=== cpu_control_unit ===
[src/rtl/cpu_control_unit.sv]
// Fetch/decode/control stage of the 8-bit CPU: PC, instruction register and a two-state FETCH/EXEC sequencer.
// Optional feature macro CTRL_BEQ_EN: when defined, opcode 0x07 is BEQ; otherwise it is an illegal-opcode NOP.
module cpu_control_unit (
  input  logic        clk_i,
  input  logic        rst_ni,
  input  logic [31:0] imem_instr_i,
  input  logic        imem_busy_i,
  input  logic        zero_i,
  output logic [31:0] pc_o,
  output logic        imem_read_o,
  output logic        write_o,
  output logic [2:0]  inaddress_o,
  output logic [2:0]  out1address_o,
  output logic [2:0]  out2address_o,
  output logic [7:0]  immediate_o,
  output logic        imm_sel_o,
  output logic        neg_sel_o,
  output logic [2:0]  aluop_o,
  output logic        illegal_o
);

  typedef enum logic {
    S_FETCH = 1'b0,
    S_EXEC  = 1'b1
  } state_e;

  localparam logic [7:0] OP_LOADI = 8'h00;
  localparam logic [7:0] OP_MOV   = 8'h01;
  localparam logic [7:0] OP_ADD   = 8'h02;
  localparam logic [7:0] OP_SUB   = 8'h03;
  localparam logic [7:0] OP_AND   = 8'h04;
  localparam logic [7:0] OP_OR    = 8'h05;
  localparam logic [7:0] OP_J     = 8'h06;
  localparam logic [7:0] OP_BEQ   = 8'h07;

  localparam logic [2:0] ALU_FWD = 3'b000;
  localparam logic [2:0] ALU_ADD = 3'b001;
  localparam logic [2:0] ALU_AND = 3'b010;
  localparam logic [2:0] ALU_OR  = 3'b011;

  state_e      state_q, state_d;
  logic [31:0] pc_q, pc_d;
  logic [31:0] ir_q, ir_d;

  logic [7:0]  op;
  logic [7:0]  offset;
  logic [31:0] pc_plus4;
  logic [31:0] branch_target;
  logic        take_branch;

  assign op            = ir_q[31:24];
  assign offset        = ir_q[23:16];
  assign pc_plus4      = pc_q + 32'd4;
  // Offset counts words, so it is sign-extended and scaled by 4 before adding.
  assign branch_target = pc_plus4 + {{22{offset[7]}}, offset, 2'b00};

  always_ff @(posedge clk_i or negedge rst_ni) begin
    if (!rst_ni) begin
      state_q <= S_FETCH;
      pc_q    <= 32'd0;
      ir_q    <= 32'd0;
    end else begin
      state_q <= state_d;
      pc_q    <= pc_d;
      ir_q    <= ir_d;
    end
  end

  always_comb begin
    state_d       = state_q;
    pc_d          = pc_q;
    ir_d          = ir_q;
    take_branch   = 1'b0;
    imem_read_o   = 1'b0;
    write_o       = 1'b0;
    inaddress_o   = 3'd0;
    out1address_o = 3'd0;
    out2address_o = 3'd0;
    immediate_o   = 8'd0;
    imm_sel_o     = 1'b0;
    neg_sel_o     = 1'b0;
    aluop_o       = ALU_FWD;
    illegal_o     = 1'b0;

    unique case (state_q)
      S_FETCH: begin
        imem_read_o = 1'b1;
        if (!imem_busy_i) begin
          ir_d    = imem_instr_i;
          state_d = S_EXEC;
        end
      end

      S_EXEC: begin
        inaddress_o   = ir_q[18:16];
        out1address_o = ir_q[10:8];
        out2address_o = ir_q[2:0];
        immediate_o   = ir_q[7:0];

        case (op)
          OP_LOADI: begin
            write_o   = 1'b1;
            imm_sel_o = 1'b1;
          end
          OP_MOV: write_o = 1'b1;
          OP_ADD: begin
            write_o = 1'b1;
            aluop_o = ALU_ADD;
          end
          OP_SUB: begin
            write_o   = 1'b1;
            aluop_o   = ALU_ADD;
            neg_sel_o = 1'b1;
          end
          OP_AND: begin
            write_o = 1'b1;
            aluop_o = ALU_AND;
          end
          OP_OR: begin
            write_o = 1'b1;
            aluop_o = ALU_OR;
          end
          OP_J: take_branch = 1'b1;
`ifdef CTRL_BEQ_EN
          OP_BEQ: begin
            aluop_o     = ALU_ADD;
            neg_sel_o   = 1'b1;
            take_branch = zero_i;
          end
`endif
          default: illegal_o = 1'b1;
        endcase

        pc_d    = take_branch ? branch_target : pc_plus4;
        state_d = S_FETCH;
      end

      default: state_d = S_FETCH;
    endcase
  end

  assign pc_o = pc_q;

endmodule

[config.mk]
export PLATFORM = sky130hd
export DESIGN_NAME = cpu_control_unit
export DESIGN_NICKNAME = d
export VERILOG_FILES = /design/src/rtl/cpu_control_unit.sv
export SDC_FILE = /design/constraint.sdc
export NUM_CORES = 1
export LEC_CHECK = 0
export CORE_ASPECT_RATIO = 0.5
export CORE_MARGIN = 10
export CORE_UTILIZATION = 43
export CTS_CLUSTER_DIAMETER = 50
export DETAILED_ROUTE_END_ITERATION = 8
export HOLD_SLACK_MARGIN = 0.05
export PLACE_DENSITY_LB_ADDON = 0.12
export SYNTH_ARGS = -nofsm -noshare
export SYNTH_HDL_FRONTEND = slang
export SYNTH_SLANG_ARGS = --single-unit
[constraint.sdc]
create_clock -name clk_i -period 4.5 [get_ports clk_i]
set_clock_uncertainty 0.1 [all_clocks]
set_input_delay 0.675 -clock clk_i [delete_from_list [all_inputs] [get_ports clk_i]]
set_output_delay 0.675 -clock clk_i [all_outputs]
set_load 0.005 [all_outputs]
=== fu_result_arbiter ===
File: src/rtl/fu_result_arbiter.sv
// fu_result_arbiter: shares one CDB broadcast port and one ROB write port
// among N functional units. Each channel runs its own round-robin pointer,
// issues a combinational one-hot grant and registers the winner's payload
// onto its bus one cycle later.
module fu_result_arbiter #(
    parameter int N      = 4,
    parameter int ID_W   = 4,
    parameter int DATA_W = 8
) (
    input  logic                  clk,
    input  logic                  rst,
    input  logic [N-1:0]          cdb_req,
    input  logic [N*ID_W-1:0]     cdb_req_id,
    input  logic [N*DATA_W-1:0]   cdb_req_val,
    output logic [N-1:0]          cdb_grant,
    input  logic [N-1:0]          rob_req,
    input  logic [N*ID_W-1:0]     rob_req_id,
    input  logic [N*DATA_W-1:0]   rob_req_flags,
    input  logic [N*DATA_W-1:0]   rob_req_wbs,
    input  logic [N*DATA_W-1:0]   rob_req_val,
    output logic [N-1:0]          rob_grant,
    input  logic                  rob_ready,
    input  logic                  flush,
    output logic                  cdb_valid,
    output logic [ID_W-1:0]       cdb_id,
    output logic [DATA_W-1:0]     cdb_val,
    output logic                  rob_valid,
    output logic [ID_W-1:0]       rob_id,
    output logic [DATA_W-1:0]     rob_flags,
    output logic [DATA_W-1:0]     rob_wbs,
    output logic [DATA_W-1:0]     rob_val
);

    localparam int PTR_W = $clog2(N);

    // Per-FU payload views of the flattened input buses.
    logic [ID_W-1:0]   cdb_id_arr    [N];
    logic [DATA_W-1:0] cdb_val_arr   [N];
    logic [ID_W-1:0]   rob_id_arr    [N];
    logic [DATA_W-1:0] rob_flags_arr [N];
    logic [DATA_W-1:0] rob_wbs_arr   [N];
    logic [DATA_W-1:0] rob_val_arr   [N];

    for (genvar gi = 0; gi < N; gi++) begin : g_unpack
        assign cdb_id_arr[gi]    = cdb_req_id[gi*ID_W +: ID_W];
        assign cdb_val_arr[gi]   = cdb_req_val[gi*DATA_W +: DATA_W];
        assign rob_id_arr[gi]    = rob_req_id[gi*ID_W +: ID_W];
        assign rob_flags_arr[gi] = rob_req_flags[gi*DATA_W +: DATA_W];
        assign rob_wbs_arr[gi]   = rob_req_wbs[gi*DATA_W +: DATA_W];
        assign rob_val_arr[gi]   = rob_req_val[gi*DATA_W +: DATA_W];
    end

    // Round-robin scan: first requester at or above ptr, wrapping N-1 -> 0.
    // Returns {found, index}.
    function automatic logic [PTR_W:0] rr_pick(input logic [N-1:0] req,
                                               input logic [PTR_W-1:0] ptr);
        logic             found;
        logic [PTR_W-1:0] win;
        logic [PTR_W:0]   cand;
        found = 1'b0;
        win   = '0;
        for (int k = 0; k < N; k++) begin
            cand = {1'b0, ptr} + (PTR_W+1)'(k);
            if (cand >= (PTR_W+1)'(N)) begin
                cand = cand - (PTR_W+1)'(N);
            end
            if (!found && req[cand[PTR_W-1:0]]) begin
                found = 1'b1;
                win   = cand[PTR_W-1:0];
            end
        end
        return {found, win};
    endfunction

    // Pointer moves to the slot just past the winner.
    function automatic logic [PTR_W-1:0] ptr_after(input logic [PTR_W-1:0] win);
        return (win == PTR_W'(N-1)) ? '0 : win + 1'b1;
    endfunction

    logic [PTR_W-1:0]  cdb_ptr_q, cdb_ptr_d;
    logic [PTR_W-1:0]  rob_ptr_q, rob_ptr_d;
    logic              cdb_valid_q, cdb_valid_d;
    logic [ID_W-1:0]   cdb_id_q, cdb_id_d;
    logic [DATA_W-1:0] cdb_val_q, cdb_val_d;
    logic              rob_valid_q, rob_valid_d;
    logic [ID_W-1:0]   rob_id_q, rob_id_d;
    logic [DATA_W-1:0] rob_flags_q, rob_flags_d;
    logic [DATA_W-1:0] rob_wbs_q, rob_wbs_d;
    logic [DATA_W-1:0] rob_val_q, rob_val_d;

    logic [PTR_W:0]    cdb_pick, rob_pick;
    logic [PTR_W-1:0]  cdb_win, rob_win;
    logic              cdb_fire, rob_fire;

    assign cdb_pick = rr_pick(cdb_req, cdb_ptr_q);
    assign rob_pick = rr_pick(rob_req, rob_ptr_q);
    assign cdb_win  = cdb_pick[PTR_W-1:0];
    assign rob_win  = rob_pick[PTR_W-1:0];

    // Flush kills both channels; ROB additionally waits for rob_ready.
    // Grants are forced low while reset is held.
    assign cdb_fire = cdb_pick[PTR_W] && !flush && !rst;
    assign rob_fire = rob_pick[PTR_W] && !flush && rob_ready && !rst;

    for (genvar gi = 0; gi < N; gi++) begin : g_grant
        assign cdb_grant[gi] = cdb_fire && (cdb_win == PTR_W'(gi));
        assign rob_grant[gi] = rob_fire && (rob_win == PTR_W'(gi));
    end

    // CDB next state: capture winner and advance pointer, else hold payload.
    always_comb begin
        cdb_valid_d = cdb_fire;
        cdb_id_d    = cdb_id_q;
        cdb_val_d   = cdb_val_q;
        cdb_ptr_d   = cdb_ptr_q;
        if (cdb_fire) begin
            cdb_id_d  = cdb_id_arr[cdb_win];
            cdb_val_d = cdb_val_arr[cdb_win];
            cdb_ptr_d = ptr_after(cdb_win);
        end
    end

    // ROB next state: same policy as the CDB channel with a wider payload.
    always_comb begin
        rob_valid_d = rob_fire;
        rob_id_d    = rob_id_q;
        rob_flags_d = rob_flags_q;
        rob_wbs_d   = rob_wbs_q;
        rob_val_d   = rob_val_q;
        rob_ptr_d   = rob_ptr_q;
        if (rob_fire) begin
            rob_id_d    = rob_id_arr[rob_win];
            rob_flags_d = rob_flags_arr[rob_win];
            rob_wbs_d   = rob_wbs_arr[rob_win];
            rob_val_d   = rob_val_arr[rob_win];
            rob_ptr_d   = ptr_after(rob_win);
        end
    end

    // Bus and pointer registers for both channels.
    always_ff @(posedge clk or posedge rst) begin
        if (rst) begin
            cdb_ptr_q   <= '0;
            cdb_valid_q <= 1'b0;
            cdb_id_q    <= '0;
            cdb_val_q   <= '0;
            rob_ptr_q   <= '0;
            rob_valid_q <= 1'b0;
            rob_id_q    <= '0;
            rob_flags_q <= '0;
            rob_wbs_q   <= '0;
            rob_val_q   <= '0;
        end else begin
            cdb_ptr_q   <= cdb_ptr_d;
            cdb_valid_q <= cdb_valid_d;
            cdb_id_q    <= cdb_id_d;
            cdb_val_q   <= cdb_val_d;
            rob_ptr_q   <= rob_ptr_d;
            rob_valid_q <= rob_valid_d;
            rob_id_q    <= rob_id_d;
            rob_flags_q <= rob_flags_d;
            rob_wbs_q   <= rob_wbs_d;
            rob_val_q   <= rob_val_d;
        end
    end

    assign cdb_valid = cdb_valid_q;
    assign cdb_id    = cdb_id_q;
    assign cdb_val   = cdb_val_q;
    assign rob_valid = rob_valid_q;
    assign rob_id    = rob_id_q;
    assign rob_flags = rob_flags_q;
    assign rob_wbs   = rob_wbs_q;
    assign rob_val   = rob_val_q;

endmodule

File: config.mk
export PLATFORM = sky130hd
export DESIGN_NAME = fu_result_arbiter
export DESIGN_NICKNAME = d
export VERILOG_FILES = /design/src/rtl/fu_result_arbiter.sv
export SDC_FILE = /design/constraint.sdc
export NUM_CORES = 1
export LEC_CHECK = 0
export ABC_AREA = 1
export CAP_MARGIN = 40
export CORE_MARGIN = 4
export CORE_UTILIZATION = 42
export DETAILED_ROUTE_END_ITERATION = 7
export GPL_ROUTABILITY_DRIVEN = 0
export HOLD_SLACK_MARGIN = 0.12
export PLACE_DENSITY = 0.78
export RECOVER_POWER = 50
export SETUP_SLACK_MARGIN = 0.2
export SYNTH_ARGS = -nofsm -noshare
export SYNTH_HDL_FRONTEND = slang
export SYNTH_SLANG_ARGS = --single-unit
File: constraint.sdc
create_clock -name clk -period 2.5 [get_ports clk]
set_clock_uncertainty 0.1 [all_clocks]
set_input_delay 0.5 -clock clk [delete_from_list [all_inputs] [get_ports clk]]
set_output_delay 0.5 -clock clk [all_outputs]
set_load 0.02 [all_outputs]

==> layout pictures side by side <==
Drive-strength map.
picture 1
Scale bar: 20 µm.
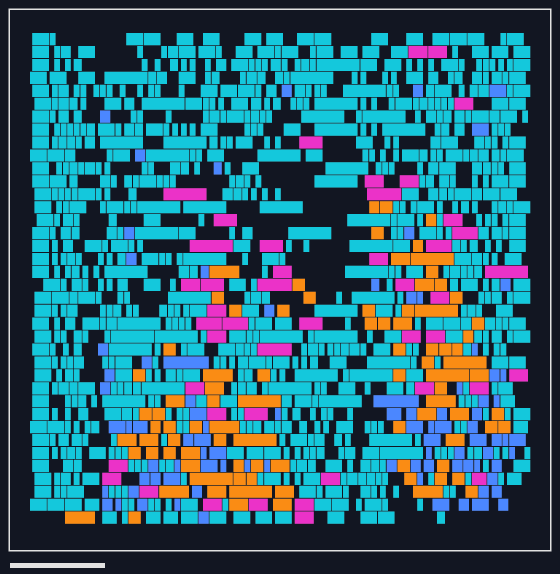
picture 2
Scale bar: 50 µm.
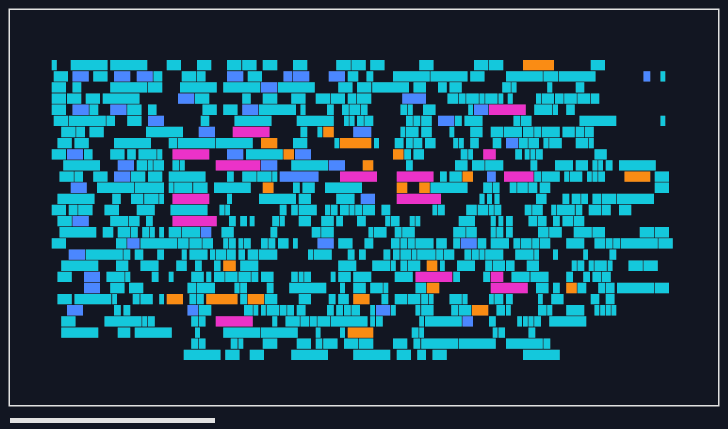
- most cells: picture 1
Picture 1 is fu_result_arbiter.
Picture 2 is cpu_control_unit.

### The clock network, cpu_control_unit

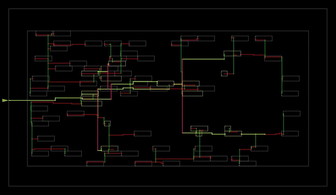
Clk. pwr: 825 µW
clock buffer count: 9
sinks on the clock net: 58
clock latency (worst-skew pair): 0.34 ns
FF+latch count: 58

==> results.sh, cpu_control_unit <==
# source this file to load flow results
export IMPL_outcome="completed"
export IMPL_synth_warning_count=0
export IMPL_n_fill_cell=1039
export IMPL_seq_power_share=0.258
export IMPL_critical_path_startpoint_type="flop"
export IMPL_routed_wl_met2_mm=6.12
export IMPL_post_synth_edffs=0
export IMPL_drc=0
export IMPL_layout_min_cycle_time_ns=4.07
export IMPL_final_comb_area_um2=3380
export IMPL_io_buffers=83
export IMPL_amount_of_wire_on_met3_after_detailed_routing_um=979
export IMPL_use_met1=0.216
export IMPL_timing_final_setup_violations=0
export IMPL_non_clock_inverter_count=12
export IMPL_syn_instance_count=585
export IMPL_post_synth_and_or_nand_nor_area_fraction=0.226
export IMPL_post_cts_hold_buffer_count=0
export IMPL_power_leakage_uw=0.00270
export IMPL_sh_seq_area=0.230
export IMPL_cts_tree="done"
export IMPL_clk_root_buffer_cell="clkbuf_16"
export IMPL_achievable_frequency_ghz=0.246
export IMPL_setup_worst_path_end_class="flop"
export IMPL_cap_violations=0
export IMPL_tns_ns=0
## cpu_control_unit: worst paths after layout
check	slack, ns	startpoint	endpoint
max in group asynchronous	3.13	rst_ni	state_q
max reg2reg	0.43	pc_o[4]	pc_o[31]
min reg2reg	0.40	ir_q[10]	ir_q[10]
min	0.30	rst_ni	pc_o[29]
min in group clk_i	0.40	ir_q[10]	ir_q[10]
max	0.43	pc_o[4]	pc_o[31]
## cpu_control_unit: sequential cells by signal, summed over array words and instances, names as in the netlist
| signal | count |
|---|---|
| ir_q | 27 |
| pc_o | 30 |
| state_q | 1 |
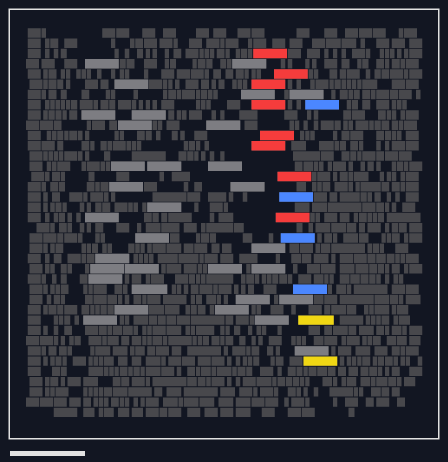
*Sequential cells colored by netlist name, fu_result_arbiter*
Scale bar: 20 µm. Other sequential cells in the stronger gray, the rest of the logic in the fainter gray.
legend:
  yellow:
    netlist_name: `cdb_ptr_q`
    flops: 2
  red:
    netlist_name: `cdb_val`
    flops: 8
    where: north
  blue:
    netlist_name: `cdb_id`
    flops: 4
not colored: 32

==> results.sh, fu_result_arbiter <==
# source this file to load flow results
export IMPL_nNonClkBuffers=299
export IMPL_tns_ns=-1.96
export IMPL_powerSeq_uw=1340
export IMPL_postRouteAntennaNets=0
export IMPL_cts_clk_pin_slew_worst_paths_ns=0.08
export IMPL_holdPathEnd="cdb_val[7]"
export IMPL_clock_tree_area_fraction=0.00974
export IMPL_ys_sh_xor=0
export IMPL_dp_slack_ns=-0.838
export IMPL_power_ir_vdd_worst_mv=1.02
export IMPL_timing_critical_path_cells="buf_4, nand2_2, nand3_2, nand2_2, nand2_2, nand2_1, nand2_2, nand3_4, buf_4, ha_4, inv_2, nor2_4, buf_6"
export IMPL_timing_rr_start="rob_ptr_q[0]"
export IMPL_outcome="finished, violations left"
export IMPL_postSynthAreaPerCell_um2=5.69
export IMPL_critical_path_startpoint_type="flop"
export IMPL_report_power_total_uw=11900
export IMPL_ff2ff_path_depth=14
export IMPL_synth_area_um2=4680
export IMPL_timing_final_setup_violations=8
export IMPL_buffer_area_frac=0.370
export IMPL_timing_worst_slew_pin_value_ns=0.963
export IMPL_aoi_share=0.00642
export IMPL_clock_buffer_count=5
export IMPL_nWellTaps=140
export IMPL_violations_in_the_final_reports="setup timing"
export IMPL_finalNonFillerCells=1222
export IMPL_worstHoldPathType="flop to flop"
export IMPL_internal_reg_to_reg_setup_slack_ns=0.08
export IMPL_clkPwrFrac=0.036
export IMPL_postLayoutSetupSlackWorst_ns=-0.286
export IMPL_grt_overflow_total=0
export IMPL_critical_path_required_ns=1.90
export IMPL_cp_startpoint="cdb_ptr_q[0]"
export IMPL_max_clock_path_buffers=2
export IMPL_final_layout_size_suffix_gt1_frac=0.205
export IMPL_power_net_switching_uw=6490
export IMPL_ys_cells=822
export IMPL_final_max_slew_viol_count=0
==> fu_result_arbiter: sequential cells by signal (all words and copies together), names as in the netlist <==
signal / cells
cdb_valid: 1
cdb_id: 4
rob_valid: 1
rob_id: 4
cdb_ptr_q: 2
cdb_val: 8
rob_ptr_q: 2
rob_flags: 8
rob_val: 8
rob_wbs: 8
==> fu_result_arbiter: per-layer routing <==
layer / wire length (µm) / vias to the layer above / global-route usage
met5: 0 / - / 0
met4: 785 / 0 / 0.107
met3: 1720 / 55 / 0.0700
met2: 8700 / 307 / 0.449
met1: 7060 / 2720 / 0.305
li1: - / 3030 / -

=== seg_scan_ctrl ===
### I/O nets highlighted, seg_scan_ctrl

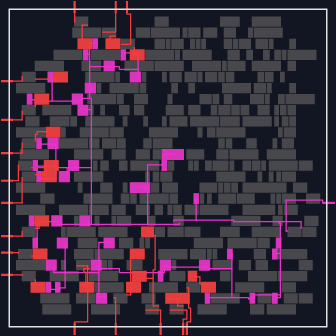

===== config.mk =====
export PLATFORM = sky130hd
export DESIGN_NAME = seg_scan_ctrl
export DESIGN_NICKNAME = d
export VERILOG_FILES = /design/src/rtl/seg_pkg.sv /design/src/rtl/seg_slot_timer.sv /design/src/rtl/seg_scan_ctrl.sv
export SDC_FILE = /design/constraint.sdc
export NUM_CORES = 1
export LEC_CHECK = 0
export CAP_MARGIN = 30
export CORE_UTILIZATION = 50
export CTS_CLUSTER_DIAMETER = 120
export DETAILED_ROUTE_END_ITERATION = 8
export GPL_ROUTABILITY_DRIVEN = 0
export PLACE_DENSITY_LB_ADDON = 0.08
export SLEW_MARGIN = 20
export SYNTH_ARGS = -nofsm -noshare
export SYNTH_HDL_FRONTEND = slang
export SYNTH_SLANG_ARGS = --single-unit
export TNS_END_PERCENT = 20

===== constraint.sdc =====
create_clock -name clk -period 3.75 [get_ports clk]
set_clock_uncertainty 0.15 [all_clocks]
set_input_delay 0.75 -clock clk [delete_from_list [all_inputs] [get_ports clk]]
set_output_delay 0.75 -clock clk [all_outputs]
set_load 0.05 [all_outputs]

===== src/rtl/seg_pkg.sv =====
// seg_pkg: shared types and constants for the 7-segment scan controller
package seg_pkg;
  typedef enum logic [1:0] {IDLE, BLANK, SHOW} state_t;
  localparam int DEF_DIGITS = 4;
  localparam int DEF_SLOT_CYC = 50000;
  localparam int DEF_BLANK_CYC = 2;
  localparam int NIBBLE_W = 4;
  localparam logic SEG_ON = 1'b0;
  localparam logic SEG_OFF = 1'b1;
endpackage


===== src/rtl/seg_slot_timer.sv =====
// seg_slot_timer: per-slot cycle counter and digit index with slot-end/frame strobes
// Ports: clk, rst; act (scanning state), clr (force counters to zero);
//        cnt (cycle within slot), idx (digit), slot_end (last cycle of slot), frame (last cycle of last digit)
module seg_slot_timer import seg_pkg::*; #(
  parameter int DIGITS = DEF_DIGITS,
  parameter int SLOT_CYC = DEF_SLOT_CYC,
  parameter int CNT_W = 16,
  parameter int IDX_W = $clog2(DIGITS)
) (
  input  logic             clk,
  input  logic             rst,
  input  logic             act,
  input  logic             clr,
  output logic [CNT_W-1:0] cnt,
  output logic [IDX_W-1:0] idx,
  output logic             slot_end,
  output logic             frame
);
  logic last_cnt, last_idx;
  assign last_cnt = cnt == CNT_W'(SLOT_CYC - 1);
  assign last_idx = idx == IDX_W'(DIGITS - 1);
  assign slot_end = act && last_cnt;
  assign frame = slot_end && last_idx;
  // compare before incrementing so cnt never overflows
  always_ff @(posedge clk)
    if (rst || clr || !act) begin
      cnt <= '0;
      idx <= '0;
    end else if (last_cnt) begin
      cnt <= '0;
      idx <= last_idx ? '0 : idx + 1'b1;
    end else
      cnt <= cnt + 1'b1;
endmodule


===== src/rtl/seg_scan_ctrl.sv =====
// seg_scan_ctrl: time-multiplexed common-anode 7-segment scan controller
// Ports: clk, rst (sync, active-high); en (scan enable); value/dp_in/load (double-buffered input);
//        hex (registered nibble to external decoder), dig_n (active-low anodes), dp_n, frame (end-of-frame pulse)
// Optional: define SEG_LZ_SUPPRESS_EN for leading-zero suppression.
module seg_scan_ctrl import seg_pkg::*; #(
  parameter int DIGITS = DEF_DIGITS,
  parameter int SLOT_CYC = DEF_SLOT_CYC,
  parameter int BLANK_CYC = DEF_BLANK_CYC,
  parameter int CNT_W = 16
) (
  input  logic                       clk,
  input  logic                       rst,
  input  logic                       en,
  input  logic [NIBBLE_W*DIGITS-1:0] value,
  input  logic [DIGITS-1:0]          dp_in,
  input  logic                       load,
  output logic [NIBBLE_W-1:0]        hex,
  output logic [DIGITS-1:0]          dig_n,
  output logic                       dp_n,
  output logic                       frame
);
  localparam int IDX_W = $clog2(DIGITS);
  state_t state, state_nx;
  logic [CNT_W-1:0] cnt;
  logic [IDX_W-1:0] idx, idx_nx;
  logic slot_end, start, swap, pv, lit;
  logic [NIBBLE_W*DIGITS-1:0] pend, disp, pend_nx, disp_nx;
  logic [DIGITS-1:0] pdp, ddp, pdp_nx, ddp_nx, lz;

  seg_slot_timer #(.DIGITS(DIGITS), .SLOT_CYC(SLOT_CYC), .CNT_W(CNT_W), .IDX_W(IDX_W)) u_timer (
    .clk(clk), .rst(rst), .act(state != IDLE), .clr(!en),
    .cnt(cnt), .idx(idx), .slot_end(slot_end), .frame(frame)
  );

  // start marks the edge that enters cnt=0 of a slot; swap refreshes the display at digit-0 entry,
  // taking a coincident load directly so it is shown this frame
  assign idx_nx = (state == IDLE || idx == IDX_W'(DIGITS - 1)) ? '0 : idx + 1'b1;
  assign start = en && (state == IDLE || slot_end);
  assign swap = start && idx_nx == '0 && (pv || load);
  assign pend_nx = load ? value : pend;
  assign pdp_nx = load ? dp_in : pdp;
  assign disp_nx = swap ? pend_nx : disp;
  assign ddp_nx = swap ? pdp_nx : ddp;

`ifdef SEG_LZ_SUPPRESS_EN
  logic z;
  // digit i is blank when it and every digit above it has a zero nibble and no dp
  always_comb begin
    z = 1'b1;
    lz = '0;
    for (int i = DIGITS - 1; i >= 1; i--) begin
      z = z && disp[NIBBLE_W*i +: NIBBLE_W] == '0 && !ddp[i];
      lz[i] = z;
    end
  end
`else
  assign lz = '0;
`endif

  always_comb begin
    state_nx = state;
    lit = state == SHOW && !lz[idx];
    dig_n = lit ? ~(DIGITS'(1) << idx) : {DIGITS{SEG_OFF}};
    dp_n = lit ? ~ddp[idx] : SEG_OFF;
    if (!en)
      state_nx = IDLE;
    else if (state == IDLE)
      state_nx = BLANK;
    else if (state == BLANK && cnt == CNT_W'(BLANK_CYC - 1))
      state_nx = SHOW;
    else if (state == SHOW && slot_end)
      state_nx = BLANK;
  end

  always_ff @(posedge clk)
    if (rst) begin
      state <= IDLE;
      hex <= '0;
      pend <= '0;
      pdp <= '0;
      disp <= '0;
      ddp <= '0;
      pv <= 1'b0;
    end else begin
      state <= state_nx;
      pend <= pend_nx;
      pdp <= pdp_nx;
      disp <= disp_nx;
      ddp <= ddp_nx;
      pv <= swap ? 1'b0 : (pv || load);
      if (start)
        hex <= disp_nx[{idx_nx, 2'b00} +: NIBBLE_W];
    end
endmodule


=== uart_tx_feeder ===
### src/rtl/uart_tx_feeder.sv
// ---------------------------------------------------------------------------
// uart_tx_feeder
//
// Byte FIFO in front of a simple UART transmitter core. Bytes pushed on the
// write side are queued in a circular buffer and handed to the core one at a
// time. The core is started with a one-cycle tx_send pulse. Its transmit-done
// flag is acknowledged with a one-cycle tx_flag_clr pulse.
//
// Ports
//   clk          single clock for all logic
//   n_rst        asynchronous, active-low reset
//   wr_en        push request, sampled on rising clk
//   wr_data      byte to push
//   ovf_clr      clears the sticky overflow flag
//   tx_flag      core transmit-done flag (level, held until cleared)
//   tx_data      byte presented to the core (registered)
//   tx_send      start request to the core (registered one-cycle pulse)
//   tx_flag_clr  clear request for the core tx_flag (registered one-cycle pulse)
//   full         FIFO holds DEPTH entries
//   empty        FIFO holds no entries
//   count        current FIFO occupancy
//   busy         feeder is not idle
//   overflow     sticky: a push was dropped because the FIFO was full
//
// DEPTH must be a power of two (minimum 2) so the pointers wrap naturally.
// ---------------------------------------------------------------------------
module uart_tx_feeder #(
    parameter int DATA_WIDTH = 8,
    parameter int DEPTH      = 8
) (
    input  logic                      clk,
    input  logic                      n_rst,
    input  logic                      wr_en,
    input  logic [DATA_WIDTH-1:0]     wr_data,
    input  logic                      ovf_clr,
    input  logic                      tx_flag,
    output logic [DATA_WIDTH-1:0]     tx_data,
    output logic                      tx_send,
    output logic                      tx_flag_clr,
    output logic                      full,
    output logic                      empty,
    output logic [$clog2(DEPTH):0]    count,
    output logic                      busy,
    output logic                      overflow
);

    localparam int PTR_W = $clog2(DEPTH);
    localparam int CNT_W = PTR_W + 1;

    typedef enum logic [2:0] {
        IDLE,
        SEND,
        WAIT_DONE,
        CLEAR,
        GAP
    } state_t;

    state_t                  state_q, state_d;
    logic [PTR_W-1:0]        wr_ptr_q, wr_ptr_d;
    logic [PTR_W-1:0]        rd_ptr_q, rd_ptr_d;
    logic [CNT_W-1:0]        count_q, count_d;
    logic                    overflow_q, overflow_d;
    logic [DATA_WIDTH-1:0]   tx_data_q, tx_data_d;
    logic                    tx_send_q, tx_send_d;
    logic                    tx_flag_clr_q, tx_flag_clr_d;

    logic [DATA_WIDTH-1:0]   mem_q [DEPTH];

    logic                    full_w;
    logic                    empty_w;
    logic                    pop;
    logic                    push_ok;
    logic                    push_drop;

    assign full_w  = (count_q == CNT_W'(DEPTH));
    assign empty_w = (count_q == '0);

    // Feeder state machine: next state, pop request and tx_data load.
    always_comb begin
        state_d   = state_q;
        tx_data_d = tx_data_q;
        pop       = 1'b0;
        case (state_q)
            IDLE: begin
                if (!empty_w) begin
                    pop       = 1'b1;
                    tx_data_d = mem_q[rd_ptr_q];
                    state_d   = SEND;
                end
            end
            SEND:      state_d = WAIT_DONE;
            WAIT_DONE: begin
                if (tx_flag) begin
                    state_d = CLEAR;
                end
            end
            CLEAR:     state_d = GAP;
            GAP:       state_d = IDLE;
            default:   state_d = IDLE;
        endcase
    end

    // The start pulse is launched from SEND and reaches the port one cycle
    // later, so tx_data has been stable for a full cycle before the core sees
    // the start. The flag clear is issued while in CLEAR; GAP then gives the
    // core flag register a cycle to drop before IDLE can pop again.
    always_comb begin
        tx_send_d     = (state_q == SEND);
        tx_flag_clr_d = (state_d == CLEAR);
    end

    // FIFO bookkeeping. A pop frees a slot in the same cycle, so a push into
    // a full FIFO is still accepted when the feeder is popping.
    always_comb begin
        push_ok   = wr_en && (!full_w || pop);
        push_drop = wr_en && full_w && !pop;

        wr_ptr_d = push_ok ? (wr_ptr_q + PTR_W'(1)) : wr_ptr_q;
        rd_ptr_d = pop     ? (rd_ptr_q + PTR_W'(1)) : rd_ptr_q;

        case ({push_ok, pop})
            2'b10:   count_d = count_q + CNT_W'(1);
            2'b01:   count_d = count_q - CNT_W'(1);
            default: count_d = count_q;
        endcase

        // A dropped push wins over a simultaneous clear.
        if (push_drop) begin
            overflow_d = 1'b1;
        end else if (ovf_clr) begin
            overflow_d = 1'b0;
        end else begin
            overflow_d = overflow_q;
        end
    end

    always_ff @(posedge clk or negedge n_rst) begin
        if (!n_rst) begin
            state_q       <= IDLE;
            wr_ptr_q      <= '0;
            rd_ptr_q      <= '0;
            count_q       <= '0;
            overflow_q    <= 1'b0;
            tx_data_q     <= '0;
            tx_send_q     <= 1'b0;
            tx_flag_clr_q <= 1'b0;
        end else begin
            state_q       <= state_d;
            wr_ptr_q      <= wr_ptr_d;
            rd_ptr_q      <= rd_ptr_d;
            count_q       <= count_d;
            overflow_q    <= overflow_d;
            tx_data_q     <= tx_data_d;
            tx_send_q     <= tx_send_d;
            tx_flag_clr_q <= tx_flag_clr_d;
        end
    end

    // Storage is not reset: entries are unreachable while empty is high.
    always_ff @(posedge clk) begin
        if (push_ok) begin
            mem_q[wr_ptr_q] <= wr_data;
        end
    end

    assign tx_data     = tx_data_q;
    assign tx_send     = tx_send_q;
    assign tx_flag_clr = tx_flag_clr_q;
    assign full        = full_w;
    assign empty       = empty_w;
    assign count       = count_q;
    assign busy        = (state_q != IDLE);
    assign overflow    = overflow_q;

endmodule

### config.mk
export PLATFORM = sky130hd
export DESIGN_NAME = uart_tx_feeder
export DESIGN_NICKNAME = d
export VERILOG_FILES = /design/src/rtl/uart_tx_feeder.sv
export SDC_FILE = /design/constraint.sdc
export NUM_CORES = 1
export LEC_CHECK = 0
export CORE_ASPECT_RATIO = 0.9
export CORE_MARGIN = 5
export CORE_UTILIZATION = 61
export DETAILED_ROUTE_END_ITERATION = 16
export GPL_ROUTABILITY_DRIVEN = 0
export PLACE_DENSITY = 0.84
export SYNTH_ARGS = -nofsm -noshare
export SYNTH_HDL_FRONTEND = slang
export SYNTH_SLANG_ARGS = --single-unit
export TNS_END_PERCENT = 20
### constraint.sdc
create_clock -name clk -period 4.9 [get_ports clk]
set_input_delay 0.98 -clock clk [delete_from_list [all_inputs] [get_ports clk]]
set_output_delay 0.98 -clock clk [all_outputs]
set_load 0.01 [all_outputs]
=== ram_dp_param ===
==> src/rtl/ram_pkg.sv <==
// Shared types and helpers for the parametrised dual-port RAM.
package ram_pkg;

    typedef enum logic {
        ST_CLEAR = 1'b0,
        ST_READY = 1'b1
    } ram_state_e;

    localparam int RDW_OLD = 0;
    localparam int RDW_NEW = 1;

    function automatic int lanes(input int data_w);
        return data_w / 8;
    endfunction

endpackage

==> src/rtl/ram_rd_pipe.sv <==
// RD_LAT-deep delay line for read valid/data/err; flushed by rst.
// Data in each stage holds when its valid is low, so the output keeps the last read word.
module ram_rd_pipe #(
    parameter int DATA_W = 8,
    parameter int RD_LAT = 1
) (
    input  logic              clk,
    input  logic              rst,
    input  logic              in_vld,
    input  logic [DATA_W-1:0] in_dat,
    input  logic              in_err,
    output logic              out_vld,
    output logic [DATA_W-1:0] out_dat,
    output logic              out_err
);

    logic [RD_LAT-1:0] vld_q, vld_d;
    logic [RD_LAT-1:0] err_q, err_d;
    logic [DATA_W-1:0] dat_q [RD_LAT];
    logic [DATA_W-1:0] dat_d [RD_LAT];

    always_comb begin
        vld_d    = '0;
        err_d    = '0;
        vld_d[0] = in_vld;
        err_d[0] = in_vld & in_err;
        dat_d[0] = in_vld ? in_dat : dat_q[0];
        for (int i = 1; i < RD_LAT; i++) begin
            vld_d[i] = vld_q[i-1];
            err_d[i] = err_q[i-1];
            dat_d[i] = vld_q[i-1] ? dat_q[i-1] : dat_q[i];
        end
    end

    always_ff @(posedge clk) begin
        if (rst) begin
            vld_q <= '0;
            err_q <= '0;
            for (int i = 0; i < RD_LAT; i++) begin
                dat_q[i] <= '0;
            end
        end else begin
            vld_q <= vld_d;
            err_q <= err_d;
            for (int i = 0; i < RD_LAT; i++) begin
                dat_q[i] <= dat_d[i];
            end
        end
    end

    assign out_vld = vld_q[RD_LAT-1];
    assign out_err = err_q[RD_LAT-1];
    assign out_dat = dat_q[RD_LAT-1];

endmodule

==> src/rtl/ram_dp_param.sv <==
// Simple-dual-port RAM with byte-lane writes, post-reset clear sweep and selectable read-during-write.
// Read data appears RD_LAT edges after the request edge; no backpressure, requests are dropped while init_busy.
module ram_dp_param
    import ram_pkg::*;
#(
    parameter int DATA_W     = 8,
    parameter int ADDR_W     = 8,
    parameter int DEPTH      = 256,
    parameter int RD_LAT     = 1,
    parameter int RDW_MODE   = 0,
    parameter int CLR_ON_RST = 1
) (
    input  logic                  clk,
    input  logic                  rst,
    input  logic                  wr_en,
    input  logic [ADDR_W-1:0]     wr_addr,
    input  logic [DATA_W-1:0]     wr_data,
    input  logic [DATA_W/8-1:0]   wr_be,
    input  logic                  rd_en,
    input  logic [ADDR_W-1:0]     rd_addr,
    output logic [DATA_W-1:0]     rd_data,
    output logic                  rd_valid,
    output logic                  rd_err,
    output logic                  init_busy
);

    localparam int NL = lanes(DATA_W);
    localparam logic [ADDR_W:0] LAST_L = (ADDR_W+1)'(DEPTH - 1);

    if (DATA_W % 8 != 0) begin : g_bad_width
        $error("DATA_W must be a multiple of 8");
    end
    if (RD_LAT != 1 && RD_LAT != 2) begin : g_bad_lat
        $error("RD_LAT must be 1 or 2");
    end
    if (DEPTH < 1 || DEPTH > (1 << ADDR_W)) begin : g_bad_depth
        $error("DEPTH must be in 1..2**ADDR_W");
    end

    logic [DATA_W-1:0] mem_q [DEPTH];

    ram_state_e        state_q, state_d;
    logic [ADDR_W:0]   clr_ptr_q, clr_ptr_d;
    logic              ready, wr_in_rng, rd_in_rng, wr_acc, rd_acc;
    logic              mem_we;
    logic [ADDR_W-1:0] mem_idx;
    logic [DATA_W-1:0] mem_wdat, wr_old, wr_merge, rd_word;
    logic              cap_vld_q, cap_vld_d, cap_err_q, cap_err_d;
    logic [DATA_W-1:0] cap_dat_q, cap_dat_d;

    // A full-size array has no out-of-range addresses, so skip the compare entirely.
    if (DEPTH == (1 << ADDR_W)) begin : g_full
        assign wr_in_rng = 1'b1;
        assign rd_in_rng = 1'b1;
    end else begin : g_part
        localparam logic [ADDR_W:0] DEPTH_L = (ADDR_W+1)'(DEPTH);
        assign wr_in_rng = ({1'b0, wr_addr} < DEPTH_L);
        assign rd_in_rng = ({1'b0, rd_addr} < DEPTH_L);
    end

    assign ready     = (state_q == ST_READY);
    assign init_busy = ~ready;
    assign wr_acc    = wr_en & wr_in_rng & ready & ~rst;
    assign rd_acc    = rd_en & ready & ~rst;

    always_comb begin
        wr_old   = mem_q[wr_addr];
        wr_merge = wr_old;
        for (int i = 0; i < NL; i++) begin
            if (wr_be[i]) begin
                wr_merge[8*i +: 8] = wr_data[8*i +: 8];
            end
        end
    end

    always_comb begin
        state_d   = state_q;
        clr_ptr_d = clr_ptr_q;
        mem_we    = wr_acc;
        mem_idx   = wr_addr;
        mem_wdat  = wr_merge;
        case (state_q)
            ST_CLEAR: begin
                mem_we    = ~rst;
                mem_idx   = clr_ptr_q[ADDR_W-1:0];
                mem_wdat  = '0;
                clr_ptr_d = clr_ptr_q + 1'b1;
                if (clr_ptr_q == LAST_L) begin
                    state_d = ST_READY;
                end
            end
            default: begin
            end
        endcase
    end

    // The array read is captured on the request edge so RDW_OLD sees the pre-write word.
    always_comb begin
        rd_word = mem_q[rd_addr];
        if (RDW_MODE == RDW_NEW && wr_acc && wr_addr == rd_addr) begin
            rd_word = wr_merge;
        end
        cap_vld_d = rd_acc;
        cap_err_d = rd_acc & ~rd_in_rng;
        cap_dat_d = cap_dat_q;
        if (rd_acc) begin
            cap_dat_d = rd_in_rng ? rd_word : '0;
        end
    end

    always_ff @(posedge clk) begin
        if (rst) begin
            state_q   <= (CLR_ON_RST != 0) ? ST_CLEAR : ST_READY;
            clr_ptr_q <= '0;
            cap_vld_q <= 1'b0;
            cap_err_q <= 1'b0;
            cap_dat_q <= '0;
        end else begin
            state_q   <= state_d;
            clr_ptr_q <= clr_ptr_d;
            cap_vld_q <= cap_vld_d;
            cap_err_q <= cap_err_d;
            cap_dat_q <= cap_dat_d;
        end
    end

    always_ff @(posedge clk) begin
        if (mem_we) begin
            mem_q[mem_idx] <= mem_wdat;
        end
    end

    ram_rd_pipe #(
        .DATA_W (DATA_W),
        .RD_LAT (RD_LAT)
    ) u_rd_pipe (
        .clk     (clk),
        .rst     (rst),
        .in_vld  (cap_vld_q),
        .in_dat  (cap_dat_q),
        .in_err  (cap_err_q),
        .out_vld (rd_valid),
        .out_dat (rd_data),
        .out_err (rd_err)
    );

endmodule
==> config.mk <==
export PLATFORM = sky130hd
export DESIGN_NAME = ram_dp_param
export DESIGN_NICKNAME = d
export VERILOG_FILES = /design/src/rtl/ram_pkg.sv /design/src/rtl/ram_rd_pipe.sv /design/src/rtl/ram_dp_param.sv
export SDC_FILE = /design/constraint.sdc
export NUM_CORES = 2
export LEC_CHECK = 0
export CORE_MARGIN = 2
export CORE_UTILIZATION = 35
export CTS_BUF_LIST = sky130_fd_sc_hd__clkbuf_4
export DETAILED_ROUTE_END_ITERATION = 8
export SLEW_MARGIN = 40
export SYNTH_ARGS = -nofsm -noshare
export SYNTH_HDL_FRONTEND = slang
export SYNTH_SLANG_ARGS = --single-unit
export TNS_END_PERCENT = 1
==> constraint.sdc <==
create_clock -name clk -period 21.5 [get_ports clk]
set_clock_uncertainty 0.05 [all_clocks]
set_input_delay 2.15 -clock clk [delete_from_list [all_inputs] [get_ports clk]]
set_output_delay 2.15 -clock clk [all_outputs]
set_load 0.1 [all_outputs]
### Metal layers overlaid, ram_dp_param

Scale bar: 200 µm.
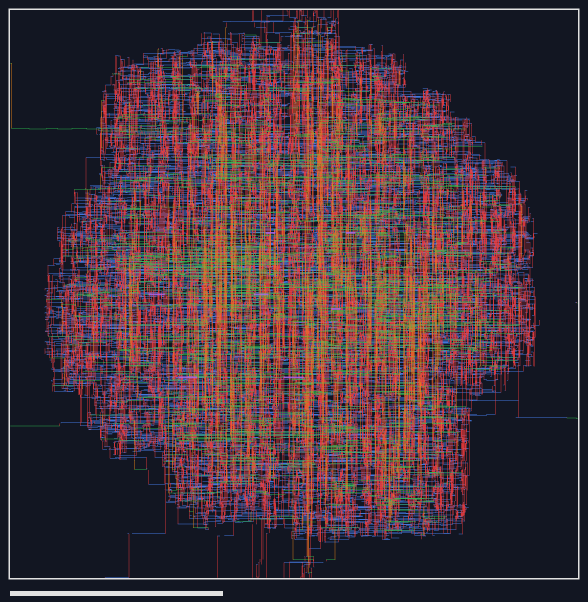
legend:
  blue:
    layer: metal 1
    wire_length: 126 mm
  orange:
    layer: metal 4
    wire_length: 24.2 mm
  green:
    layer: metal 3
    wire_length: 39.6 mm
  purple:
    layer: metal 5
    wire_length: 81.0 µm
  red:
    layer: metal 2
    wire_length: 156 mm

==> results.sh, ram_dp_param <==
# source this file to load flow results
export IMPL_route_detailed_wl_per_inst_um=34.2
export IMPL_grt_first_pass_wirelength_mm=479
export IMPL_post_synth_edffs=2048
export IMPL_vias_in_the_first_global_route=62300
export IMPL_drc=0
export IMPL_outcome="completed"
export IMPL_syn_num_nets=5678
export IMPL_cp_startpoint="wr_addr[0]"
export IMPL_final_comb_area_um2=34100
export IMPL_synth_warning_count=0
export IMPL_layout_min_cycle_time_ns=8.38
export IMPL_power_leakage_uw=0.0370
export IMPL_postLayoutSetupSlackWorst_ns=13.12
export IMPL_share_comb_of_total_power=0.073
export IMPL_die_height_um=534
export IMPL_pwr_density_nw_per_um2=78.0
export IMPL_power_switching_fraction=0.244
export IMPL_n_fill_cell=25500
export IMPL_openroad_warnings=43
export IMPL_internal_power_uw=6500
export IMPL_cap_violations=0
export IMPL_non_clock_inverter_count=11
## ram_dp_param: power by group through the flow
stage	logic [µW]	clock network, µW	registers [µW]
6_report	631	3580	4380
5_1_grt	642	3830	4380
4_1_cts	616	3620	4380
3_5_place_dp	615	0	4470
3_3_place_gp	607	0	4470
2_1_floorplan	405	0	4470
## ram_dp_param: metal layers
layer / up-vias / global-route usage
li1: 24800 / -
met1: 32600 / 0.299
met2: 4467 / 0.359
met3: 927 / 0.0659
met4: 14 / 0.151
met5: - / 0
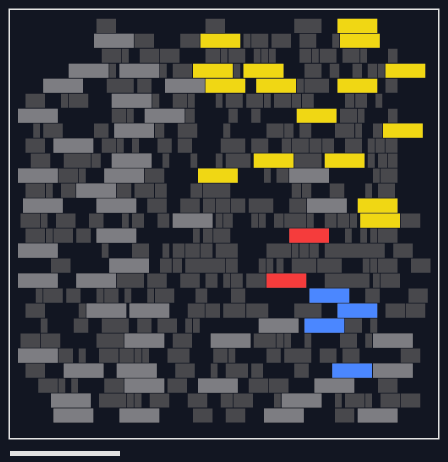
*Sequential cells colored by netlist name, seg_scan_ctrl*
Scale bar: 20 µm. Other sequential cells in the stronger gray, the rest of the logic in the fainter gray.
legend:
  blue:
    netlist_name: `ddp`
    flops: 4
    where: south-east
  red:
    netlist_name: `u_timer.idx`
    flops: 2
  yellow:
    netlist_name: `u_timer.cnt`
    flops: 16
not colored: 43

Notes on 'I/O nets highlighted' of seg_scan_ctrl above:
legend:
  magenta:
    port: `rst`
    bits: 1
    direction: input
    end_cells: 43
    buffers: 3
    wire: 389 µm
  red:
    port: `value`
    bits: 16
    direction: input
    end_cells: 20
    buffers: 16
    wire: 204 µm
count of buffers inserted at the top-level ports: 33
# IOs: 34

==> results.sh, seg_scan_ctrl <==
# source this file to load flow results
export IMPL_outcome="completed"
export IMPL_timing_rr_start="u_timer.idx[0]"
export IMPL_power_switching_fraction=0.237
export IMPL_power_net_switching_uw=355
export IMPL_clkPwrFrac=0.391
export IMPL_cts_sinks=65
export IMPL_timing_final_crit_share=0.882
export IMPL_grt_util_met3=0.0412
export IMPL_wl_mm=5.69
export IMPL_clk_root_buffer_cell="clkbuf_8"
export IMPL_top_cell_area_share=0.455
export IMPL_firstDrtPassIters=4
export IMPL_globalRouteMet2Util=0.320
export IMPL_top_layer="met4"
export IMPL_post_synth_and_or_nand_nor_area_fraction=0.188
export IMPL_cts_clk_pin_slew_worst_paths_ns=0.06
export IMPL_grt_setup_unrepaired="false"
[seg_scan_ctrl: layout make-up]
cell class / count / area, µm²
multi-input cells: 217 / 1460
clock buffers: 12 / 155
fillers: 496 / 2050
clock inverters: 3 / 40.0
flip-flops and latches: 65 / 1300
inverters: 9 / 33.8
well taps: 72 / 90.1
repair buffers: 39 / 375
[seg_scan_ctrl: worst max-delay path: cells and delay by family, from the launching register on]
family	cells	cell delay, ns
muxes	1	0.56
and+or+nand+nor	1	0.07
buffers and inverters	1	0.79
DFF	1	0.65
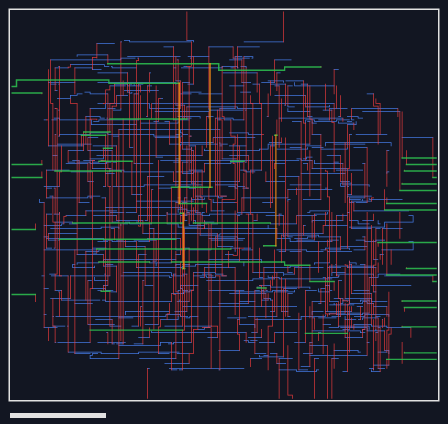
*Metal layers overlaid, uart_tx_feeder*
Scale bar: 20 µm.
legend:
  blue:
    layer: metal 1
    wire_length: 2490 µm
  red:
    layer: metal 2
    wire_length: 3030 µm
  green:
    layer: metal 3
    wire_length: 473 µm
  orange:
    layer: metal 4
    wire_length: 85.7 µm

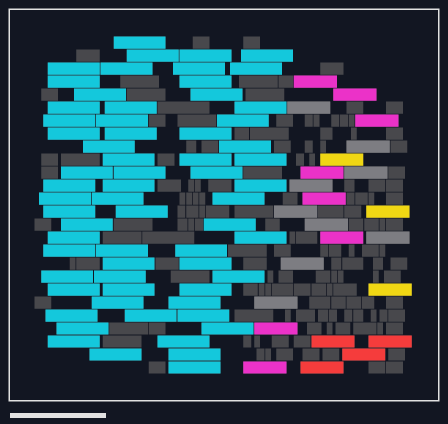
*Sequential cells colored by netlist name, uart_tx_feeder*
Scale bar: 20 µm. Other sequential cells in the stronger gray, the rest of the logic in the fainter gray.
legend:
  yellow:
    netlist_name: `state_q`
    flops: 3
  cyan:
    netlist_name: `mem_q`
    flops: 64
  red:
    netlist_name: `count`
    flops: 4
    where: south-east
  magenta:
    netlist_name: `tx_data`
    flops: 8
not colored: 9
final core utilization: 0.722
flop share of the area: 0.625

==> results.sh, uart_tx_feeder <==
# source this file to load flow results
export IMPL_finalNonFillerCells=304
export IMPL_internal_power_uw=1680
export IMPL_ys_cells=197
export IMPL_place_detailed_hpwl_mm=4.07
export IMPL_path_max_fanout=9
export IMPL_place_area_um2=3820
export IMPL_synth_area_yosys_um2=3480
export IMPL_post_synth_edffs=64
export IMPL_via_count_of_the_routed_design=1784
export IMPL_outcome="completed"
export IMPL_fp_dieW_um=89.6
export IMPL_layout_min_cycle_time_ns=3.11
export IMPL_clock_buffer_count=10
export IMPL_route_detailed_wl_per_inst_um=20.0
export IMPL_topCellsByArea="edfxtp_1 (55%), dfrtp_1 (17%), mux4_2 (10%)"
export IMPL_final_seq_area_um2=2520
export IMPL_diodes=0
export IMPL_netlist_top_cell_by_area="edfxtp_1"
export IMPL_grt_overflow_total=0
export IMPL_synth_area_um2=3480
export IMPL_timing_critical_path_cells="clkdlybuf4s50_1, o21a_2, or2b_1, nor3_1"
export IMPL_max_stage_delay_ns=0.93
export IMPL_globalRouteMet2Util=0.300
export IMPL_final_comb_area_um2=897
export IMPL_timing_worst_slew_pin_value_ns=1.25
export IMPL_seq_power_share=0.485
export IMPL_timing_final_setup_violations=0
export IMPL_critical_path_required_ns=4.87
export IMPL_critical_path_cell_count=4
export IMPL_cap_violations=0
==> uart_tx_feeder: kinds of logic (layout without fill, tap and decap cells) <==
| logic type | Yosys count | count (layout) | share of synthesized area |
|---|---|---|---|
| AND-OR/OR-AND | 15 | 15 | 0.0255 |
| AND/OR/NAND/NOR | 44 | 44 | 0.0644 |
| buffers and inverters | 12 | 49 | 0.0173 |
| XOR/XNOR | 8 | 8 | 0.0201 |
| adder cells (fa/ha/maj) | 3 | 3 | 0.0108 |
| flip-flops | 88 | 88 | 0.725 |
| multiplexers | 27 | 27 | 0.137 |

==> layout pictures side by side <==
The clock network.
Plate I
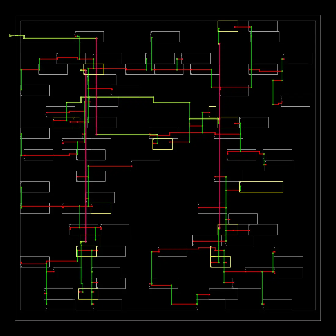
Plate II
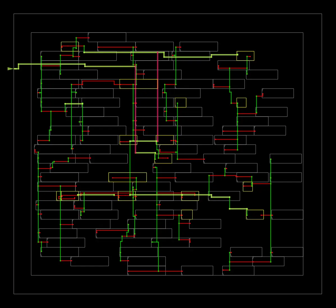
Plate III
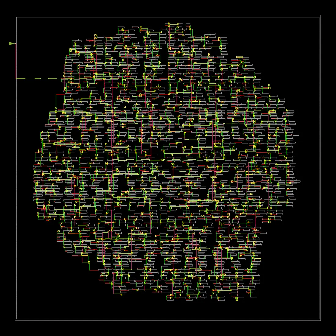
The one with the fewest sequential cells is Plate I.
uart_tx_feeder is Plate II.
seg_scan_ctrl is Plate I.
ram_dp_param is Plate III.


=== arbiter_puf_engine_flat ===
### I/O nets highlighted, arbiter_puf_engine_flat

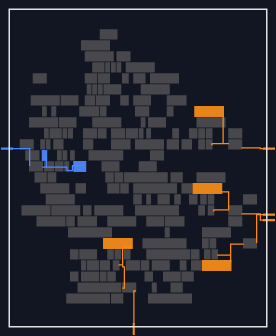

`config.mk`:
```
export PLATFORM = sky130hd
export DESIGN_NAME = arbiter_puf_engine_flat
export DESIGN_NICKNAME = d
export VERILOG_FILES = /design/src/rtl/puf_pkg.sv /design/src/rtl/arbiter_puf_engine_if.sv /design/src/rtl/arbiter_chain.sv /design/src/rtl/arbiter_puf_engine.sv /design/src/flat_wrapper.sv
export SDC_FILE = /design/constraint.sdc
export NUM_CORES = 1
export LEC_CHECK = 0
export CAP_MARGIN = 40
export CORE_ASPECT_RATIO = 1.25
export CORE_MARGIN = 2
export CORE_UTILIZATION = 35
export DETAILED_ROUTE_END_ITERATION = 16
export GPL_ROUTABILITY_DRIVEN = 0
export SLEW_MARGIN = 20
export SYNTH_ARGS = -nofsm -noshare
export SYNTH_HDL_FRONTEND = slang
export SYNTH_SLANG_ARGS = --single-unit
export TNS_END_PERCENT = 5
```
`constraint.sdc`:
```
create_clock -name clk -period 4 [get_ports clk]
set_input_delay 0.4 -clock clk [delete_from_list [all_inputs] [get_ports clk]]
set_output_delay 0.4 -clock clk [all_outputs]
set_load 0.02 [all_outputs]
```
`src/rtl/puf_pkg.sv`:
```
// ============================================================================
//  Module   : puf_pkg
//  Purpose  : State encoding, default parameters and challenge-rotation helper
//             shared by the arbiter PUF engine.
//  Revision : 1.0 - initial release
// ============================================================================
`default_nettype none

package puf_pkg;

    localparam int C_LENGTH_DEF      = 8;
    localparam int N_CHAINS_DEF      = 4;
    localparam int N_VOTES_DEF       = 5;
    localparam int SETTLE_CYCLES_DEF = 4;

    typedef enum logic [2:0] {
        ST_IDLE    = 3'd0,
        ST_LAUNCH  = 3'd1,
        ST_SAMPLE  = 3'd2,
        ST_RELEASE = 3'd3,
        ST_DONE    = 3'd4
    } state_t;

    // Source bit feeding bit 'idx' of a word rotated left by 'k'.
    function automatic int rotl_src(input int idx, input int k, input int width);
        return (idx + width - (k % width)) % width;
    endfunction

endpackage

`default_nettype wire

```
`src/rtl/arbiter_puf_engine_if.sv`:
```
// ============================================================================
//  Module   : arbiter_puf_engine_if
//  Purpose  : Start/challenge request and voted-response bundle of the PUF
//             engine. xor_out exists only when PUF_XOR_EN is defined.
//  Revision : 1.0 - initial release
// ============================================================================
`default_nettype none

interface arbiter_puf_engine_if #(
    parameter int C_LENGTH = 8,
    parameter int N_CHAINS = 4
);
    logic                start;
    logic [C_LENGTH-1:0] challenge;
    logic                busy;
    logic                valid;
    logic [N_CHAINS-1:0] response;
    logic [N_CHAINS-1:0] stable;
`ifdef PUF_XOR_EN
    logic                xor_out;

    modport master (output start, challenge,
                    input  busy, valid, response, stable, xor_out);
    modport slave  (input  start, challenge,
                    output busy, valid, response, stable, xor_out);
`else
    modport master (output start, challenge,
                    input  busy, valid, response, stable);
    modport slave  (input  start, challenge,
                    output busy, valid, response, stable);
`endif
endinterface

`default_nettype wire

```
`src/rtl/arbiter_chain.sv`:
```
// ============================================================================
//  Module   : arbiter_chain
//  Purpose  : One switch-box delay chain racing two copies of launch, ending
//             in an arbiter flop clocked by path A and sampling path B.
//  Revision : 1.0 - initial release
// ============================================================================
`default_nettype none

module arbiter_chain #(
    parameter int C_LENGTH = 8
) (
    input  wire logic                launch,
    input  wire logic [C_LENGTH-1:0] challenge,
    output logic                     arb_q
);

    logic [C_LENGTH:0] w_path_a;
    logic [C_LENGTH:0] w_path_b;

    assign w_path_a[0] = launch;
    assign w_path_b[0] = launch;

    // challenge bit 1 crosses the two paths, 0 passes them straight through
    for (genvar i = 0; i < C_LENGTH; i++) begin : g_stage
        assign w_path_a[i+1] = challenge[i] ? w_path_b[i] : w_path_a[i];
        assign w_path_b[i+1] = challenge[i] ? w_path_a[i] : w_path_b[i];
    end

    always_ff @(posedge w_path_a[C_LENGTH]) begin
        arb_q <= w_path_b[C_LENGTH];
    end

endmodule

`default_nettype wire

```
`src/rtl/arbiter_puf_engine.sv`:
```
// ============================================================================
//  Module   : arbiter_puf_engine
//  Purpose  : Multi-chain arbiter PUF with launch/sample/release sequencer and
//             per-chain majority voting. Optional XOR output: PUF_XOR_EN.
//  Revision : 1.0 - initial release
// ============================================================================
`default_nettype none

module arbiter_puf_engine
    import puf_pkg::*;
#(
    parameter int C_LENGTH      = C_LENGTH_DEF,
    parameter int N_CHAINS      = N_CHAINS_DEF,
    parameter int N_VOTES       = N_VOTES_DEF,
    parameter int SETTLE_CYCLES = SETTLE_CYCLES_DEF
) (
    input  wire logic           clk,
    input  wire logic           rst,
    arbiter_puf_engine_if.slave bus
);

    localparam int c_CNT_W  = $clog2(N_VOTES + 1);
    localparam int c_VIDX_W = (N_VOTES > 1) ? $clog2(N_VOTES) : 1;
    localparam int c_SET_W  = $clog2(SETTLE_CYCLES);

    state_t                r_state;
    state_t                w_state_nxt;
    logic                  r_launch;
    logic [c_SET_W-1:0]    r_settle;
    logic [c_VIDX_W-1:0]   r_vidx;
    logic [C_LENGTH-1:0]   r_chal;
    logic [N_CHAINS-1:0]   w_arb;
    logic [N_CHAINS-1:0]   r_sync1;
    logic [N_CHAINS-1:0]   r_sync2;
    logic [c_CNT_W-1:0]    r_votes [N_CHAINS];
    logic [N_CHAINS-1:0]   w_resp;
    logic [N_CHAINS-1:0]   w_stab;
    logic [N_CHAINS-1:0]   r_resp;
    logic [N_CHAINS-1:0]   r_stab;
    logic                  w_settle_done;
    logic                  w_last_vote;
    logic                  w_busy;
    logic                  w_valid;

    assign w_settle_done = (r_settle == c_SET_W'(SETTLE_CYCLES - 1));
    assign w_last_vote   = (r_vidx == c_VIDX_W'(N_VOTES - 1));

    for (genvar k = 0; k < N_CHAINS; k++) begin : g_chain
        logic [C_LENGTH-1:0] w_chal;
        for (genvar i = 0; i < C_LENGTH; i++) begin : g_bit
            assign w_chal[i] = r_chal[rotl_src(i, k, C_LENGTH)];
        end
        (* dont_touch = "true" *)
        arbiter_chain #(.C_LENGTH(C_LENGTH)) u_chain (
            .launch    (r_launch),
            .challenge (w_chal),
            .arb_q     (w_arb[k])
        );
    end

    always_comb begin
        w_state_nxt = r_state;
        w_busy      = 1'b1;
        w_valid     = 1'b0;
        case (r_state)
            ST_IDLE: begin
                w_busy = 1'b0;
                if (bus.start) w_state_nxt = ST_LAUNCH;
            end
            ST_LAUNCH:  if (w_settle_done) w_state_nxt = ST_SAMPLE;
            ST_SAMPLE:  w_state_nxt = ST_RELEASE;
            ST_RELEASE: if (w_settle_done) w_state_nxt = w_last_vote ? ST_DONE : ST_LAUNCH;
            ST_DONE: begin
                w_busy      = 1'b0;
                w_valid     = 1'b1;
                w_state_nxt = ST_IDLE;
            end
            default: w_state_nxt = ST_IDLE;
        endcase
    end

    always_comb begin
        w_resp = '0;
        w_stab = '0;
        for (int k = 0; k < N_CHAINS; k++) begin
            w_resp[k] = (r_votes[k] > c_CNT_W'(N_VOTES / 2));
            w_stab[k] = (r_votes[k] == '0) || (r_votes[k] == c_CNT_W'(N_VOTES));
        end
    end

    always_ff @(posedge clk) begin
        if (rst) begin
            r_state  <= ST_IDLE;
            r_launch <= 1'b0;
            r_settle <= '0;
            r_vidx   <= '0;
            r_chal   <= '0;
            r_sync1  <= '0;
            r_sync2  <= '0;
            r_resp   <= '0;
            r_stab   <= '0;
            for (int k = 0; k < N_CHAINS; k++) r_votes[k] <= '0;
        end else begin
            r_state  <= w_state_nxt;
            // registered so the chains see a glitch-free launch edge
            r_launch <= (w_state_nxt == ST_LAUNCH);
            r_sync1  <= w_arb;
            r_sync2  <= r_sync1;

            if ((r_state == ST_LAUNCH || r_state == ST_RELEASE) && (w_state_nxt == r_state))
                r_settle <= r_settle + c_SET_W'(1);
            else
                r_settle <= '0;

            if (r_state == ST_IDLE && bus.start) begin
                r_chal <= bus.challenge;
                r_vidx <= '0;
                for (int k = 0; k < N_CHAINS; k++) r_votes[k] <= '0;
            end else if (r_state == ST_SAMPLE) begin
                for (int k = 0; k < N_CHAINS; k++)
                    r_votes[k] <= r_votes[k] + c_CNT_W'(r_sync2[k]);
            end

            if (r_state == ST_RELEASE && w_settle_done && !w_last_vote)
                r_vidx <= r_vidx + c_VIDX_W'(1);

            if (w_state_nxt == ST_DONE && r_state != ST_DONE) begin
                r_resp <= w_resp;
                r_stab <= w_stab;
            end
        end
    end

`ifdef PUF_XOR_EN
    logic r_xor;

    always_ff @(posedge clk) begin
        if (rst)
            r_xor <= 1'b0;
        else if (w_state_nxt == ST_DONE && r_state != ST_DONE)
            r_xor <= ^w_resp;
    end

    assign bus.xor_out = r_xor;
`endif

    assign bus.busy     = w_busy;
    assign bus.valid    = w_valid;
    assign bus.response = r_resp;
    assign bus.stable   = r_stab;

endmodule

`default_nettype wire

```
`src/flat_wrapper.sv`:
```
// flat-port wrapper written by rule: the top's interface ports become plain ports
module arbiter_puf_engine_flat import puf_pkg::*;
#(
    parameter int C_LENGTH      = C_LENGTH_DEF,
    parameter int N_CHAINS      = N_CHAINS_DEF,
    parameter int N_VOTES       = N_VOTES_DEF,
    parameter int SETTLE_CYCLES = SETTLE_CYCLES_DEF
)
  (clk, rst, bus_start, bus_challenge, bus_busy, bus_valid, bus_response, bus_stable);
  arbiter_puf_engine_if #(.C_LENGTH(C_LENGTH), .N_CHAINS(N_CHAINS)) bus_i ();
  input  wire logic clk;
  input  wire logic rst;
  input wire logic [$bits(bus_i.start)-1:0] bus_start;
  input wire logic [$bits(bus_i.challenge)-1:0] bus_challenge;
  output wire logic [$bits(bus_i.busy)-1:0] bus_busy;
  output wire logic [$bits(bus_i.valid)-1:0] bus_valid;
  output wire logic [$bits(bus_i.response)-1:0] bus_response;
  output wire logic [$bits(bus_i.stable)-1:0] bus_stable;
  assign bus_i.start = bus_start;
  assign bus_i.challenge = bus_challenge;
  assign bus_busy = bus_i.busy;
  assign bus_valid = bus_i.valid;
  assign bus_response = bus_i.response;
  assign bus_stable = bus_i.stable;
  arbiter_puf_engine #(.C_LENGTH(C_LENGTH), .N_CHAINS(N_CHAINS), .N_VOTES(N_VOTES), .SETTLE_CYCLES(SETTLE_CYCLES)) u_core (.clk(clk), .rst(rst), .bus(bus_i));
endmodule
```
=== pkt_serializer ===
## config.mk

```make
export PLATFORM = sky130hd
export DESIGN_NAME = pkt_serializer
export DESIGN_NICKNAME = d
export VERILOG_FILES = /design/src/rtl/pkt_serializer.sv
export SDC_FILE = /design/constraint.sdc
export NUM_CORES = 1
export LEC_CHECK = 0
export CAP_MARGIN = 15
export CORE_AREA = 2 2 361 363
export CTS_CLUSTER_DIAMETER = 120
export DETAILED_ROUTE_END_ITERATION = 7
export DIE_AREA = 0 0 363 365
export SYNTH_ARGS = -nofsm -noshare
export SYNTH_HDL_FRONTEND = slang
export SYNTH_SLANG_ARGS = --single-unit
export TNS_END_PERCENT = 50
```

## constraint.sdc

```tcl
create_clock -name clk -period 6.6 [get_ports clk]
set_input_delay 1.32 -clock clk [delete_from_list [all_inputs] [get_ports clk]]
set_output_delay 1.32 -clock clk [all_outputs]
set_load 0.02 [all_outputs]
```

## src/rtl/pkt_serializer.sv

```systemverilog
// pkt_serializer: latches a whole packet of parallel words and replays it as a beat-per-cycle stream
module pkt_serializer #(
    parameter int NUM_WORDS = 24,
    parameter int DW        = 36,
    parameter int CNT_W     = 16
) (
    input  logic                    clk,
    input  logic                    rst_n,
    input  logic                    soft_clr,
    input  logic [NUM_WORDS*DW-1:0] pkt_in_data,
    input  logic                    pkt_in_vld,
    output logic                    pkt_in_rdy,
    output logic [DW-1:0]           out_data,
    output logic                    out_vld,
    output logic                    out_sop,
    output logic                    out_eop,
    input  logic                    out_rdy,
    output logic [CNT_W-1:0]        pkt_cnt,
    output logic [CNT_W-1:0]        abort_cnt
);
    localparam int IW = (NUM_WORDS > 1) ? $clog2(NUM_WORDS) : 1;
    localparam logic [IW-1:0] LAST = IW'(NUM_WORDS - 1);

    typedef enum logic {IDLE, SEND} state_t;

    state_t                  state_q, state_d;
    logic [IW-1:0]           idx_q, idx_d;
    logic [NUM_WORDS*DW-1:0] buf_q, buf_d;
    logic [CNT_W-1:0]        pkt_q, pkt_d, abort_q, abort_d;
    logic                    last, xfer, accept;

    // The only combinational path from out_rdy: it lets the next packet in on the last beat.
    assign last       = idx_q == LAST;
    assign xfer       = state_q == SEND && out_rdy;
    assign pkt_in_rdy = !soft_clr && (state_q == IDLE || (state_q == SEND && last && out_rdy));
    assign accept     = pkt_in_vld && pkt_in_rdy;
    assign out_vld    = state_q == SEND;
    assign out_data   = out_vld ? buf_q[int'(idx_q)*DW +: DW] : '0;
    assign out_sop    = out_vld && idx_q == '0;
    assign out_eop    = out_vld && last;
    assign pkt_cnt    = pkt_q;
    assign abort_cnt  = abort_q;

    // Next state: soft_clr wins; a new packet may be latched on the same cycle as the last beat.
    always_comb begin
        state_d = state_q;
        idx_d   = idx_q;
        buf_d   = buf_q;
        pkt_d   = pkt_q;
        abort_d = abort_q;
        if (soft_clr) begin
            state_d = IDLE;
            idx_d   = '0;
            abort_d = (state_q == SEND && abort_q != '1) ? abort_q + 1'b1 : abort_q;
        end else begin
            if (xfer && !last) idx_d = idx_q + 1'b1;
            if (xfer && last) begin
                pkt_d   = pkt_q + 1'b1;
                state_d = IDLE;
                idx_d   = '0;
            end
            if (accept) begin
                buf_d   = pkt_in_data;
                idx_d   = '0;
                state_d = SEND;
            end
        end
    end

    // State, beat index, packet buffer and status counters.
    always_ff @(posedge clk or negedge rst_n) begin
        if (!rst_n) begin
            state_q <= IDLE;
            idx_q   <= '0;
            buf_q   <= '0;
            pkt_q   <= '0;
            abort_q <= '0;
        end else begin
            state_q <= state_d;
            idx_q   <= idx_d;
            buf_q   <= buf_d;
            pkt_q   <= pkt_d;
            abort_q <= abort_d;
        end
    end
endmodule

```

### The clock network, pkt_serializer

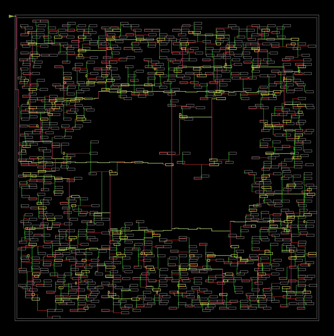
clock latency (worst-skew pair): 0.73 ns
FF+latch count: 902
Clk. pwr: 6110 µW
clock buffer count: 162

==> results.sh, pkt_serializer <==
# source this file to load flow results
export IMPL_outcome="completed"
export IMPL_io_pins=941
export IMPL_ys_cells=2795
export IMPL_synth_warning_count=0
export IMPL_row_count=132
export IMPL_place_area_um2=52000
export IMPL_ys_flop_type="dfrtp_1"
export IMPL_critical_path_cell_count=6
export IMPL_post_cts_hold_buffer_count=0
export IMPL_timing_setup_critical_path_class="flop to primary output"
export IMPL_ys_sh_xor=0.00635
export IMPL_finalHoldViolations=0
export IMPL_topCombFamilyByArea="multiplexers"
export IMPL_synth_area_yosys_um2=41400
export IMPL_yosys_top_cells_count="dfrtp_1 (902), mux2_1 (701), mux2i_1 (290)"
export IMPL_setup_worst_path_end="out_data[11]"
export IMPL_final_max_slew_viol_count=0
export IMPL_internal_reg_to_reg_setup_slack_ns=2.58
export IMPL_cts_post_setup_buffers_inserted=0
export IMPL_power_leakage_uw=0.0217
export IMPL_postLayoutSetupSlackWorst_ns=0.840
export IMPL_io_buffers=940
export IMPL_topCellsByArea="dfrtp_1 (55%), mux2_1 (19%), mux2i_1 (7.0%)"
export IMPL_maxSlewHeadroom=0.211
export IMPL_clk_root_buffer_cell="clkbuf_16"
export IMPL_post_synth_and_or_nand_nor_area_fraction=0.0292
export IMPL_timing_worst_slew_pin_value_ns=1.18
==> pkt_serializer: worst reg2reg max path, cell delays in order, from the launching register on <==
cell and delay, ns:
dfrtp_4 0.84, buf_12 0.50, ha_1 0.38, a41oi_2 0.20, nor3b_4 0.35, buf_12 0.37, buf_12 0.68, mux2_2 0.59
==> pkt_serializer: area by class of cell <==
cell class	instances	area [µm²]
Multi-Input combinational cell	1689	17400
Clock buffer	162	3180
Inverter	9	33.8
Sequential cell	902	22600
Timing Repair Buffer	980	9880
Tap cell	1675	2100
Fill cell	11800	72900
Antenna cell	58	145
Clock inverter	31	457
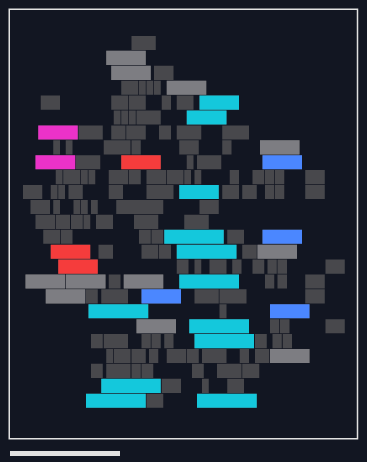
*Sequential cells colored by netlist name, arbiter_puf_engine_flat*
Scale bar: 20 µm. Other sequential cells in the stronger gray, the rest of the logic in the fainter gray.
legend:
  red:
    netlist_name: `u_core.r_state`
    flops: 3
  cyan:
    netlist_name: `u_core.r_votes`
    flops: 12
  blue:
    netlist_name: `u_core.bus.response`
    flops: 4
  magenta:
    netlist_name: `u_core.r_settle`
    flops: 2
not colored: 11
Register Area: 731 µm²
flop share of the area: 0.414
final core utilization: 0.424

Notes on 'I/O nets highlighted' of arbiter_puf_engine_flat above:
legend:
  orange:
    port: `bus_stable`
    bits: 4
    direction: output
    end_cells: 4
    buffers: 4
    wire: 78.1 µm
  blue:
    port: `bus_start`
    bits: 1
    direction: input
    end_cells: 2
    buffers: 1
    wire: 23.5 µm

==> results.sh, arbiter_puf_engine_flat <==
# source this file to load flow results
export IMPL_outcome="completed"
export IMPL_unclocked_pins=1
export IMPL_holdPathEnd="u_core.r_sync2[0]"
export IMPL_grt_total_usage=0.117
export IMPL_synth_area_yosys_um2=1540
export IMPL_netlist_top_cell_by_area="dfxtp_1"
export IMPL_yosys_top_cells_count="dfxtp_1 (23), nor2_1 (15), a21oi_1 (12), ha_1 (12)"
export IMPL_min_delay_start="u_core.r_sync1[0]"
export IMPL_postSynthAreaPerCell_um2=10.4
export IMPL_place_area_um2=1680
export IMPL_power_leader="registers"
export IMPL_maxSlewHeadroom=0.423
export IMPL_finalHoldViolations=0
export IMPL_report_power_total_uw=598
export IMPL_layout_area_top_class="multi-input combinational cells"
export IMPL_post_synth_and_or_nand_nor_area_fraction=0.213
export IMPL_internal_reg_to_reg_setup_slack_ns=2.00
export IMPL_post_synth_mux_area_share=0.0195
export IMPL_clockNetworkPower_uw=232
export IMPL_max_clock_path_buffers=2
export IMPL_synth_warning_count=0
export IMPL_via_per_inst=5.04
export IMPL_grt_first_pass_wirelength_mm=4.42
export IMPL_post_cts_hold_buffer_count=0
export IMPL_timing_worst_slew_pin_value_ns=0.853
export IMPL_most_numerous_logic_cell_after_layout="dfxtp_1"
export IMPL_final_max_slew_viol_count=0
export IMPL_post_synth_edffs=9
export IMPL_nWellTaps=56
export IMPL_die_height_um=78.1
export IMPL_via_count_of_the_routed_design=1089
export IMPL_critical_path_startpoint_type="flop"
export IMPL_cts_buffers_inserted=5
export IMPL_aoi_share=0.106
export IMPL_detail_route_iter0_violations=45
export IMPL_topCellsByArea="dfxtp_1 (30%), edfxtp_1 (18%), ha_1 (9.8%)"
export IMPL_number_of_unconstrained_endpoints=1
export IMPL_clk_root_buffer_cell="clkbuf_8"
export IMPL_cpMaxStageDelayCell="clkdlybuf4s50_1"
export IMPL_cts_resizes=0
export IMPL_layout_min_cycle_time_ns=2.19
export IMPL_place_detailed_hpwl_mm=1.83
export IMPL_ys_flop_type="dfxtp_1"
-- arbiter_puf_engine_flat: sequential cells by signal, summed over array words and instances, names as in the netlist --
signal / flops
u_core.r_launch: 1
u_core.bus.response: 4
u_core.r_state: 3
u_core.r_settle: 2
u_core.r_sync1: 1
u_core.r_vidx: 3
u_core.r_sync2: 1
u_core.r_votes: 12
u_core.bus.stable: 4
u_core.g_chain.u_chain.arb_q: 1
-- arbiter_puf_engine_flat: metal layers --
layer,vias up,track usage,wire [µm]
li1,549,-,-
met1,512,0.135,1130
met2,22,0.197,1320
met3,6,0.0387,111
met4,0,0.0522,48
met5,-,0,0

=== mtm_alu_deserializer ===
==> config.mk <==
export PLATFORM = sky130hd
export DESIGN_NAME = mtm_alu_deserializer
export DESIGN_NICKNAME = d
export VERILOG_FILES = /design/src/rtl/mtm_alu_pkg.sv /design/src/rtl/mtm_alu_uart_rx.sv /design/src/rtl/mtm_alu_deserializer.sv
export SDC_FILE = /design/constraint.sdc
export NUM_CORES = 1
export LEC_CHECK = 0
export CAP_MARGIN = 30
export CORE_UTILIZATION = 50
export DETAILED_ROUTE_END_ITERATION = 8
export PLACE_DENSITY = 0.72
export SETUP_SLACK_MARGIN = 0.2
export SLEW_MARGIN = 20
export SYNTH_ARGS = -nofsm -noshare
export SYNTH_HDL_FRONTEND = slang
export SYNTH_HIERARCHICAL = 1
export SYNTH_SLANG_ARGS = --single-unit
==> constraint.sdc <==
create_clock -name clk -period 4.5 [get_ports clk]
set_input_delay 1.35 -clock clk [delete_from_list [all_inputs] [get_ports clk]]
set_output_delay 1.35 -clock clk [all_outputs]
set_load 0.01 [all_outputs]
==> src/rtl/mtm_alu_pkg.sv <==
// Shared types and helpers for the MTM ALU serial request path.
// Holds the operation codes, byte-type and error-index constants, and the CRC4 function.
package mtm_alu_pkg;

    typedef enum logic [2:0] {
        and_op = 3'b000,
        or_op  = 3'b001,
        add_op = 3'b100,
        sub_op = 3'b101
    } operation_t;

    typedef enum logic [1:0] {
        IDLE,
        RX,
        STOP
    } rx_state_t;

    localparam logic BYTE_DATA = 1'b0;
    localparam logic BYTE_CMD  = 1'b1;

    localparam int unsigned ERR_W        = 3;
    localparam int unsigned ERR_DATA_IDX = 2;
    localparam int unsigned ERR_CRC_IDX  = 1;
    localparam int unsigned ERR_OP_IDX   = 0;

    // x^4+x+1, zero init, data consumed MSB first
    function automatic logic [3:0] crc4(input logic [67:0] d);
        logic [3:0] c;
        logic       fb;
        c = '0;
        for (int unsigned i = 68; i > 0; i--) begin
            fb = c[3] ^ d[i-1];
            c  = {c[2:0], 1'b0} ^ ({4{fb}} & 4'b0011);
        end
        return c;
    endfunction

endpackage

==> src/rtl/mtm_alu_uart_rx.sv <==
// Serial byte receiver: start bit, type bit, 8 payload bits MSB first, stop bit.
// byte_valid / frame_err are asserted combinationally in the cycle the stop bit is sampled.
module mtm_alu_uart_rx
    import mtm_alu_pkg::*;
(
    input  logic       clk,
    input  logic       reset_n,
    input  logic       sin,
    output logic       byte_valid,
    output logic       is_cmd,
    output logic [7:0] payload,
    output logic       frame_err
);

    rx_state_t  r_state;
    rx_state_t  w_next;
    logic [3:0] r_bit_cnt;
    logic [8:0] r_shift;

    always_ff @(posedge clk or negedge reset_n) begin
        if (!reset_n) begin
            r_state <= IDLE;
        end else begin
            r_state <= w_next;
        end
    end

    always_comb begin
        w_next = r_state;
        case (r_state)
            IDLE:    if (!sin) w_next = RX;
            RX:      if (r_bit_cnt == 4'd8) w_next = STOP;
            STOP:    w_next = IDLE;
            default: w_next = IDLE;
        endcase
    end

    // Nine samples in RX: the type bit followed by the eight payload bits.
    always_ff @(posedge clk or negedge reset_n) begin
        if (!reset_n) begin
            r_bit_cnt <= '0;
            r_shift   <= '0;
        end else if (r_state == RX) begin
            r_bit_cnt <= r_bit_cnt + 4'd1;
            r_shift   <= {r_shift[7:0], sin};
        end else begin
            r_bit_cnt <= '0;
        end
    end

    always_comb begin
        byte_valid = (r_state == STOP) && sin;
        frame_err  = (r_state == STOP) && !sin;
        is_cmd     = r_shift[8];
        payload    = r_shift[7:0];
    end

endmodule

==> src/rtl/mtm_alu_deserializer.sv <==
// Packet assembly for the MTM ALU: eight data bytes form {B,A}, a CMD byte closes the packet.
// Outputs and error flags are registered and change only alongside the out_valid pulse.
module mtm_alu_deserializer
    import mtm_alu_pkg::*;
#(
    parameter logic CHECK_CRC = 1'b1
) (
    input  logic        clk,
    input  logic        reset_n,
    input  logic        sin,
    output logic        out_valid,
    output logic [31:0] A,
    output logic [31:0] B,
    output logic [2:0]  op,
    output logic [3:0]  crc_rx,
    output logic        err_data,
    output logic        err_crc,
    output logic        err_op
);

    logic             w_byte_valid;
    logic             w_is_cmd;
    logic [7:0]       w_payload;
    logic             w_frame_err;
    logic [3:0]       w_crc_exp;
    logic             w_op_legal;
    logic [ERR_W-1:0] w_err;

    logic [3:0]       r_cnt;
    logic [63:0]      r_shift;
    logic             r_valid;
    logic [31:0]      r_a;
    logic [31:0]      r_b;
    logic [2:0]       r_op;
    logic [3:0]       r_crc;
    logic [ERR_W-1:0] r_err;

    mtm_alu_uart_rx u_rx (
        .clk        (clk),
        .reset_n    (reset_n),
        .sin        (sin),
        .byte_valid (w_byte_valid),
        .is_cmd     (w_is_cmd),
        .payload    (w_payload),
        .frame_err  (w_frame_err)
    );

    assign w_crc_exp = crc4({r_shift, 1'b1, w_payload[6:4]});

    always_comb begin
        case (operation_t'(w_payload[6:4]))
            and_op, or_op, add_op, sub_op: w_op_legal = 1'b1;
            default:                       w_op_legal = 1'b0;
        endcase
    end

    // Priority chain guarantees at most one flag per packet.
    always_comb begin
        w_err = '0;
        if (r_cnt != 4'd8) begin
            w_err[ERR_DATA_IDX] = 1'b1;
        end else if (CHECK_CRC && (w_payload[3:0] != w_crc_exp)) begin
            w_err[ERR_CRC_IDX] = 1'b1;
        end else if (!w_op_legal) begin
            w_err[ERR_OP_IDX] = 1'b1;
        end
    end

    always_ff @(posedge clk or negedge reset_n) begin
        if (!reset_n) begin
            r_cnt   <= '0;
            r_shift <= '0;
            r_valid <= 1'b0;
            r_a     <= '0;
            r_b     <= '0;
            r_op    <= '0;
            r_crc   <= '0;
            r_err   <= '0;
        end else begin
            r_valid <= 1'b0;
            if (w_frame_err) begin
                r_cnt <= '0;
            end else if (w_byte_valid) begin
                if (w_is_cmd == BYTE_CMD) begin
                    r_valid <= 1'b1;
                    r_b     <= r_shift[63:32];
                    r_a     <= r_shift[31:0];
                    r_op    <= w_payload[6:4];
                    r_crc   <= w_payload[3:0];
                    r_err   <= w_err;
                    r_cnt   <= '0;
                end else begin
                    r_shift <= {r_shift[55:0], w_payload};
                    if (r_cnt != 4'd9) begin
                        r_cnt <= r_cnt + 4'd1;
                    end
                end
            end
        end
    end

    assign out_valid = r_valid;
    assign A         = r_a;
    assign B         = r_b;
    assign op        = r_op;
    assign crc_rx    = r_crc;
    assign err_data  = r_err[ERR_DATA_IDX];
    assign err_crc   = r_err[ERR_CRC_IDX];
    assign err_op    = r_err[ERR_OP_IDX];

endmodule

=== mips_multicycle_control ===
===== src/rtl/mips_ctrl_defs.sv =====
// Shared definitions for the multi-cycle MIPS control unit: state codes, opcodes,
// ULA/mux select codes and the packed control vector.
package mips_ctrl_defs;

  typedef enum logic [3:0] {
    S_RESET     = 4'd0,
    S_FETCH     = 4'd1,
    S_DECODE    = 4'd2,
    S_MEM_ADDR  = 4'd3,
    S_MEM_READ  = 4'd4,
    S_MEM_WB    = 4'd5,
    S_MEM_WRITE = 4'd6,
    S_R_EXEC    = 4'd7,
    S_R_WB      = 4'd8,
    S_BRANCH    = 4'd9,
    S_JUMP      = 4'd10,
    S_ADDI_EXEC = 4'd11,
    S_ADDI_WB   = 4'd12,
    S_ILLEGAL   = 4'd13
  } state_t;

  localparam logic [5:0] OP_RTYPE = 6'b000000;
  localparam logic [5:0] OP_LW    = 6'b100011;
  localparam logic [5:0] OP_SW    = 6'b101011;
  localparam logic [5:0] OP_BEQ   = 6'b000100;
  localparam logic [5:0] OP_ADDI  = 6'b001000;
  localparam logic [5:0] OP_J     = 6'b000010;

  localparam logic [1:0] ULA_ADD   = 2'b00;
  localparam logic [1:0] ULA_SUB   = 2'b01;
  localparam logic [1:0] ULA_FUNCT = 2'b10;

  localparam logic [1:0] SRCB_RT      = 2'b00;
  localparam logic [1:0] SRCB_FOUR    = 2'b01;
  localparam logic [1:0] SRCB_IMM     = 2'b10;
  localparam logic [1:0] SRCB_IMM_SH2 = 2'b11;

  localparam logic [1:0] PCSRC_ALU    = 2'b00;
  localparam logic [1:0] PCSRC_ALUOUT = 2'b01;
  localparam logic [1:0] PCSRC_JUMP   = 2'b10;

  typedef struct packed {
    logic       pc_write;
    logic       pc_write_cond;
    logic       i_or_d;
    logic       mem_read;
    logic       mem_write;
    logic       ir_write;
    logic       reg_dst;
    logic       mem_to_reg;
    logic       reg_write;
    logic       alu_src_a;
    logic [1:0] alu_src_b;
    logic [1:0] ula_operation;
    logic [1:0] pc_source;
    logic       instr_done;
  } ctrl_t;

endpackage


===== src/rtl/mips_ctrl_decode.sv =====
// Moore output decoder: maps the current state to the datapath control vector.
// The JUMP state decode exists only when MIPS_CTRL_JUMP_EN is defined.
module mips_ctrl_decode
  import mips_ctrl_defs::*;
(
  input  state_t state,
  output ctrl_t  ctrl
);

  always_comb begin
    ctrl = '0;
    case (state)
      S_FETCH: begin
        ctrl.mem_read  = 1'b1;
        ctrl.ir_write  = 1'b1;
        ctrl.alu_src_b = SRCB_FOUR;
        ctrl.pc_write  = 1'b1;
      end
      S_DECODE: ctrl.alu_src_b = SRCB_IMM_SH2;
      S_MEM_ADDR, S_ADDI_EXEC: begin
        ctrl.alu_src_a = 1'b1;
        ctrl.alu_src_b = SRCB_IMM;
      end
      S_MEM_READ: begin
        ctrl.mem_read = 1'b1;
        ctrl.i_or_d   = 1'b1;
      end
      S_MEM_WB: begin
        ctrl.reg_write  = 1'b1;
        ctrl.mem_to_reg = 1'b1;
        ctrl.instr_done = 1'b1;
      end
      S_MEM_WRITE: begin
        ctrl.mem_write  = 1'b1;
        ctrl.i_or_d     = 1'b1;
        ctrl.instr_done = 1'b1;
      end
      S_R_EXEC: begin
        ctrl.alu_src_a     = 1'b1;
        ctrl.ula_operation = ULA_FUNCT;
      end
      S_R_WB: begin
        ctrl.reg_write  = 1'b1;
        ctrl.reg_dst    = 1'b1;
        ctrl.instr_done = 1'b1;
      end
      S_ADDI_WB: begin
        ctrl.reg_write  = 1'b1;
        ctrl.instr_done = 1'b1;
      end
      S_BRANCH: begin
        ctrl.alu_src_a     = 1'b1;
        ctrl.ula_operation = ULA_SUB;
        ctrl.pc_write_cond = 1'b1;
        ctrl.pc_source     = PCSRC_ALUOUT;
        ctrl.instr_done    = 1'b1;
      end
`ifdef MIPS_CTRL_JUMP_EN
      S_JUMP: begin
        ctrl.pc_write   = 1'b1;
        ctrl.pc_source  = PCSRC_JUMP;
        ctrl.instr_done = 1'b1;
      end
`endif
      default: ctrl = '0;
    endcase
  end

endmodule


===== src/rtl/mips_multicycle_control.sv =====
// Multi-cycle MIPS main control: state register, next-state logic, retired-instruction
// counter and sticky illegal-opcode flag. Optional j support via MIPS_CTRL_JUMP_EN.
module mips_multicycle_control
  import mips_ctrl_defs::*;
(
  input  logic        clock,
  input  logic        reset,
  input  logic [5:0]  opcode,
  output logic        pc_write,
  output logic        pc_write_cond,
  output logic        i_or_d,
  output logic        mem_read,
  output logic        mem_write,
  output logic        ir_write,
  output logic        reg_dst,
  output logic        mem_to_reg,
  output logic        reg_write,
  output logic        alu_src_a,
  output logic [1:0]  alu_src_b,
  output logic [1:0]  ula_operation,
  output logic [1:0]  pc_source,
  output logic [3:0]  state,
  output logic        instr_done,
  output logic        illegal_op,
  output logic [31:0] instr_count
);

  state_t      state_q, state_d;
  logic [31:0] instr_count_q, instr_count_d;
  logic        illegal_q, illegal_d;
  logic        is_store_q, is_store_d;
  ctrl_t       ctrl;

  mips_ctrl_decode u_decode (
    .state (state_q),
    .ctrl  (ctrl)
  );

  always_comb begin
    state_d       = state_q;
    instr_count_d = instr_count_q;
    illegal_d     = illegal_q;
    is_store_d    = is_store_q;
    case (state_q)
      S_RESET:  state_d = S_FETCH;
      S_FETCH:  state_d = S_DECODE;
      S_DECODE: begin
        // lw/sw share MEM_ADDR, so the load/store choice is latched here
        is_store_d = (opcode == OP_SW);
        case (opcode)
          OP_LW, OP_SW: state_d = S_MEM_ADDR;
          OP_RTYPE:     state_d = S_R_EXEC;
          OP_BEQ:       state_d = S_BRANCH;
          OP_ADDI:      state_d = S_ADDI_EXEC;
`ifdef MIPS_CTRL_JUMP_EN
          OP_J:         state_d = S_JUMP;
`endif
          default:      state_d = S_ILLEGAL;
        endcase
      end
      S_MEM_ADDR:  state_d = is_store_q ? S_MEM_WRITE : S_MEM_READ;
      S_MEM_READ:  state_d = S_MEM_WB;
      S_R_EXEC:    state_d = S_R_WB;
      S_ADDI_EXEC: state_d = S_ADDI_WB;
      S_ILLEGAL: begin
        state_d   = S_FETCH;
        illegal_d = 1'b1;
      end
      default:     state_d = S_FETCH;
    endcase
    if (ctrl.instr_done)
      instr_count_d = instr_count_q + 32'd1;
  end

  always_ff @(posedge clock or posedge reset) begin
    if (reset) begin
      state_q       <= S_RESET;
      instr_count_q <= 32'd0;
      illegal_q     <= 1'b0;
      is_store_q    <= 1'b0;
    end else begin
      state_q       <= state_d;
      instr_count_q <= instr_count_d;
      illegal_q     <= illegal_d;
      is_store_q    <= is_store_d;
    end
  end

  assign pc_write      = ctrl.pc_write;
  assign pc_write_cond = ctrl.pc_write_cond;
  assign i_or_d        = ctrl.i_or_d;
  assign mem_read      = ctrl.mem_read;
  assign mem_write     = ctrl.mem_write;
  assign ir_write      = ctrl.ir_write;
  assign reg_dst       = ctrl.reg_dst;
  assign mem_to_reg    = ctrl.mem_to_reg;
  assign reg_write     = ctrl.reg_write;
  assign alu_src_a     = ctrl.alu_src_a;
  assign alu_src_b     = ctrl.alu_src_b;
  assign ula_operation = ctrl.ula_operation;
  assign pc_source     = ctrl.pc_source;
  assign instr_done    = ctrl.instr_done;
  assign state         = state_q;
  assign illegal_op    = illegal_q;
  assign instr_count   = instr_count_q;

endmodule

===== config.mk =====
export PLATFORM = sky130hd
export DESIGN_NAME = mips_multicycle_control
export DESIGN_NICKNAME = d
export VERILOG_FILES = /design/src/rtl/mips_ctrl_defs.sv /design/src/rtl/mips_ctrl_decode.sv /design/src/rtl/mips_multicycle_control.sv
export SDC_FILE = /design/constraint.sdc
export NUM_CORES = 1
export LEC_CHECK = 0
export ABC_AREA = 1
export CAP_MARGIN = 40
export CORE_MARGIN = 8
export CORE_UTILIZATION = 46
export CTS_BUF_LIST = sky130_fd_sc_hd__clkbuf_4
export DETAILED_ROUTE_END_ITERATION = 10
export PLACE_DENSITY = 0.81
export SYNTH_ARGS = -nofsm -noshare
export SYNTH_HDL_FRONTEND = slang
export SYNTH_SLANG_ARGS = --single-unit
export TNS_END_PERCENT = 100

===== constraint.sdc =====
create_clock -name clock -period 1.6 [get_ports clock]
set_clock_uncertainty 0.2 [all_clocks]
set_input_delay 0.48 -clock clock [delete_from_list [all_inputs] [get_ports clock]]
set_output_delay 0.48 -clock clock [all_outputs]
set_load 0.02 [all_outputs]

=== memory_write_ctrl_flat ===
--- src/rtl/memory_write_ctrl_if.sv ---
// Block-format constants shared with memory_read_ctrl, and the byte/allocator/SRAM
// bundle of memory_write_ctrl (master = the controller, slave = its environment).
package mem_pkg;
  localparam int BLOCK_BITS = 80;
  localparam int ADDR_W     = 12;
  localparam int P          = (BLOCK_BITS - 16) / 8;

  // Occupies bits [15:0] of every block; the read side walks next_idx until eop.
  typedef struct packed {
    logic [ADDR_W-1:0]    next_idx;
    logic                 eop;
    logic [14-ADDR_W:0]   rsvd;
  } footer_t;
endpackage

interface memory_write_ctrl_if;
  logic                          data_i_valid_unused_guard;
  logic [7:0]                    data_i;
  logic                          data_valid_i;
  logic                          data_last_i;
  logic                          ready_o;
  logic                          alloc_req_o;
  logic                          alloc_gnt_i;
  logic [mem_pkg::ADDR_W-1:0]    alloc_idx_i;
  logic                          mem_we_o;
  logic [mem_pkg::ADDR_W-1:0]    mem_waddr_o;
  logic [mem_pkg::BLOCK_BITS-1:0] mem_wdata_o;
  logic                          frame_done_o;
  logic [mem_pkg::ADDR_W-1:0]    head_idx_o;
  logic [15:0]                   frame_len_o;

  modport master (
    input  data_i, data_valid_i, data_last_i, alloc_gnt_i, alloc_idx_i,
    output ready_o, alloc_req_o, mem_we_o, mem_waddr_o, mem_wdata_o,
           frame_done_o, head_idx_o, frame_len_o
  );

  modport slave (
    output data_i, data_valid_i, data_last_i, alloc_gnt_i, alloc_idx_i,
    input  ready_o, alloc_req_o, mem_we_o, mem_waddr_o, mem_wdata_o,
           frame_done_o, head_idx_o, frame_len_o
  );
endinterface

--- src/rtl/memory_write_ctrl.sv ---
// Packs a byte-serial frame into linked SRAM blocks taken from the free-list
// allocator, then reports the frame's head block index and byte length.
module memory_write_ctrl
  import mem_pkg::*;
(
  input  logic                clk,
  input  logic                rst,
  memory_write_ctrl_if.master bus
);

  typedef enum logic [1:0] {
    ALLOC_HEAD,
    FILL,
    ALLOC_LINK
  } state_t;

  localparam int PTR_W = (P > 1) ? $clog2(P) : 1;
  localparam int PAY_W = P * 8;

  state_t              r_state;
  state_t              w_state_nxt;
  logic                w_ready;
  logic                w_alloc_req;
  logic                w_accept;
  logic                w_grant;
  logic                w_blk_full;
  logic [PAY_W-1:0]    w_buf_wr;

  logic [ADDR_W-1:0]   r_cur_idx;
  logic [ADDR_W-1:0]   r_head_idx;
  logic [PTR_W-1:0]    r_ptr;
  logic [15:0]         r_len;
  logic [PAY_W-1:0]    r_buf;

  logic                r_we;
  logic [ADDR_W-1:0]   r_waddr;
  logic [BLOCK_BITS-1:0] r_wdata;
  logic                r_done;
  logic [ADDR_W-1:0]   r_head_o;
  logic [15:0]         r_len_o;

  function automatic footer_t make_footer(input logic [ADDR_W-1:0] next_idx, input logic eop);
    footer_t f;
    f.next_idx = next_idx;
    f.eop      = eop;
    f.rsvd     = '0;
    return f;
  endfunction

  assign w_accept   = bus.data_valid_i & w_ready;
  assign w_grant    = bus.alloc_gnt_i & w_alloc_req;
  assign w_blk_full = (r_ptr == PTR_W'(P - 1));

  // Byte k of a block sits at the top of the word, so the payload fills MSB-first.
  always_comb begin
    w_buf_wr = r_buf;
    w_buf_wr[(P - 1 - int'(r_ptr)) * 8 +: 8] = bus.data_i;
  end

  always_ff @(posedge clk) begin
    // NOTE: registers take non-blocking assignments so every flop samples pre-edge values.
    if (rst) r_state <= ALLOC_HEAD;
    else     r_state <= w_state_nxt;
  end

  always_comb begin
    // NOTE: every output gets a default first so no path through the case infers a latch.
    w_state_nxt = r_state;
    w_ready     = 1'b0;
    w_alloc_req = 1'b0;
    case (r_state)
      ALLOC_HEAD: begin
        w_alloc_req = !rst;
        if (bus.alloc_gnt_i && !rst) w_state_nxt = FILL;
      end
      FILL: begin
        w_ready = 1'b1;
        if (bus.data_valid_i) begin
          if (bus.data_last_i)  w_state_nxt = ALLOC_HEAD;
          else if (w_blk_full)  w_state_nxt = ALLOC_LINK;
        end
      end
      ALLOC_LINK: begin
        w_alloc_req = !rst;
        if (bus.alloc_gnt_i && !rst) w_state_nxt = FILL;
      end
      default: w_state_nxt = ALLOC_HEAD;
    endcase
  end

  always_ff @(posedge clk) begin
    if (rst) begin
      r_cur_idx  <= '0;
      r_head_idx <= '0;
      r_ptr      <= '0;
      r_len      <= '0;
      r_buf      <= '0;
      r_we       <= 1'b0;
      r_waddr    <= '0;
      r_wdata    <= '0;
      r_done     <= 1'b0;
      r_head_o   <= '0;
      r_len_o    <= '0;
    end else begin
      r_we   <= 1'b0;
      r_done <= 1'b0;
      case (r_state)
        ALLOC_HEAD: begin
          if (w_grant) begin
            r_cur_idx  <= bus.alloc_idx_i;
            r_head_idx <= bus.alloc_idx_i;
            r_ptr      <= '0;
            r_len      <= '0;
            r_buf      <= '0;
          end
        end
        FILL: begin
          if (w_accept) begin
            r_len <= r_len + 16'd1;
            if (bus.data_last_i) begin
              // Unwritten positions are still zero from the last buffer clear.
              r_we     <= 1'b1;
              r_waddr  <= r_cur_idx;
              r_wdata  <= {w_buf_wr, make_footer('0, 1'b1)};
              r_done   <= 1'b1;
              r_head_o <= r_head_idx;
              r_len_o  <= r_len + 16'd1;
              r_buf    <= '0;
              r_ptr    <= '0;
            end else if (w_blk_full) begin
              r_buf <= w_buf_wr;
            end else begin
              r_buf <= w_buf_wr;
              r_ptr <= r_ptr + PTR_W'(1);
            end
          end
        end
        ALLOC_LINK: begin
          if (w_grant) begin
            r_we      <= 1'b1;
            r_waddr   <= r_cur_idx;
            r_wdata   <= {r_buf, make_footer(bus.alloc_idx_i, 1'b0)};
            r_cur_idx <= bus.alloc_idx_i;
            r_buf     <= '0;
            r_ptr     <= '0;
          end
        end
        default: ;
      endcase
    end
  end

  assign bus.ready_o      = w_ready;
  assign bus.alloc_req_o  = w_alloc_req;
  assign bus.mem_we_o     = r_we;
  assign bus.mem_waddr_o  = r_waddr;
  assign bus.mem_wdata_o  = r_wdata;
  assign bus.frame_done_o = r_done;
  assign bus.head_idx_o   = r_head_o;
  assign bus.frame_len_o  = r_len_o;

endmodule

--- src/flat_wrapper.sv ---
// flat-port wrapper written by rule: the top's interface ports become plain ports
module memory_write_ctrl_flat import mem_pkg::*;
  (clk, rst, bus_data_i, bus_data_valid_i, bus_data_last_i, bus_alloc_gnt_i, bus_alloc_idx_i, bus_ready_o, bus_alloc_req_o, bus_mem_we_o, bus_mem_waddr_o, bus_mem_wdata_o, bus_frame_done_o, bus_head_idx_o, bus_frame_len_o);
  memory_write_ctrl_if bus_i ();
  input  logic clk;
  input  logic rst;
  input wire logic [$bits(bus_i.data_i)-1:0] bus_data_i;
  input wire logic [$bits(bus_i.data_valid_i)-1:0] bus_data_valid_i;
  input wire logic [$bits(bus_i.data_last_i)-1:0] bus_data_last_i;
  input wire logic [$bits(bus_i.alloc_gnt_i)-1:0] bus_alloc_gnt_i;
  input wire logic [$bits(bus_i.alloc_idx_i)-1:0] bus_alloc_idx_i;
  output wire logic [$bits(bus_i.ready_o)-1:0] bus_ready_o;
  output wire logic [$bits(bus_i.alloc_req_o)-1:0] bus_alloc_req_o;
  output wire logic [$bits(bus_i.mem_we_o)-1:0] bus_mem_we_o;
  output wire logic [$bits(bus_i.mem_waddr_o)-1:0] bus_mem_waddr_o;
  output wire logic [$bits(bus_i.mem_wdata_o)-1:0] bus_mem_wdata_o;
  output wire logic [$bits(bus_i.frame_done_o)-1:0] bus_frame_done_o;
  output wire logic [$bits(bus_i.head_idx_o)-1:0] bus_head_idx_o;
  output wire logic [$bits(bus_i.frame_len_o)-1:0] bus_frame_len_o;
  assign bus_i.data_i = bus_data_i;
  assign bus_i.data_valid_i = bus_data_valid_i;
  assign bus_i.data_last_i = bus_data_last_i;
  assign bus_i.alloc_gnt_i = bus_alloc_gnt_i;
  assign bus_i.alloc_idx_i = bus_alloc_idx_i;
  assign bus_ready_o = bus_i.ready_o;
  assign bus_alloc_req_o = bus_i.alloc_req_o;
  assign bus_mem_we_o = bus_i.mem_we_o;
  assign bus_mem_waddr_o = bus_i.mem_waddr_o;
  assign bus_mem_wdata_o = bus_i.mem_wdata_o;
  assign bus_frame_done_o = bus_i.frame_done_o;
  assign bus_head_idx_o = bus_i.head_idx_o;
  assign bus_frame_len_o = bus_i.frame_len_o;
  memory_write_ctrl u_core (.clk(clk), .rst(rst), .bus(bus_i));
endmodule
--- config.mk ---
export PLATFORM = sky130hd
export DESIGN_NAME = memory_write_ctrl_flat
export DESIGN_NICKNAME = d
export VERILOG_FILES = /design/src/rtl/memory_write_ctrl_if.sv /design/src/rtl/memory_write_ctrl.sv /design/src/flat_wrapper.sv
export SDC_FILE = /design/constraint.sdc
export NUM_CORES = 1
export LEC_CHECK = 0
export CAP_MARGIN = 20
export CORE_MARGIN = 3
export CORE_UTILIZATION = 45
export DETAILED_ROUTE_END_ITERATION = 12
export GPL_TIMING_DRIVEN = 0
export PLACE_DENSITY = 0.79
export RECOVER_POWER = 50
export SKIP_LAST_GASP = 1
export SLEW_MARGIN = 20
export SYNTH_ARGS = -nofsm -noshare
export SYNTH_HDL_FRONTEND = slang
export SYNTH_SLANG_ARGS = --single-unit
--- constraint.sdc ---
create_clock -name clk -period 2.7 [get_ports clk]
set_input_delay 0.405 -clock clk [delete_from_list [all_inputs] [get_ports clk]]
set_output_delay 0.405 -clock clk [all_outputs]
set_load 0.02 [all_outputs]
=== led_status_ctrl_flat ===
--- src/rtl/led_status_ctrl_pkg.sv ---
// Shared types and helpers for the status-LED controller.
package led_status_pkg;

  typedef enum logic [1:0] {
    ACT_IDLE_S = 2'b00,
    ACT_ON     = 2'b01,
    ACT_GAP    = 2'b10
  } act_state_t;

  // Width able to hold values 0..value-1, never narrower than one bit.
  function automatic int cnt_width(input int value);
    return $clog2((value < 2) ? 2 : value);
  endfunction

endpackage

--- src/rtl/led_status_ctrl_if.sv ---
// Bundle of activity/trigger inputs and LED outputs of the status controller.
interface led_status_ctrl_if #(
  parameter int NUM_ACT = 2
);
  logic [NUM_ACT-1:0] act_in;
  logic               trig_in;
  logic               quiet_en;
  logic               led_heartbeat;
  logic [NUM_ACT-1:0] led_act;
  logic               led_trig;

  modport master (
    output act_in, trig_in, quiet_en,
    input  led_heartbeat, led_act, led_trig
  );

  modport slave (
    input  act_in, trig_in, quiet_en,
    output led_heartbeat, led_act, led_trig
  );
endinterface

--- src/rtl/led_status_ctrl_act_stretcher.sv ---
// One activity channel: synchroniser, transition detect and ON/GAP blink stretcher.
module act_stretcher
  import led_status_pkg::*;
#(
  parameter int   SYNC_STAGES    = 2,
  parameter logic ACT_IDLE       = 1'b1,
  parameter int   STRETCH_CYCLES = 4096
) (
  input  logic ext_clock,
  input  logic reset,
  input  logic act_in,
  input  logic freeze,
  output logic led_act
);

  localparam int            CW       = cnt_width(STRETCH_CYCLES);
  localparam logic [CW-1:0] CNT_LOAD = CW'(STRETCH_CYCLES - 1);

  logic [SYNC_STAGES-1:0] sync_q, sync_d;
  logic                   prev_q, prev_d;
  act_state_t             state_q, state_d;
  logic [CW-1:0]          cnt_q, cnt_d;
  logic                   pending_q, pending_d;
  logic                   act_event;

  always_comb begin
    sync_d    = {sync_q[SYNC_STAGES-2:0], act_in};
    prev_d    = sync_q[SYNC_STAGES-1];
    act_event = sync_q[SYNC_STAGES-1] ^ prev_q;
    state_d   = state_q;
    cnt_d     = cnt_q;
    pending_d = pending_q;
    // Frozen channels only remember that something happened.
    if (freeze) begin
      if (act_event) pending_d = 1'b1;
    end else begin
      case (state_q)
        ACT_IDLE_S: begin
          if (act_event | pending_q) begin
            state_d   = ACT_ON;
            cnt_d     = CNT_LOAD;
            pending_d = 1'b0;
          end
        end
        ACT_ON: begin
          if (act_event) pending_d = 1'b1;
          if (cnt_q == '0) begin
            state_d = ACT_GAP;
            cnt_d   = CNT_LOAD;
          end else begin
            cnt_d = cnt_q - 1'b1;
          end
        end
        ACT_GAP: begin
          if (cnt_q == '0) begin
            if (act_event | pending_q) begin
              state_d   = ACT_ON;
              cnt_d     = CNT_LOAD;
              pending_d = 1'b0;
            end else begin
              state_d = ACT_IDLE_S;
            end
          end else begin
            cnt_d = cnt_q - 1'b1;
            if (act_event) pending_d = 1'b1;
          end
        end
        default: state_d = ACT_IDLE_S;
      endcase
    end
  end

  always_ff @(posedge ext_clock) begin
    if (reset) begin
      sync_q    <= {SYNC_STAGES{ACT_IDLE}};
      prev_q    <= ACT_IDLE;
      state_q   <= ACT_IDLE_S;
      cnt_q     <= '0;
      pending_q <= 1'b0;
    end else begin
      sync_q    <= sync_d;
      prev_q    <= prev_d;
      state_q   <= state_d;
      cnt_q     <= cnt_d;
      pending_q <= pending_d;
    end
  end

  assign led_act = (state_q == ACT_ON);

endmodule

--- src/rtl/led_status_ctrl.sv ---
// Status-LED controller: heartbeat, stretched activity LEDs and held trigger LED,
// with a quiet mode that freezes switching logic during a capture.
module led_status_ctrl
  import led_status_pkg::*;
#(
  parameter int               HB_WIDTH         = 23,
  parameter int               NUM_ACT          = 2,
  parameter int               SYNC_STAGES      = 2,
  parameter logic [NUM_ACT-1:0] ACT_IDLE       = {NUM_ACT{1'b1}},
  parameter int               STRETCH_CYCLES   = 4096,
  parameter int               TRIG_HOLD_CYCLES = 4096
) (
  input logic              ext_clock,
  input logic              reset,
  led_status_ctrl_if.slave bus
);

  localparam int            HW        = cnt_width(TRIG_HOLD_CYCLES + 1);
  localparam logic [HW-1:0] HOLD_LOAD = HW'(TRIG_HOLD_CYCLES);

  logic                freeze;
  logic [HB_WIDTH-1:0] hb_q, hb_d;
  logic                trig_q, trig_d;
  logic [HW-1:0]       hold_q, hold_d;
  logic [NUM_ACT-1:0]  led_act;

  assign freeze = bus.quiet_en & bus.trig_in;

  // The hold counter keeps running through a freeze so led_trig stays honest.
  always_comb begin
    hb_d   = freeze ? hb_q : hb_q + 1'b1;
    trig_d = bus.trig_in;
    hold_d = hold_q;
    if (trig_q && !bus.trig_in) begin
      hold_d = HOLD_LOAD;
    end else if (trig_q) begin
      hold_d = '0;
    end else if (hold_q != '0) begin
      hold_d = hold_q - 1'b1;
    end
  end

  always_ff @(posedge ext_clock) begin
    if (reset) begin
      hb_q   <= '0;
      trig_q <= 1'b0;
      hold_q <= '0;
    end else begin
      hb_q   <= hb_d;
      trig_q <= trig_d;
      hold_q <= hold_d;
    end
  end

  for (genvar i = 0; i < NUM_ACT; i++) begin : g_act
    act_stretcher #(
      .SYNC_STAGES   (SYNC_STAGES),
      .ACT_IDLE      (ACT_IDLE[i]),
      .STRETCH_CYCLES(STRETCH_CYCLES)
    ) u_act (
      .ext_clock(ext_clock),
      .reset    (reset),
      .act_in   (bus.act_in[i]),
      .freeze   (freeze),
      .led_act  (led_act[i])
    );
  end

  assign bus.led_heartbeat = hb_q[HB_WIDTH-1];
  assign bus.led_act       = led_act;
  assign bus.led_trig      = trig_q | (hold_q != '0);

endmodule

--- src/flat_wrapper.sv ---
// flat-port wrapper written by rule: the top's interface ports become plain ports
module led_status_ctrl_flat import led_status_pkg::*;
#(
  parameter int               HB_WIDTH         = 23,
  parameter int               NUM_ACT          = 2,
  parameter int               SYNC_STAGES      = 2,
  parameter logic [NUM_ACT-1:0] ACT_IDLE       = {NUM_ACT{1'b1}},
  parameter int               STRETCH_CYCLES   = 4096,
  parameter int               TRIG_HOLD_CYCLES = 4096
)
  (ext_clock, reset, bus_act_in, bus_trig_in, bus_quiet_en, bus_led_heartbeat, bus_led_act, bus_led_trig);
  led_status_ctrl_if #(.NUM_ACT(NUM_ACT)) bus_i ();
  input logic ext_clock;
  input logic reset;
  input wire logic [$bits(bus_i.act_in)-1:0] bus_act_in;
  input wire logic [$bits(bus_i.trig_in)-1:0] bus_trig_in;
  input wire logic [$bits(bus_i.quiet_en)-1:0] bus_quiet_en;
  output wire logic [$bits(bus_i.led_heartbeat)-1:0] bus_led_heartbeat;
  output wire logic [$bits(bus_i.led_act)-1:0] bus_led_act;
  output wire logic [$bits(bus_i.led_trig)-1:0] bus_led_trig;
  assign bus_i.act_in = bus_act_in;
  assign bus_i.trig_in = bus_trig_in;
  assign bus_i.quiet_en = bus_quiet_en;
  assign bus_led_heartbeat = bus_i.led_heartbeat;
  assign bus_led_act = bus_i.led_act;
  assign bus_led_trig = bus_i.led_trig;
  led_status_ctrl #(.HB_WIDTH(HB_WIDTH), .NUM_ACT(NUM_ACT), .SYNC_STAGES(SYNC_STAGES), .ACT_IDLE(ACT_IDLE), .STRETCH_CYCLES(STRETCH_CYCLES), .TRIG_HOLD_CYCLES(TRIG_HOLD_CYCLES)) u_core (.ext_clock(ext_clock), .reset(reset), .bus(bus_i));
endmodule
--- config.mk ---
export PLATFORM = sky130hd
export DESIGN_NAME = led_status_ctrl_flat
export DESIGN_NICKNAME = d
export VERILOG_FILES = /design/src/rtl/led_status_ctrl_pkg.sv /design/src/rtl/led_status_ctrl_if.sv /design/src/rtl/led_status_ctrl_act_stretcher.sv /design/src/rtl/led_status_ctrl.sv /design/src/flat_wrapper.sv
export SDC_FILE = /design/constraint.sdc
export NUM_CORES = 1
export LEC_CHECK = 0
export CAP_MARGIN = 15
export CORE_MARGIN = 4
export CORE_UTILIZATION = 45
export CTS_BUF_LIST = sky130_fd_sc_hd__clkbuf_4
export CTS_CLUSTER_DIAMETER = 100
export DETAILED_ROUTE_END_ITERATION = 16
export PLACE_DENSITY_LB_ADDON = 0.2
export SLEW_MARGIN = 10
export SYNTH_ARGS = -nofsm -noshare
export SYNTH_HDL_FRONTEND = slang
export SYNTH_SLANG_ARGS = --single-unit
--- constraint.sdc ---
create_clock -name ext_clock -period 4.7 [get_ports ext_clock]
set_input_delay 0.705 -clock ext_clock [delete_from_list [all_inputs] [get_ports ext_clock]]
set_output_delay 0.705 -clock ext_clock [all_outputs]
set_load 0.02 [all_outputs]

==> layout pictures side by side <==
Metal layers overlaid.
shot_01.png
Scale bar: 20 µm.
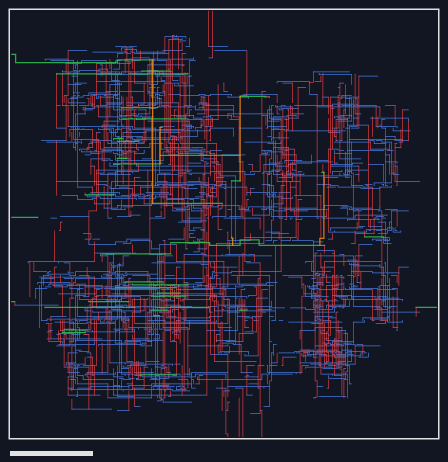
shot_02.png
Scale bar: 20 µm.
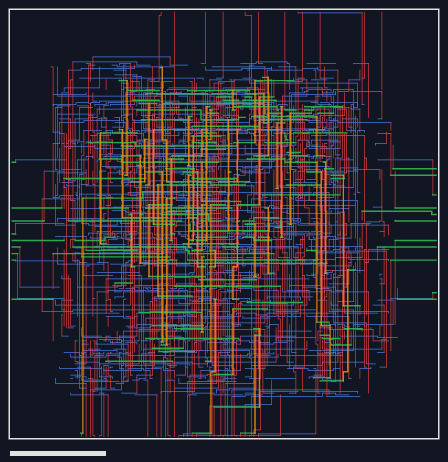
shot_03.png
Scale bar: 20 µm.
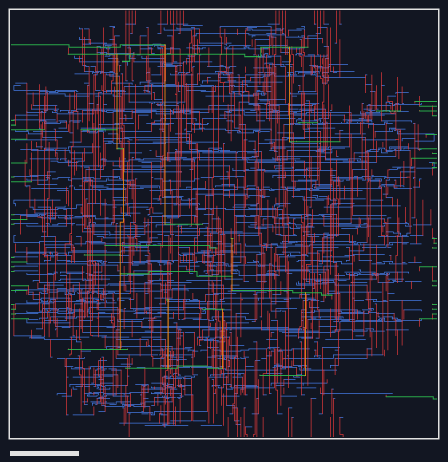
shot_04.png
Scale bar: 50 µm.
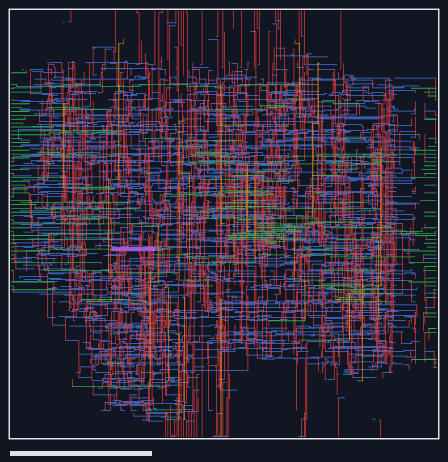
Of these, most wire: shot_04.png
Of these, largest die: shot_04.png
| picture | from |
|---|---|
| shot_02.png | mips_multicycle_control |
| shot_01.png | led_status_ctrl_flat |
| shot_03.png | mtm_alu_deserializer |
| shot_04.png | memory_write_ctrl_flat |

Key to shot_02.png:
legend:
  blue:
    layer: metal 1
    wire_length: 4250 µm
  red:
    layer: metal 2
    wire_length: 5680 µm
  orange:
    layer: metal 4
    wire_length: 952 µm
  green:
    layer: metal 3
    wire_length: 1240 µm

### Sequential cells colored by netlist name, mtm_alu_deserializer

Scale bar: 20 µm. Other sequential cells in the stronger gray, the rest of the logic in the fainter gray.
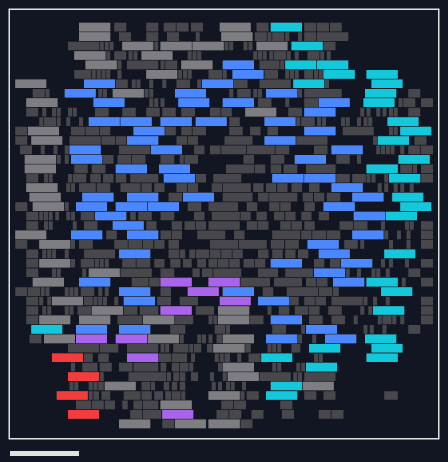
legend:
  cyan:
    netlist_name: `B`
    flops: 32
  purple:
    netlist_name: `u_rx/r_shift`
    flops: 9
  red:
    netlist_name: `u_rx/r_bit_cnt`
    flops: 4
    where: south-west
  blue:
    netlist_name: `r_shift`
    flops: 64

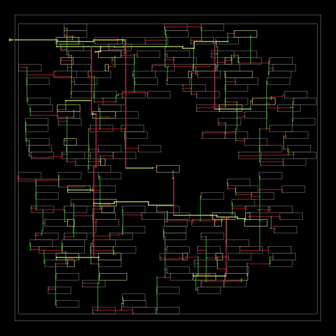
*The clock network, mtm_alu_deserializer*
CTS Buf Count: 17
clock buffer count: 22

==> results.sh, mtm_alu_deserializer <==
# source this file to load flow results
export IMPL_fin_area_um2=8910
export IMPL_post_synth_and_or_nand_nor_area_fraction=0.135
export IMPL_pwr_density_nw_per_um2=426
export IMPL_grt_setup_unrepaired="false"
export IMPL_synth_area_yosys_um2=7350
export IMPL_cap_violations=0
export IMPL_yosys_cell_count_top_type="nand2_1"
export IMPL_comb_multi_input_count=449
export IMPL_final_comb_area_um2=3270
export IMPL_syn_num_nets=648
export IMPL_power_leakage_uw=0.00444
export IMPL_via_per_inst=5.01
export IMPL_nWellTaps=180
export IMPL_fin_worst_hold_slack_ns=0.471
export IMPL_finalNonFillerCells=909
export IMPL_final_seq_area_um2=3950
export IMPL_non_clock_inverter_count=8
export IMPL_antenna_found_initial=0
export IMPL_outcome="completed"
export IMPL_postRouteAntennaNets=0
mtm_alu_deserializer: worst max-delay path, delay by kind of cell, from the launching register on:
| kind | cells | cell delay (ns) |
|---|---|---|
| AND-OR/OR-AND | 3 | 0.68 |
| flip-flops | 1 | 0.42 |
| XOR/XNOR | 5 | 1.90 |
| AND/OR/NAND/NOR | 1 | 0.39 |
mtm_alu_deserializer: per-layer routing:
metal  wire length, µm  track usage
met3               469       0.0540
met4               240       0.0776
met5                 0            0
met2              6940        0.337
met1              6770        0.284
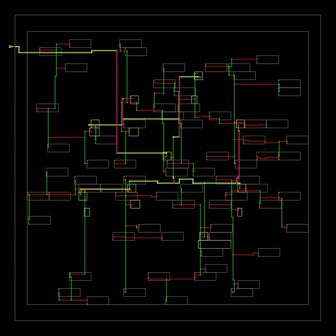
*The clock network, led_status_ctrl_flat*
clock buffer count: 9
clock latency (worst-skew pair): 0.43 ns
Clk. pwr: 405 µW
FF+latch count: 73

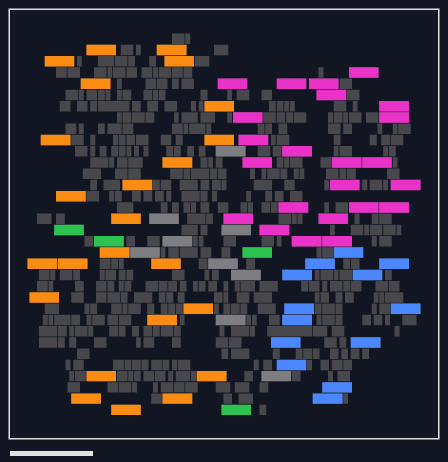
*Sequential cells colored by netlist name, led_status_ctrl_flat*
Scale bar: 20 µm. Other sequential cells in the stronger gray, the rest of the logic in the fainter gray.
legend:
  green:
    netlist_name: `u_core.g_act.u_act.sync_q`
    flops: 4
  blue:
    netlist_name: `u_core.hold_q`
    flops: 13
  magenta:
    netlist_name: `u_core.hb_q`
    flops: 23
  orange:
    netlist_name: `u_core.g_act.u_act.cnt_q`
    flops: 24
not colored: 9

==> results.sh, led_status_ctrl_flat <==
# source this file to load flow results
export IMPL_outcome="completed"
export IMPL_io_pins=10
export IMPL_ys_async_sr_fraction=0
export IMPL_finalNonFillerCells=606
export IMPL_maxSlewHeadroom=0.335
export IMPL_core_area_um2=8810
export IMPL_largest_register="u_core.g_act.u_act.cnt_q"
export IMPL_ys_cells=503
export IMPL_flip_flop_count_of_the_largest_register_after_layout=24
export IMPL_max_stage_delay_ns=0.61
export IMPL_synth_area_um2=4110
export IMPL_min_delay_start="u_core.g_act[0].u_act.sync_q[0]"
export IMPL_detail_route_iter0_violations=160
export IMPL_final_core_utilization=0.493
export IMPL_grt_first_pass_wirelength_mm=14.8
export IMPL_cts_htree_levels=3
export IMPL_topCellsByArea="dfxtp_1 (36%), nor2_1 (6.9%), ha_1 (4.9%)"
export IMPL_vias_in_the_first_global_route=3244
export IMPL_syn_num_nets=525
export IMPL_post_cts_hold_buffer_count=0
export IMPL_netlist_top_cell_by_area="dfxtp_1"
export IMPL_drt_met1_wl_mm=4.15
export IMPL_layout_top_cells="nor2_1 (74), dfxtp_1 (73), a21oi_1 (27)"
export IMPL_place_area_um2=4200
export IMPL_max_clock_path_buffers=2
export IMPL_cts_sinks=73
export IMPL_clkPwrFrac=0.175
export IMPL_yosys_register_bits=73
export IMPL_whs_path_depth=1
export IMPL_dpl_cell_count=589
export IMPL_timing_critical_path_cells="or4_1, nor3_2, nand4_1, nand2b_1, clkdlybuf4s50_1"
export IMPL_row_count=34
export IMPL_synth_area_yosys_um2=4110
export IMPL_fp_dieW_um=104
export IMPL_critical_path_startpoint_type="flop"
export IMPL_gpl_final_weighted_congestion=0.814
export IMPL_critPathArrivalTime_ns=2.75
export IMPL_via_count_of_the_routed_design=3549
export IMPL_final_layout_size_suffix_gt1_frac=0.0863
export IMPL_postSynthAreaPerCell_um2=8.16
export IMPL_route_detailed_wl_per_inst_um=14.3
export IMPL_diodes=0
export IMPL_ff2ff_path_depth=7
export IMPL_post_synth_edffs=0
export IMPL_path_max_fanout=6
## led_status_ctrl_flat: routing by layer
metal / up-vias / global-route usage
met3: 12 / 0.0460
met1: 1665 / 0.210
met2: 67 / 0.267
met4: 0 / 0.0475
li1: 1805 / -
met5: - / 0
## led_status_ctrl_flat: area by class of cell
cell class	instances	area [µm²]
fillers	858	4460
multi-input cells	382	2450
flip-flops and latches	73	1460
well taps	108	135
repair buffers	11	100
clock inverters	7	70.1
clock buffers	9	67.6
inverters	16	60.1
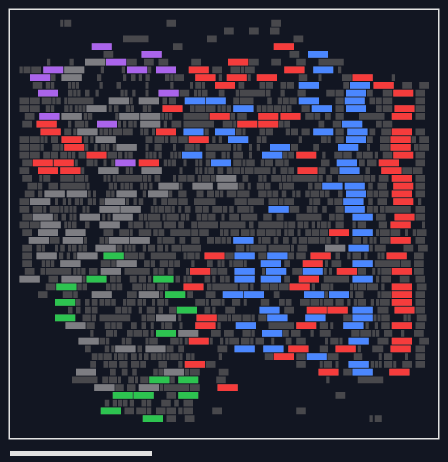
*Sequential cells colored by netlist name, memory_write_ctrl_flat*
Scale bar: 50 µm. Other sequential cells in the stronger gray, the rest of the logic in the fainter gray.
legend:
  red:
    netlist_name: `u_core.bus.mem_wdata_o`
    flops: 77
    where: widely spread
  purple:
    netlist_name: `u_core.bus.mem_waddr_o`
    flops: 12
    where: north-west
  blue:
    netlist_name: `u_core.r_buf`
    flops: 64
  green:
    netlist_name: `u_core.bus.frame_len_o`
    flops: 16
not colored: 59

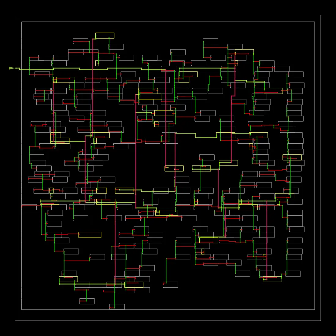
*The clock network, memory_write_ctrl_flat*
clock latency (worst-skew pair): 0.53 ns
CTS Buf Count: 24

==> results.sh, memory_write_ctrl_flat <==
# source this file to load flow results
export IMPL_clock_tree_area_fraction=0.0653
export IMPL_clockNetworkPower_uw=3310
export IMPL_ff2ff_path_depth=9
export IMPL_place_area_um2=11100
export IMPL_io_buffers=137
export IMPL_layout_min_cycle_time_ns=2.58
export IMPL_cts_tree="done"
export IMPL_critPathTopFamily="simple AND/OR/NAND/NOR gates"
export IMPL_dp_slack_ns=-1.16
export IMPL_comb_multi_input_count=697
export IMPL_gpl_final_weighted_congestion=0.942
export IMPL_max_clock_path_buffers=3
export IMPL_finalNetCount=1244
export IMPL_detail_route_iter0_violations=682
export IMPL_critPathArrivalTime_ns=3.04
export IMPL_ys_sh_xor=0.0122
export IMPL_non_clock_inverter_count=33
export IMPL_cap_violations=0
export IMPL_crit_path_frequent_cell="buf_2"
export IMPL_outcome="completed"
export IMPL_cts_clk_pin_slew_worst_paths_ns=0.06
export IMPL_diodes=0
export IMPL_floorplan_initialDensity=0.460
[memory_write_ctrl_flat: flip-flops by register name (all words and copies together), names as in the netlist]
| register | count |
|---|---|
| u_core.r_buf | 64 |
| u_core.r_state | 2 |
| u_core.r_head_idx | 12 |
| u_core.r_cur_idx | 12 |
| u_core.bus.mem_waddr_o | 12 |
| u_core.bus.mem_we_o | 1 |
| u_core.r_ptr | 3 |
| u_core.bus.frame_done_o | 1 |
| u_core.bus.frame_len_o | 16 |
| u_core.r_len | 16 |
| u_core.bus.head_idx_o | 12 |
| u_core.bus.mem_wdata_o | 77 |
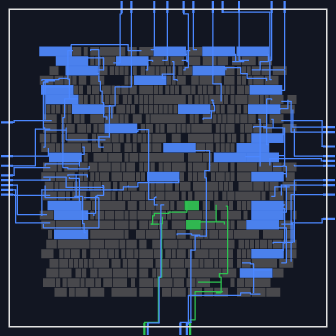
*I/O nets highlighted, mips_multicycle_control*
legend:
  blue:
    port: `instr_count`
    bits: 32
    direction: output
    end_cells: 32
    buffers: 36
    wire: 1280 µm
  green:
    port: `ula_operation`
    bits: 2
    direction: output
    end_cells: 2
    buffers: 3
    wire: 121 µm
# IOs: 62
count of buffers inserted at the top-level ports: 60

==> results.sh, mips_multicycle_control <==
# source this file to load flow results
export IMPL_outcome="finished, violations left"
export IMPL_violations_in_the_final_reports="setup timing"
export IMPL_netlist_top_cell_by_area="dfrtp_1"
export IMPL_layout_top_cells="nand2_1 (129), buf_4 (78), buf_6 (66)"
export IMPL_diodes=1
export IMPL_detail_route_iter0_violations=393
export IMPL_ys_async_sr_fraction=1.00
export IMPL_ys_flop_type="dfrtp_1"
export IMPL_postSynthAreaPerCell_um2=6.52
export IMPL_grt_overflow_total=0
export IMPL_non_clock_inverter_count=43
export IMPL_final_comb_area_um2=1700
export IMPL_synth_warning_count=0
export IMPL_setup_worst_path_end_class="primary output"
export IMPL_final_max_slew_viol_count=0
export IMPL_pwr_density_nw_per_um2=1450
export IMPL_share_comb_of_total_power=0.734
export IMPL_nWellTaps=70
export IMPL_place_detailed_hpwl_mm=5.93
export IMPL_cts_tree="done"
export IMPL_finalHoldViolations=0
export IMPL_max_stage_delay_ns=0.43
export IMPL_postLayoutSetupSlackWorst_ns=-0.614
export IMPL_report_power_total_uw=6660
export IMPL_via_per_inst=5.76
export IMPL_clock_tree_area_fraction=0.0118
export IMPL_final_layout_size_suffix_gt1_frac=0.487
export IMPL_cts_htree_levels=2
export IMPL_syn_instance_count=378
export IMPL_timing_final_setup_violations=64
export IMPL_power_leakage_uw=0.00221
export IMPL_via_count_of_the_routed_design=3507
==> mips_multicycle_control: final timing paths <==
| check | start | to | cells past startpoint |
|---|---|---|---|
| max | state[3] | instr_done | 6 |
| min | reset | instr_count[2] | 3 |
| max reg2reg | state[3] | instr_count[8] | 11 |
| min reg2reg | is_store_q | is_store_q | 2 |
| max in group asynchronous | reset | state[1] | 3 |
| min in group clock | is_store_q | is_store_q | 2 |
==> mips_multicycle_control: timing repair <==
action	4_1_cts	5_1_grt
resized	332	120
setup endpoints to repair	87	87
buffers inserted	15	13
pin swaps	13	21
hold buffers	0	0
gates cloned	2	1


==> notes/layouts.md <==
Pictures saved along the way, in no particular order.

I/O nets highlighted.
panel A
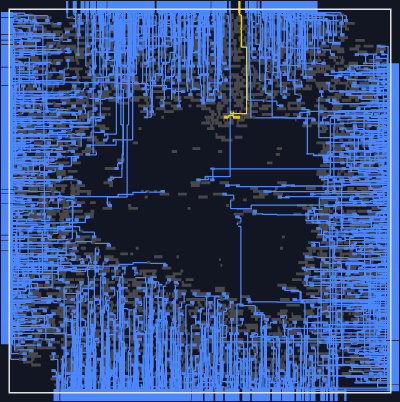
panel B
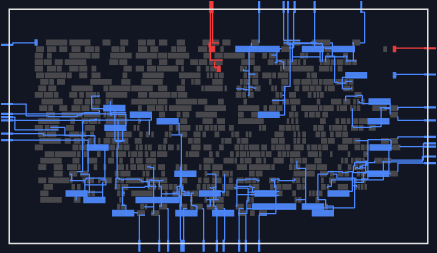
panel C
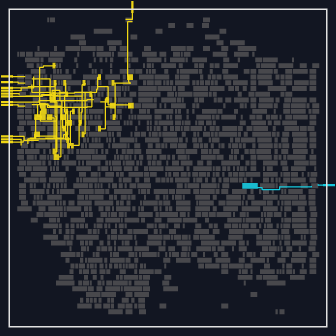
panel D
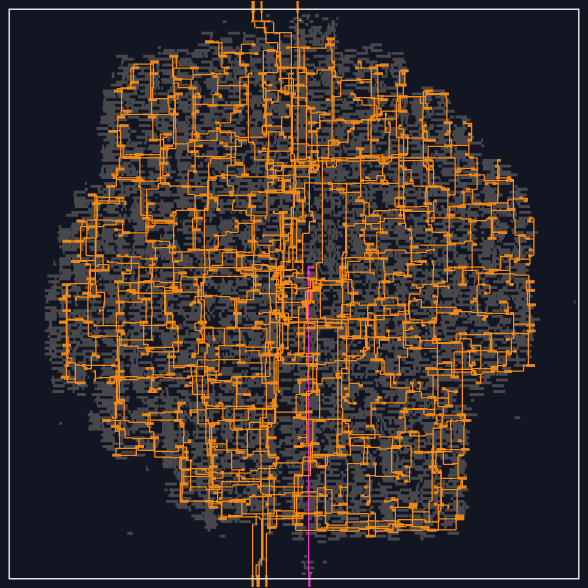
panel E
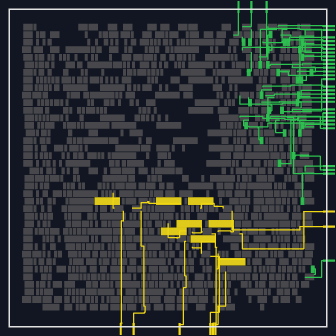
panel F
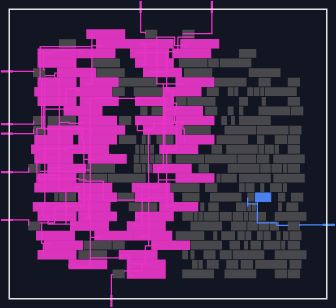
| picture | from |
|---|---|
| panel F | uart_tx_feeder |
| panel D | ram_dp_param |
| panel A | pkt_serializer |
| panel C | memory_write_ctrl_flat |
| panel B | cpu_control_unit |
| panel E | fu_result_arbiter |

Key to panel E:
legend:
  green:
    port: `cdb_req_val`
    bits: 32
    direction: input
    end_cells: 32
    buffers: 32
    wire: 806 µm
  yellow:
    port: `rob_val`
    bits: 8
    direction: output
    end_cells: 8
    buffers: 8
    wire: 400 µm


==> layout pictures side by side <==
Sequential cells colored by netlist name.
image #1
Scale bar: 20 µm. Other sequential cells in the stronger gray, the rest of the logic in the fainter gray.
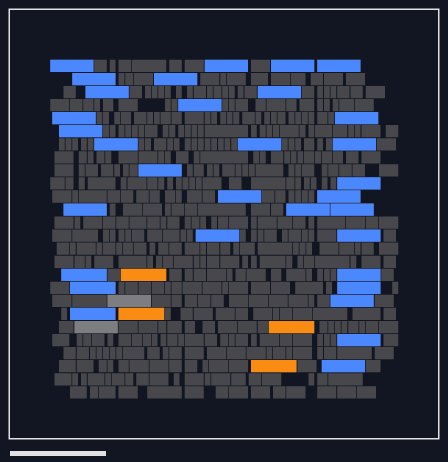
image #2
Scale bar: 100 µm. Other sequential cells in the stronger gray, the rest of the logic in the fainter gray.
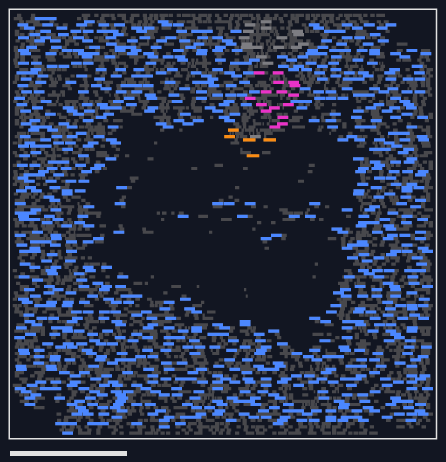
image #3
Scale bar: 50 µm. Other sequential cells in the stronger gray, the rest of the logic in the fainter gray.
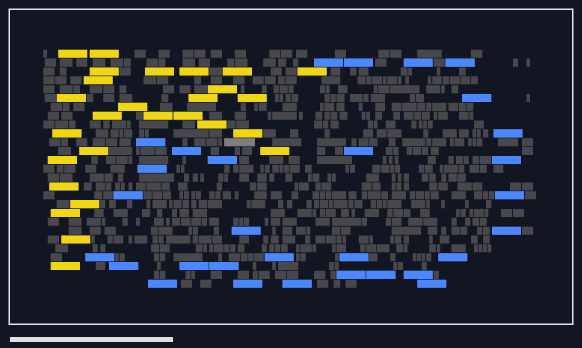
image #4
Scale bar: 200 µm. Other sequential cells in the stronger gray, the rest of the logic in the fainter gray.
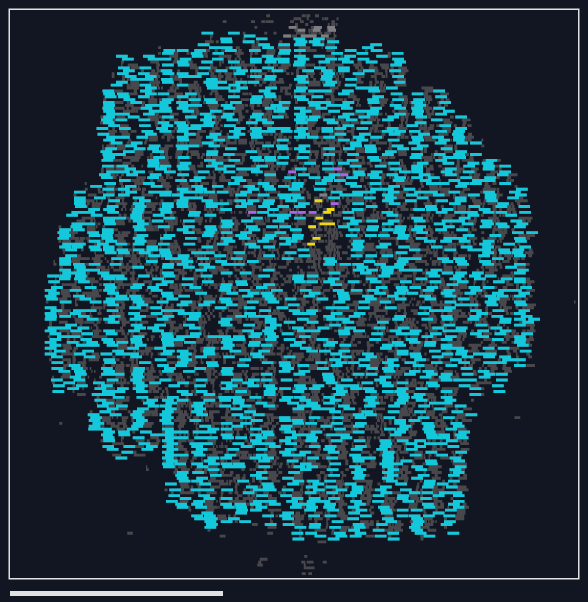
- most sequential cells: image #4
- largest die: image #4
image #3 -> cpu_control_unit
image #2 -> pkt_serializer
image #1 -> mips_multicycle_control
image #4 -> ram_dp_param

Key to image #2:
legend:
  magenta:
    netlist_name: `pkt_cnt`
    flops: 16
  orange:
    netlist_name: `idx_q`
    flops: 5
  blue:
    netlist_name: `buf_q`
    flops: 864
    where: widely spread
not colored: 17

Power and IR drop assume default switching activity.
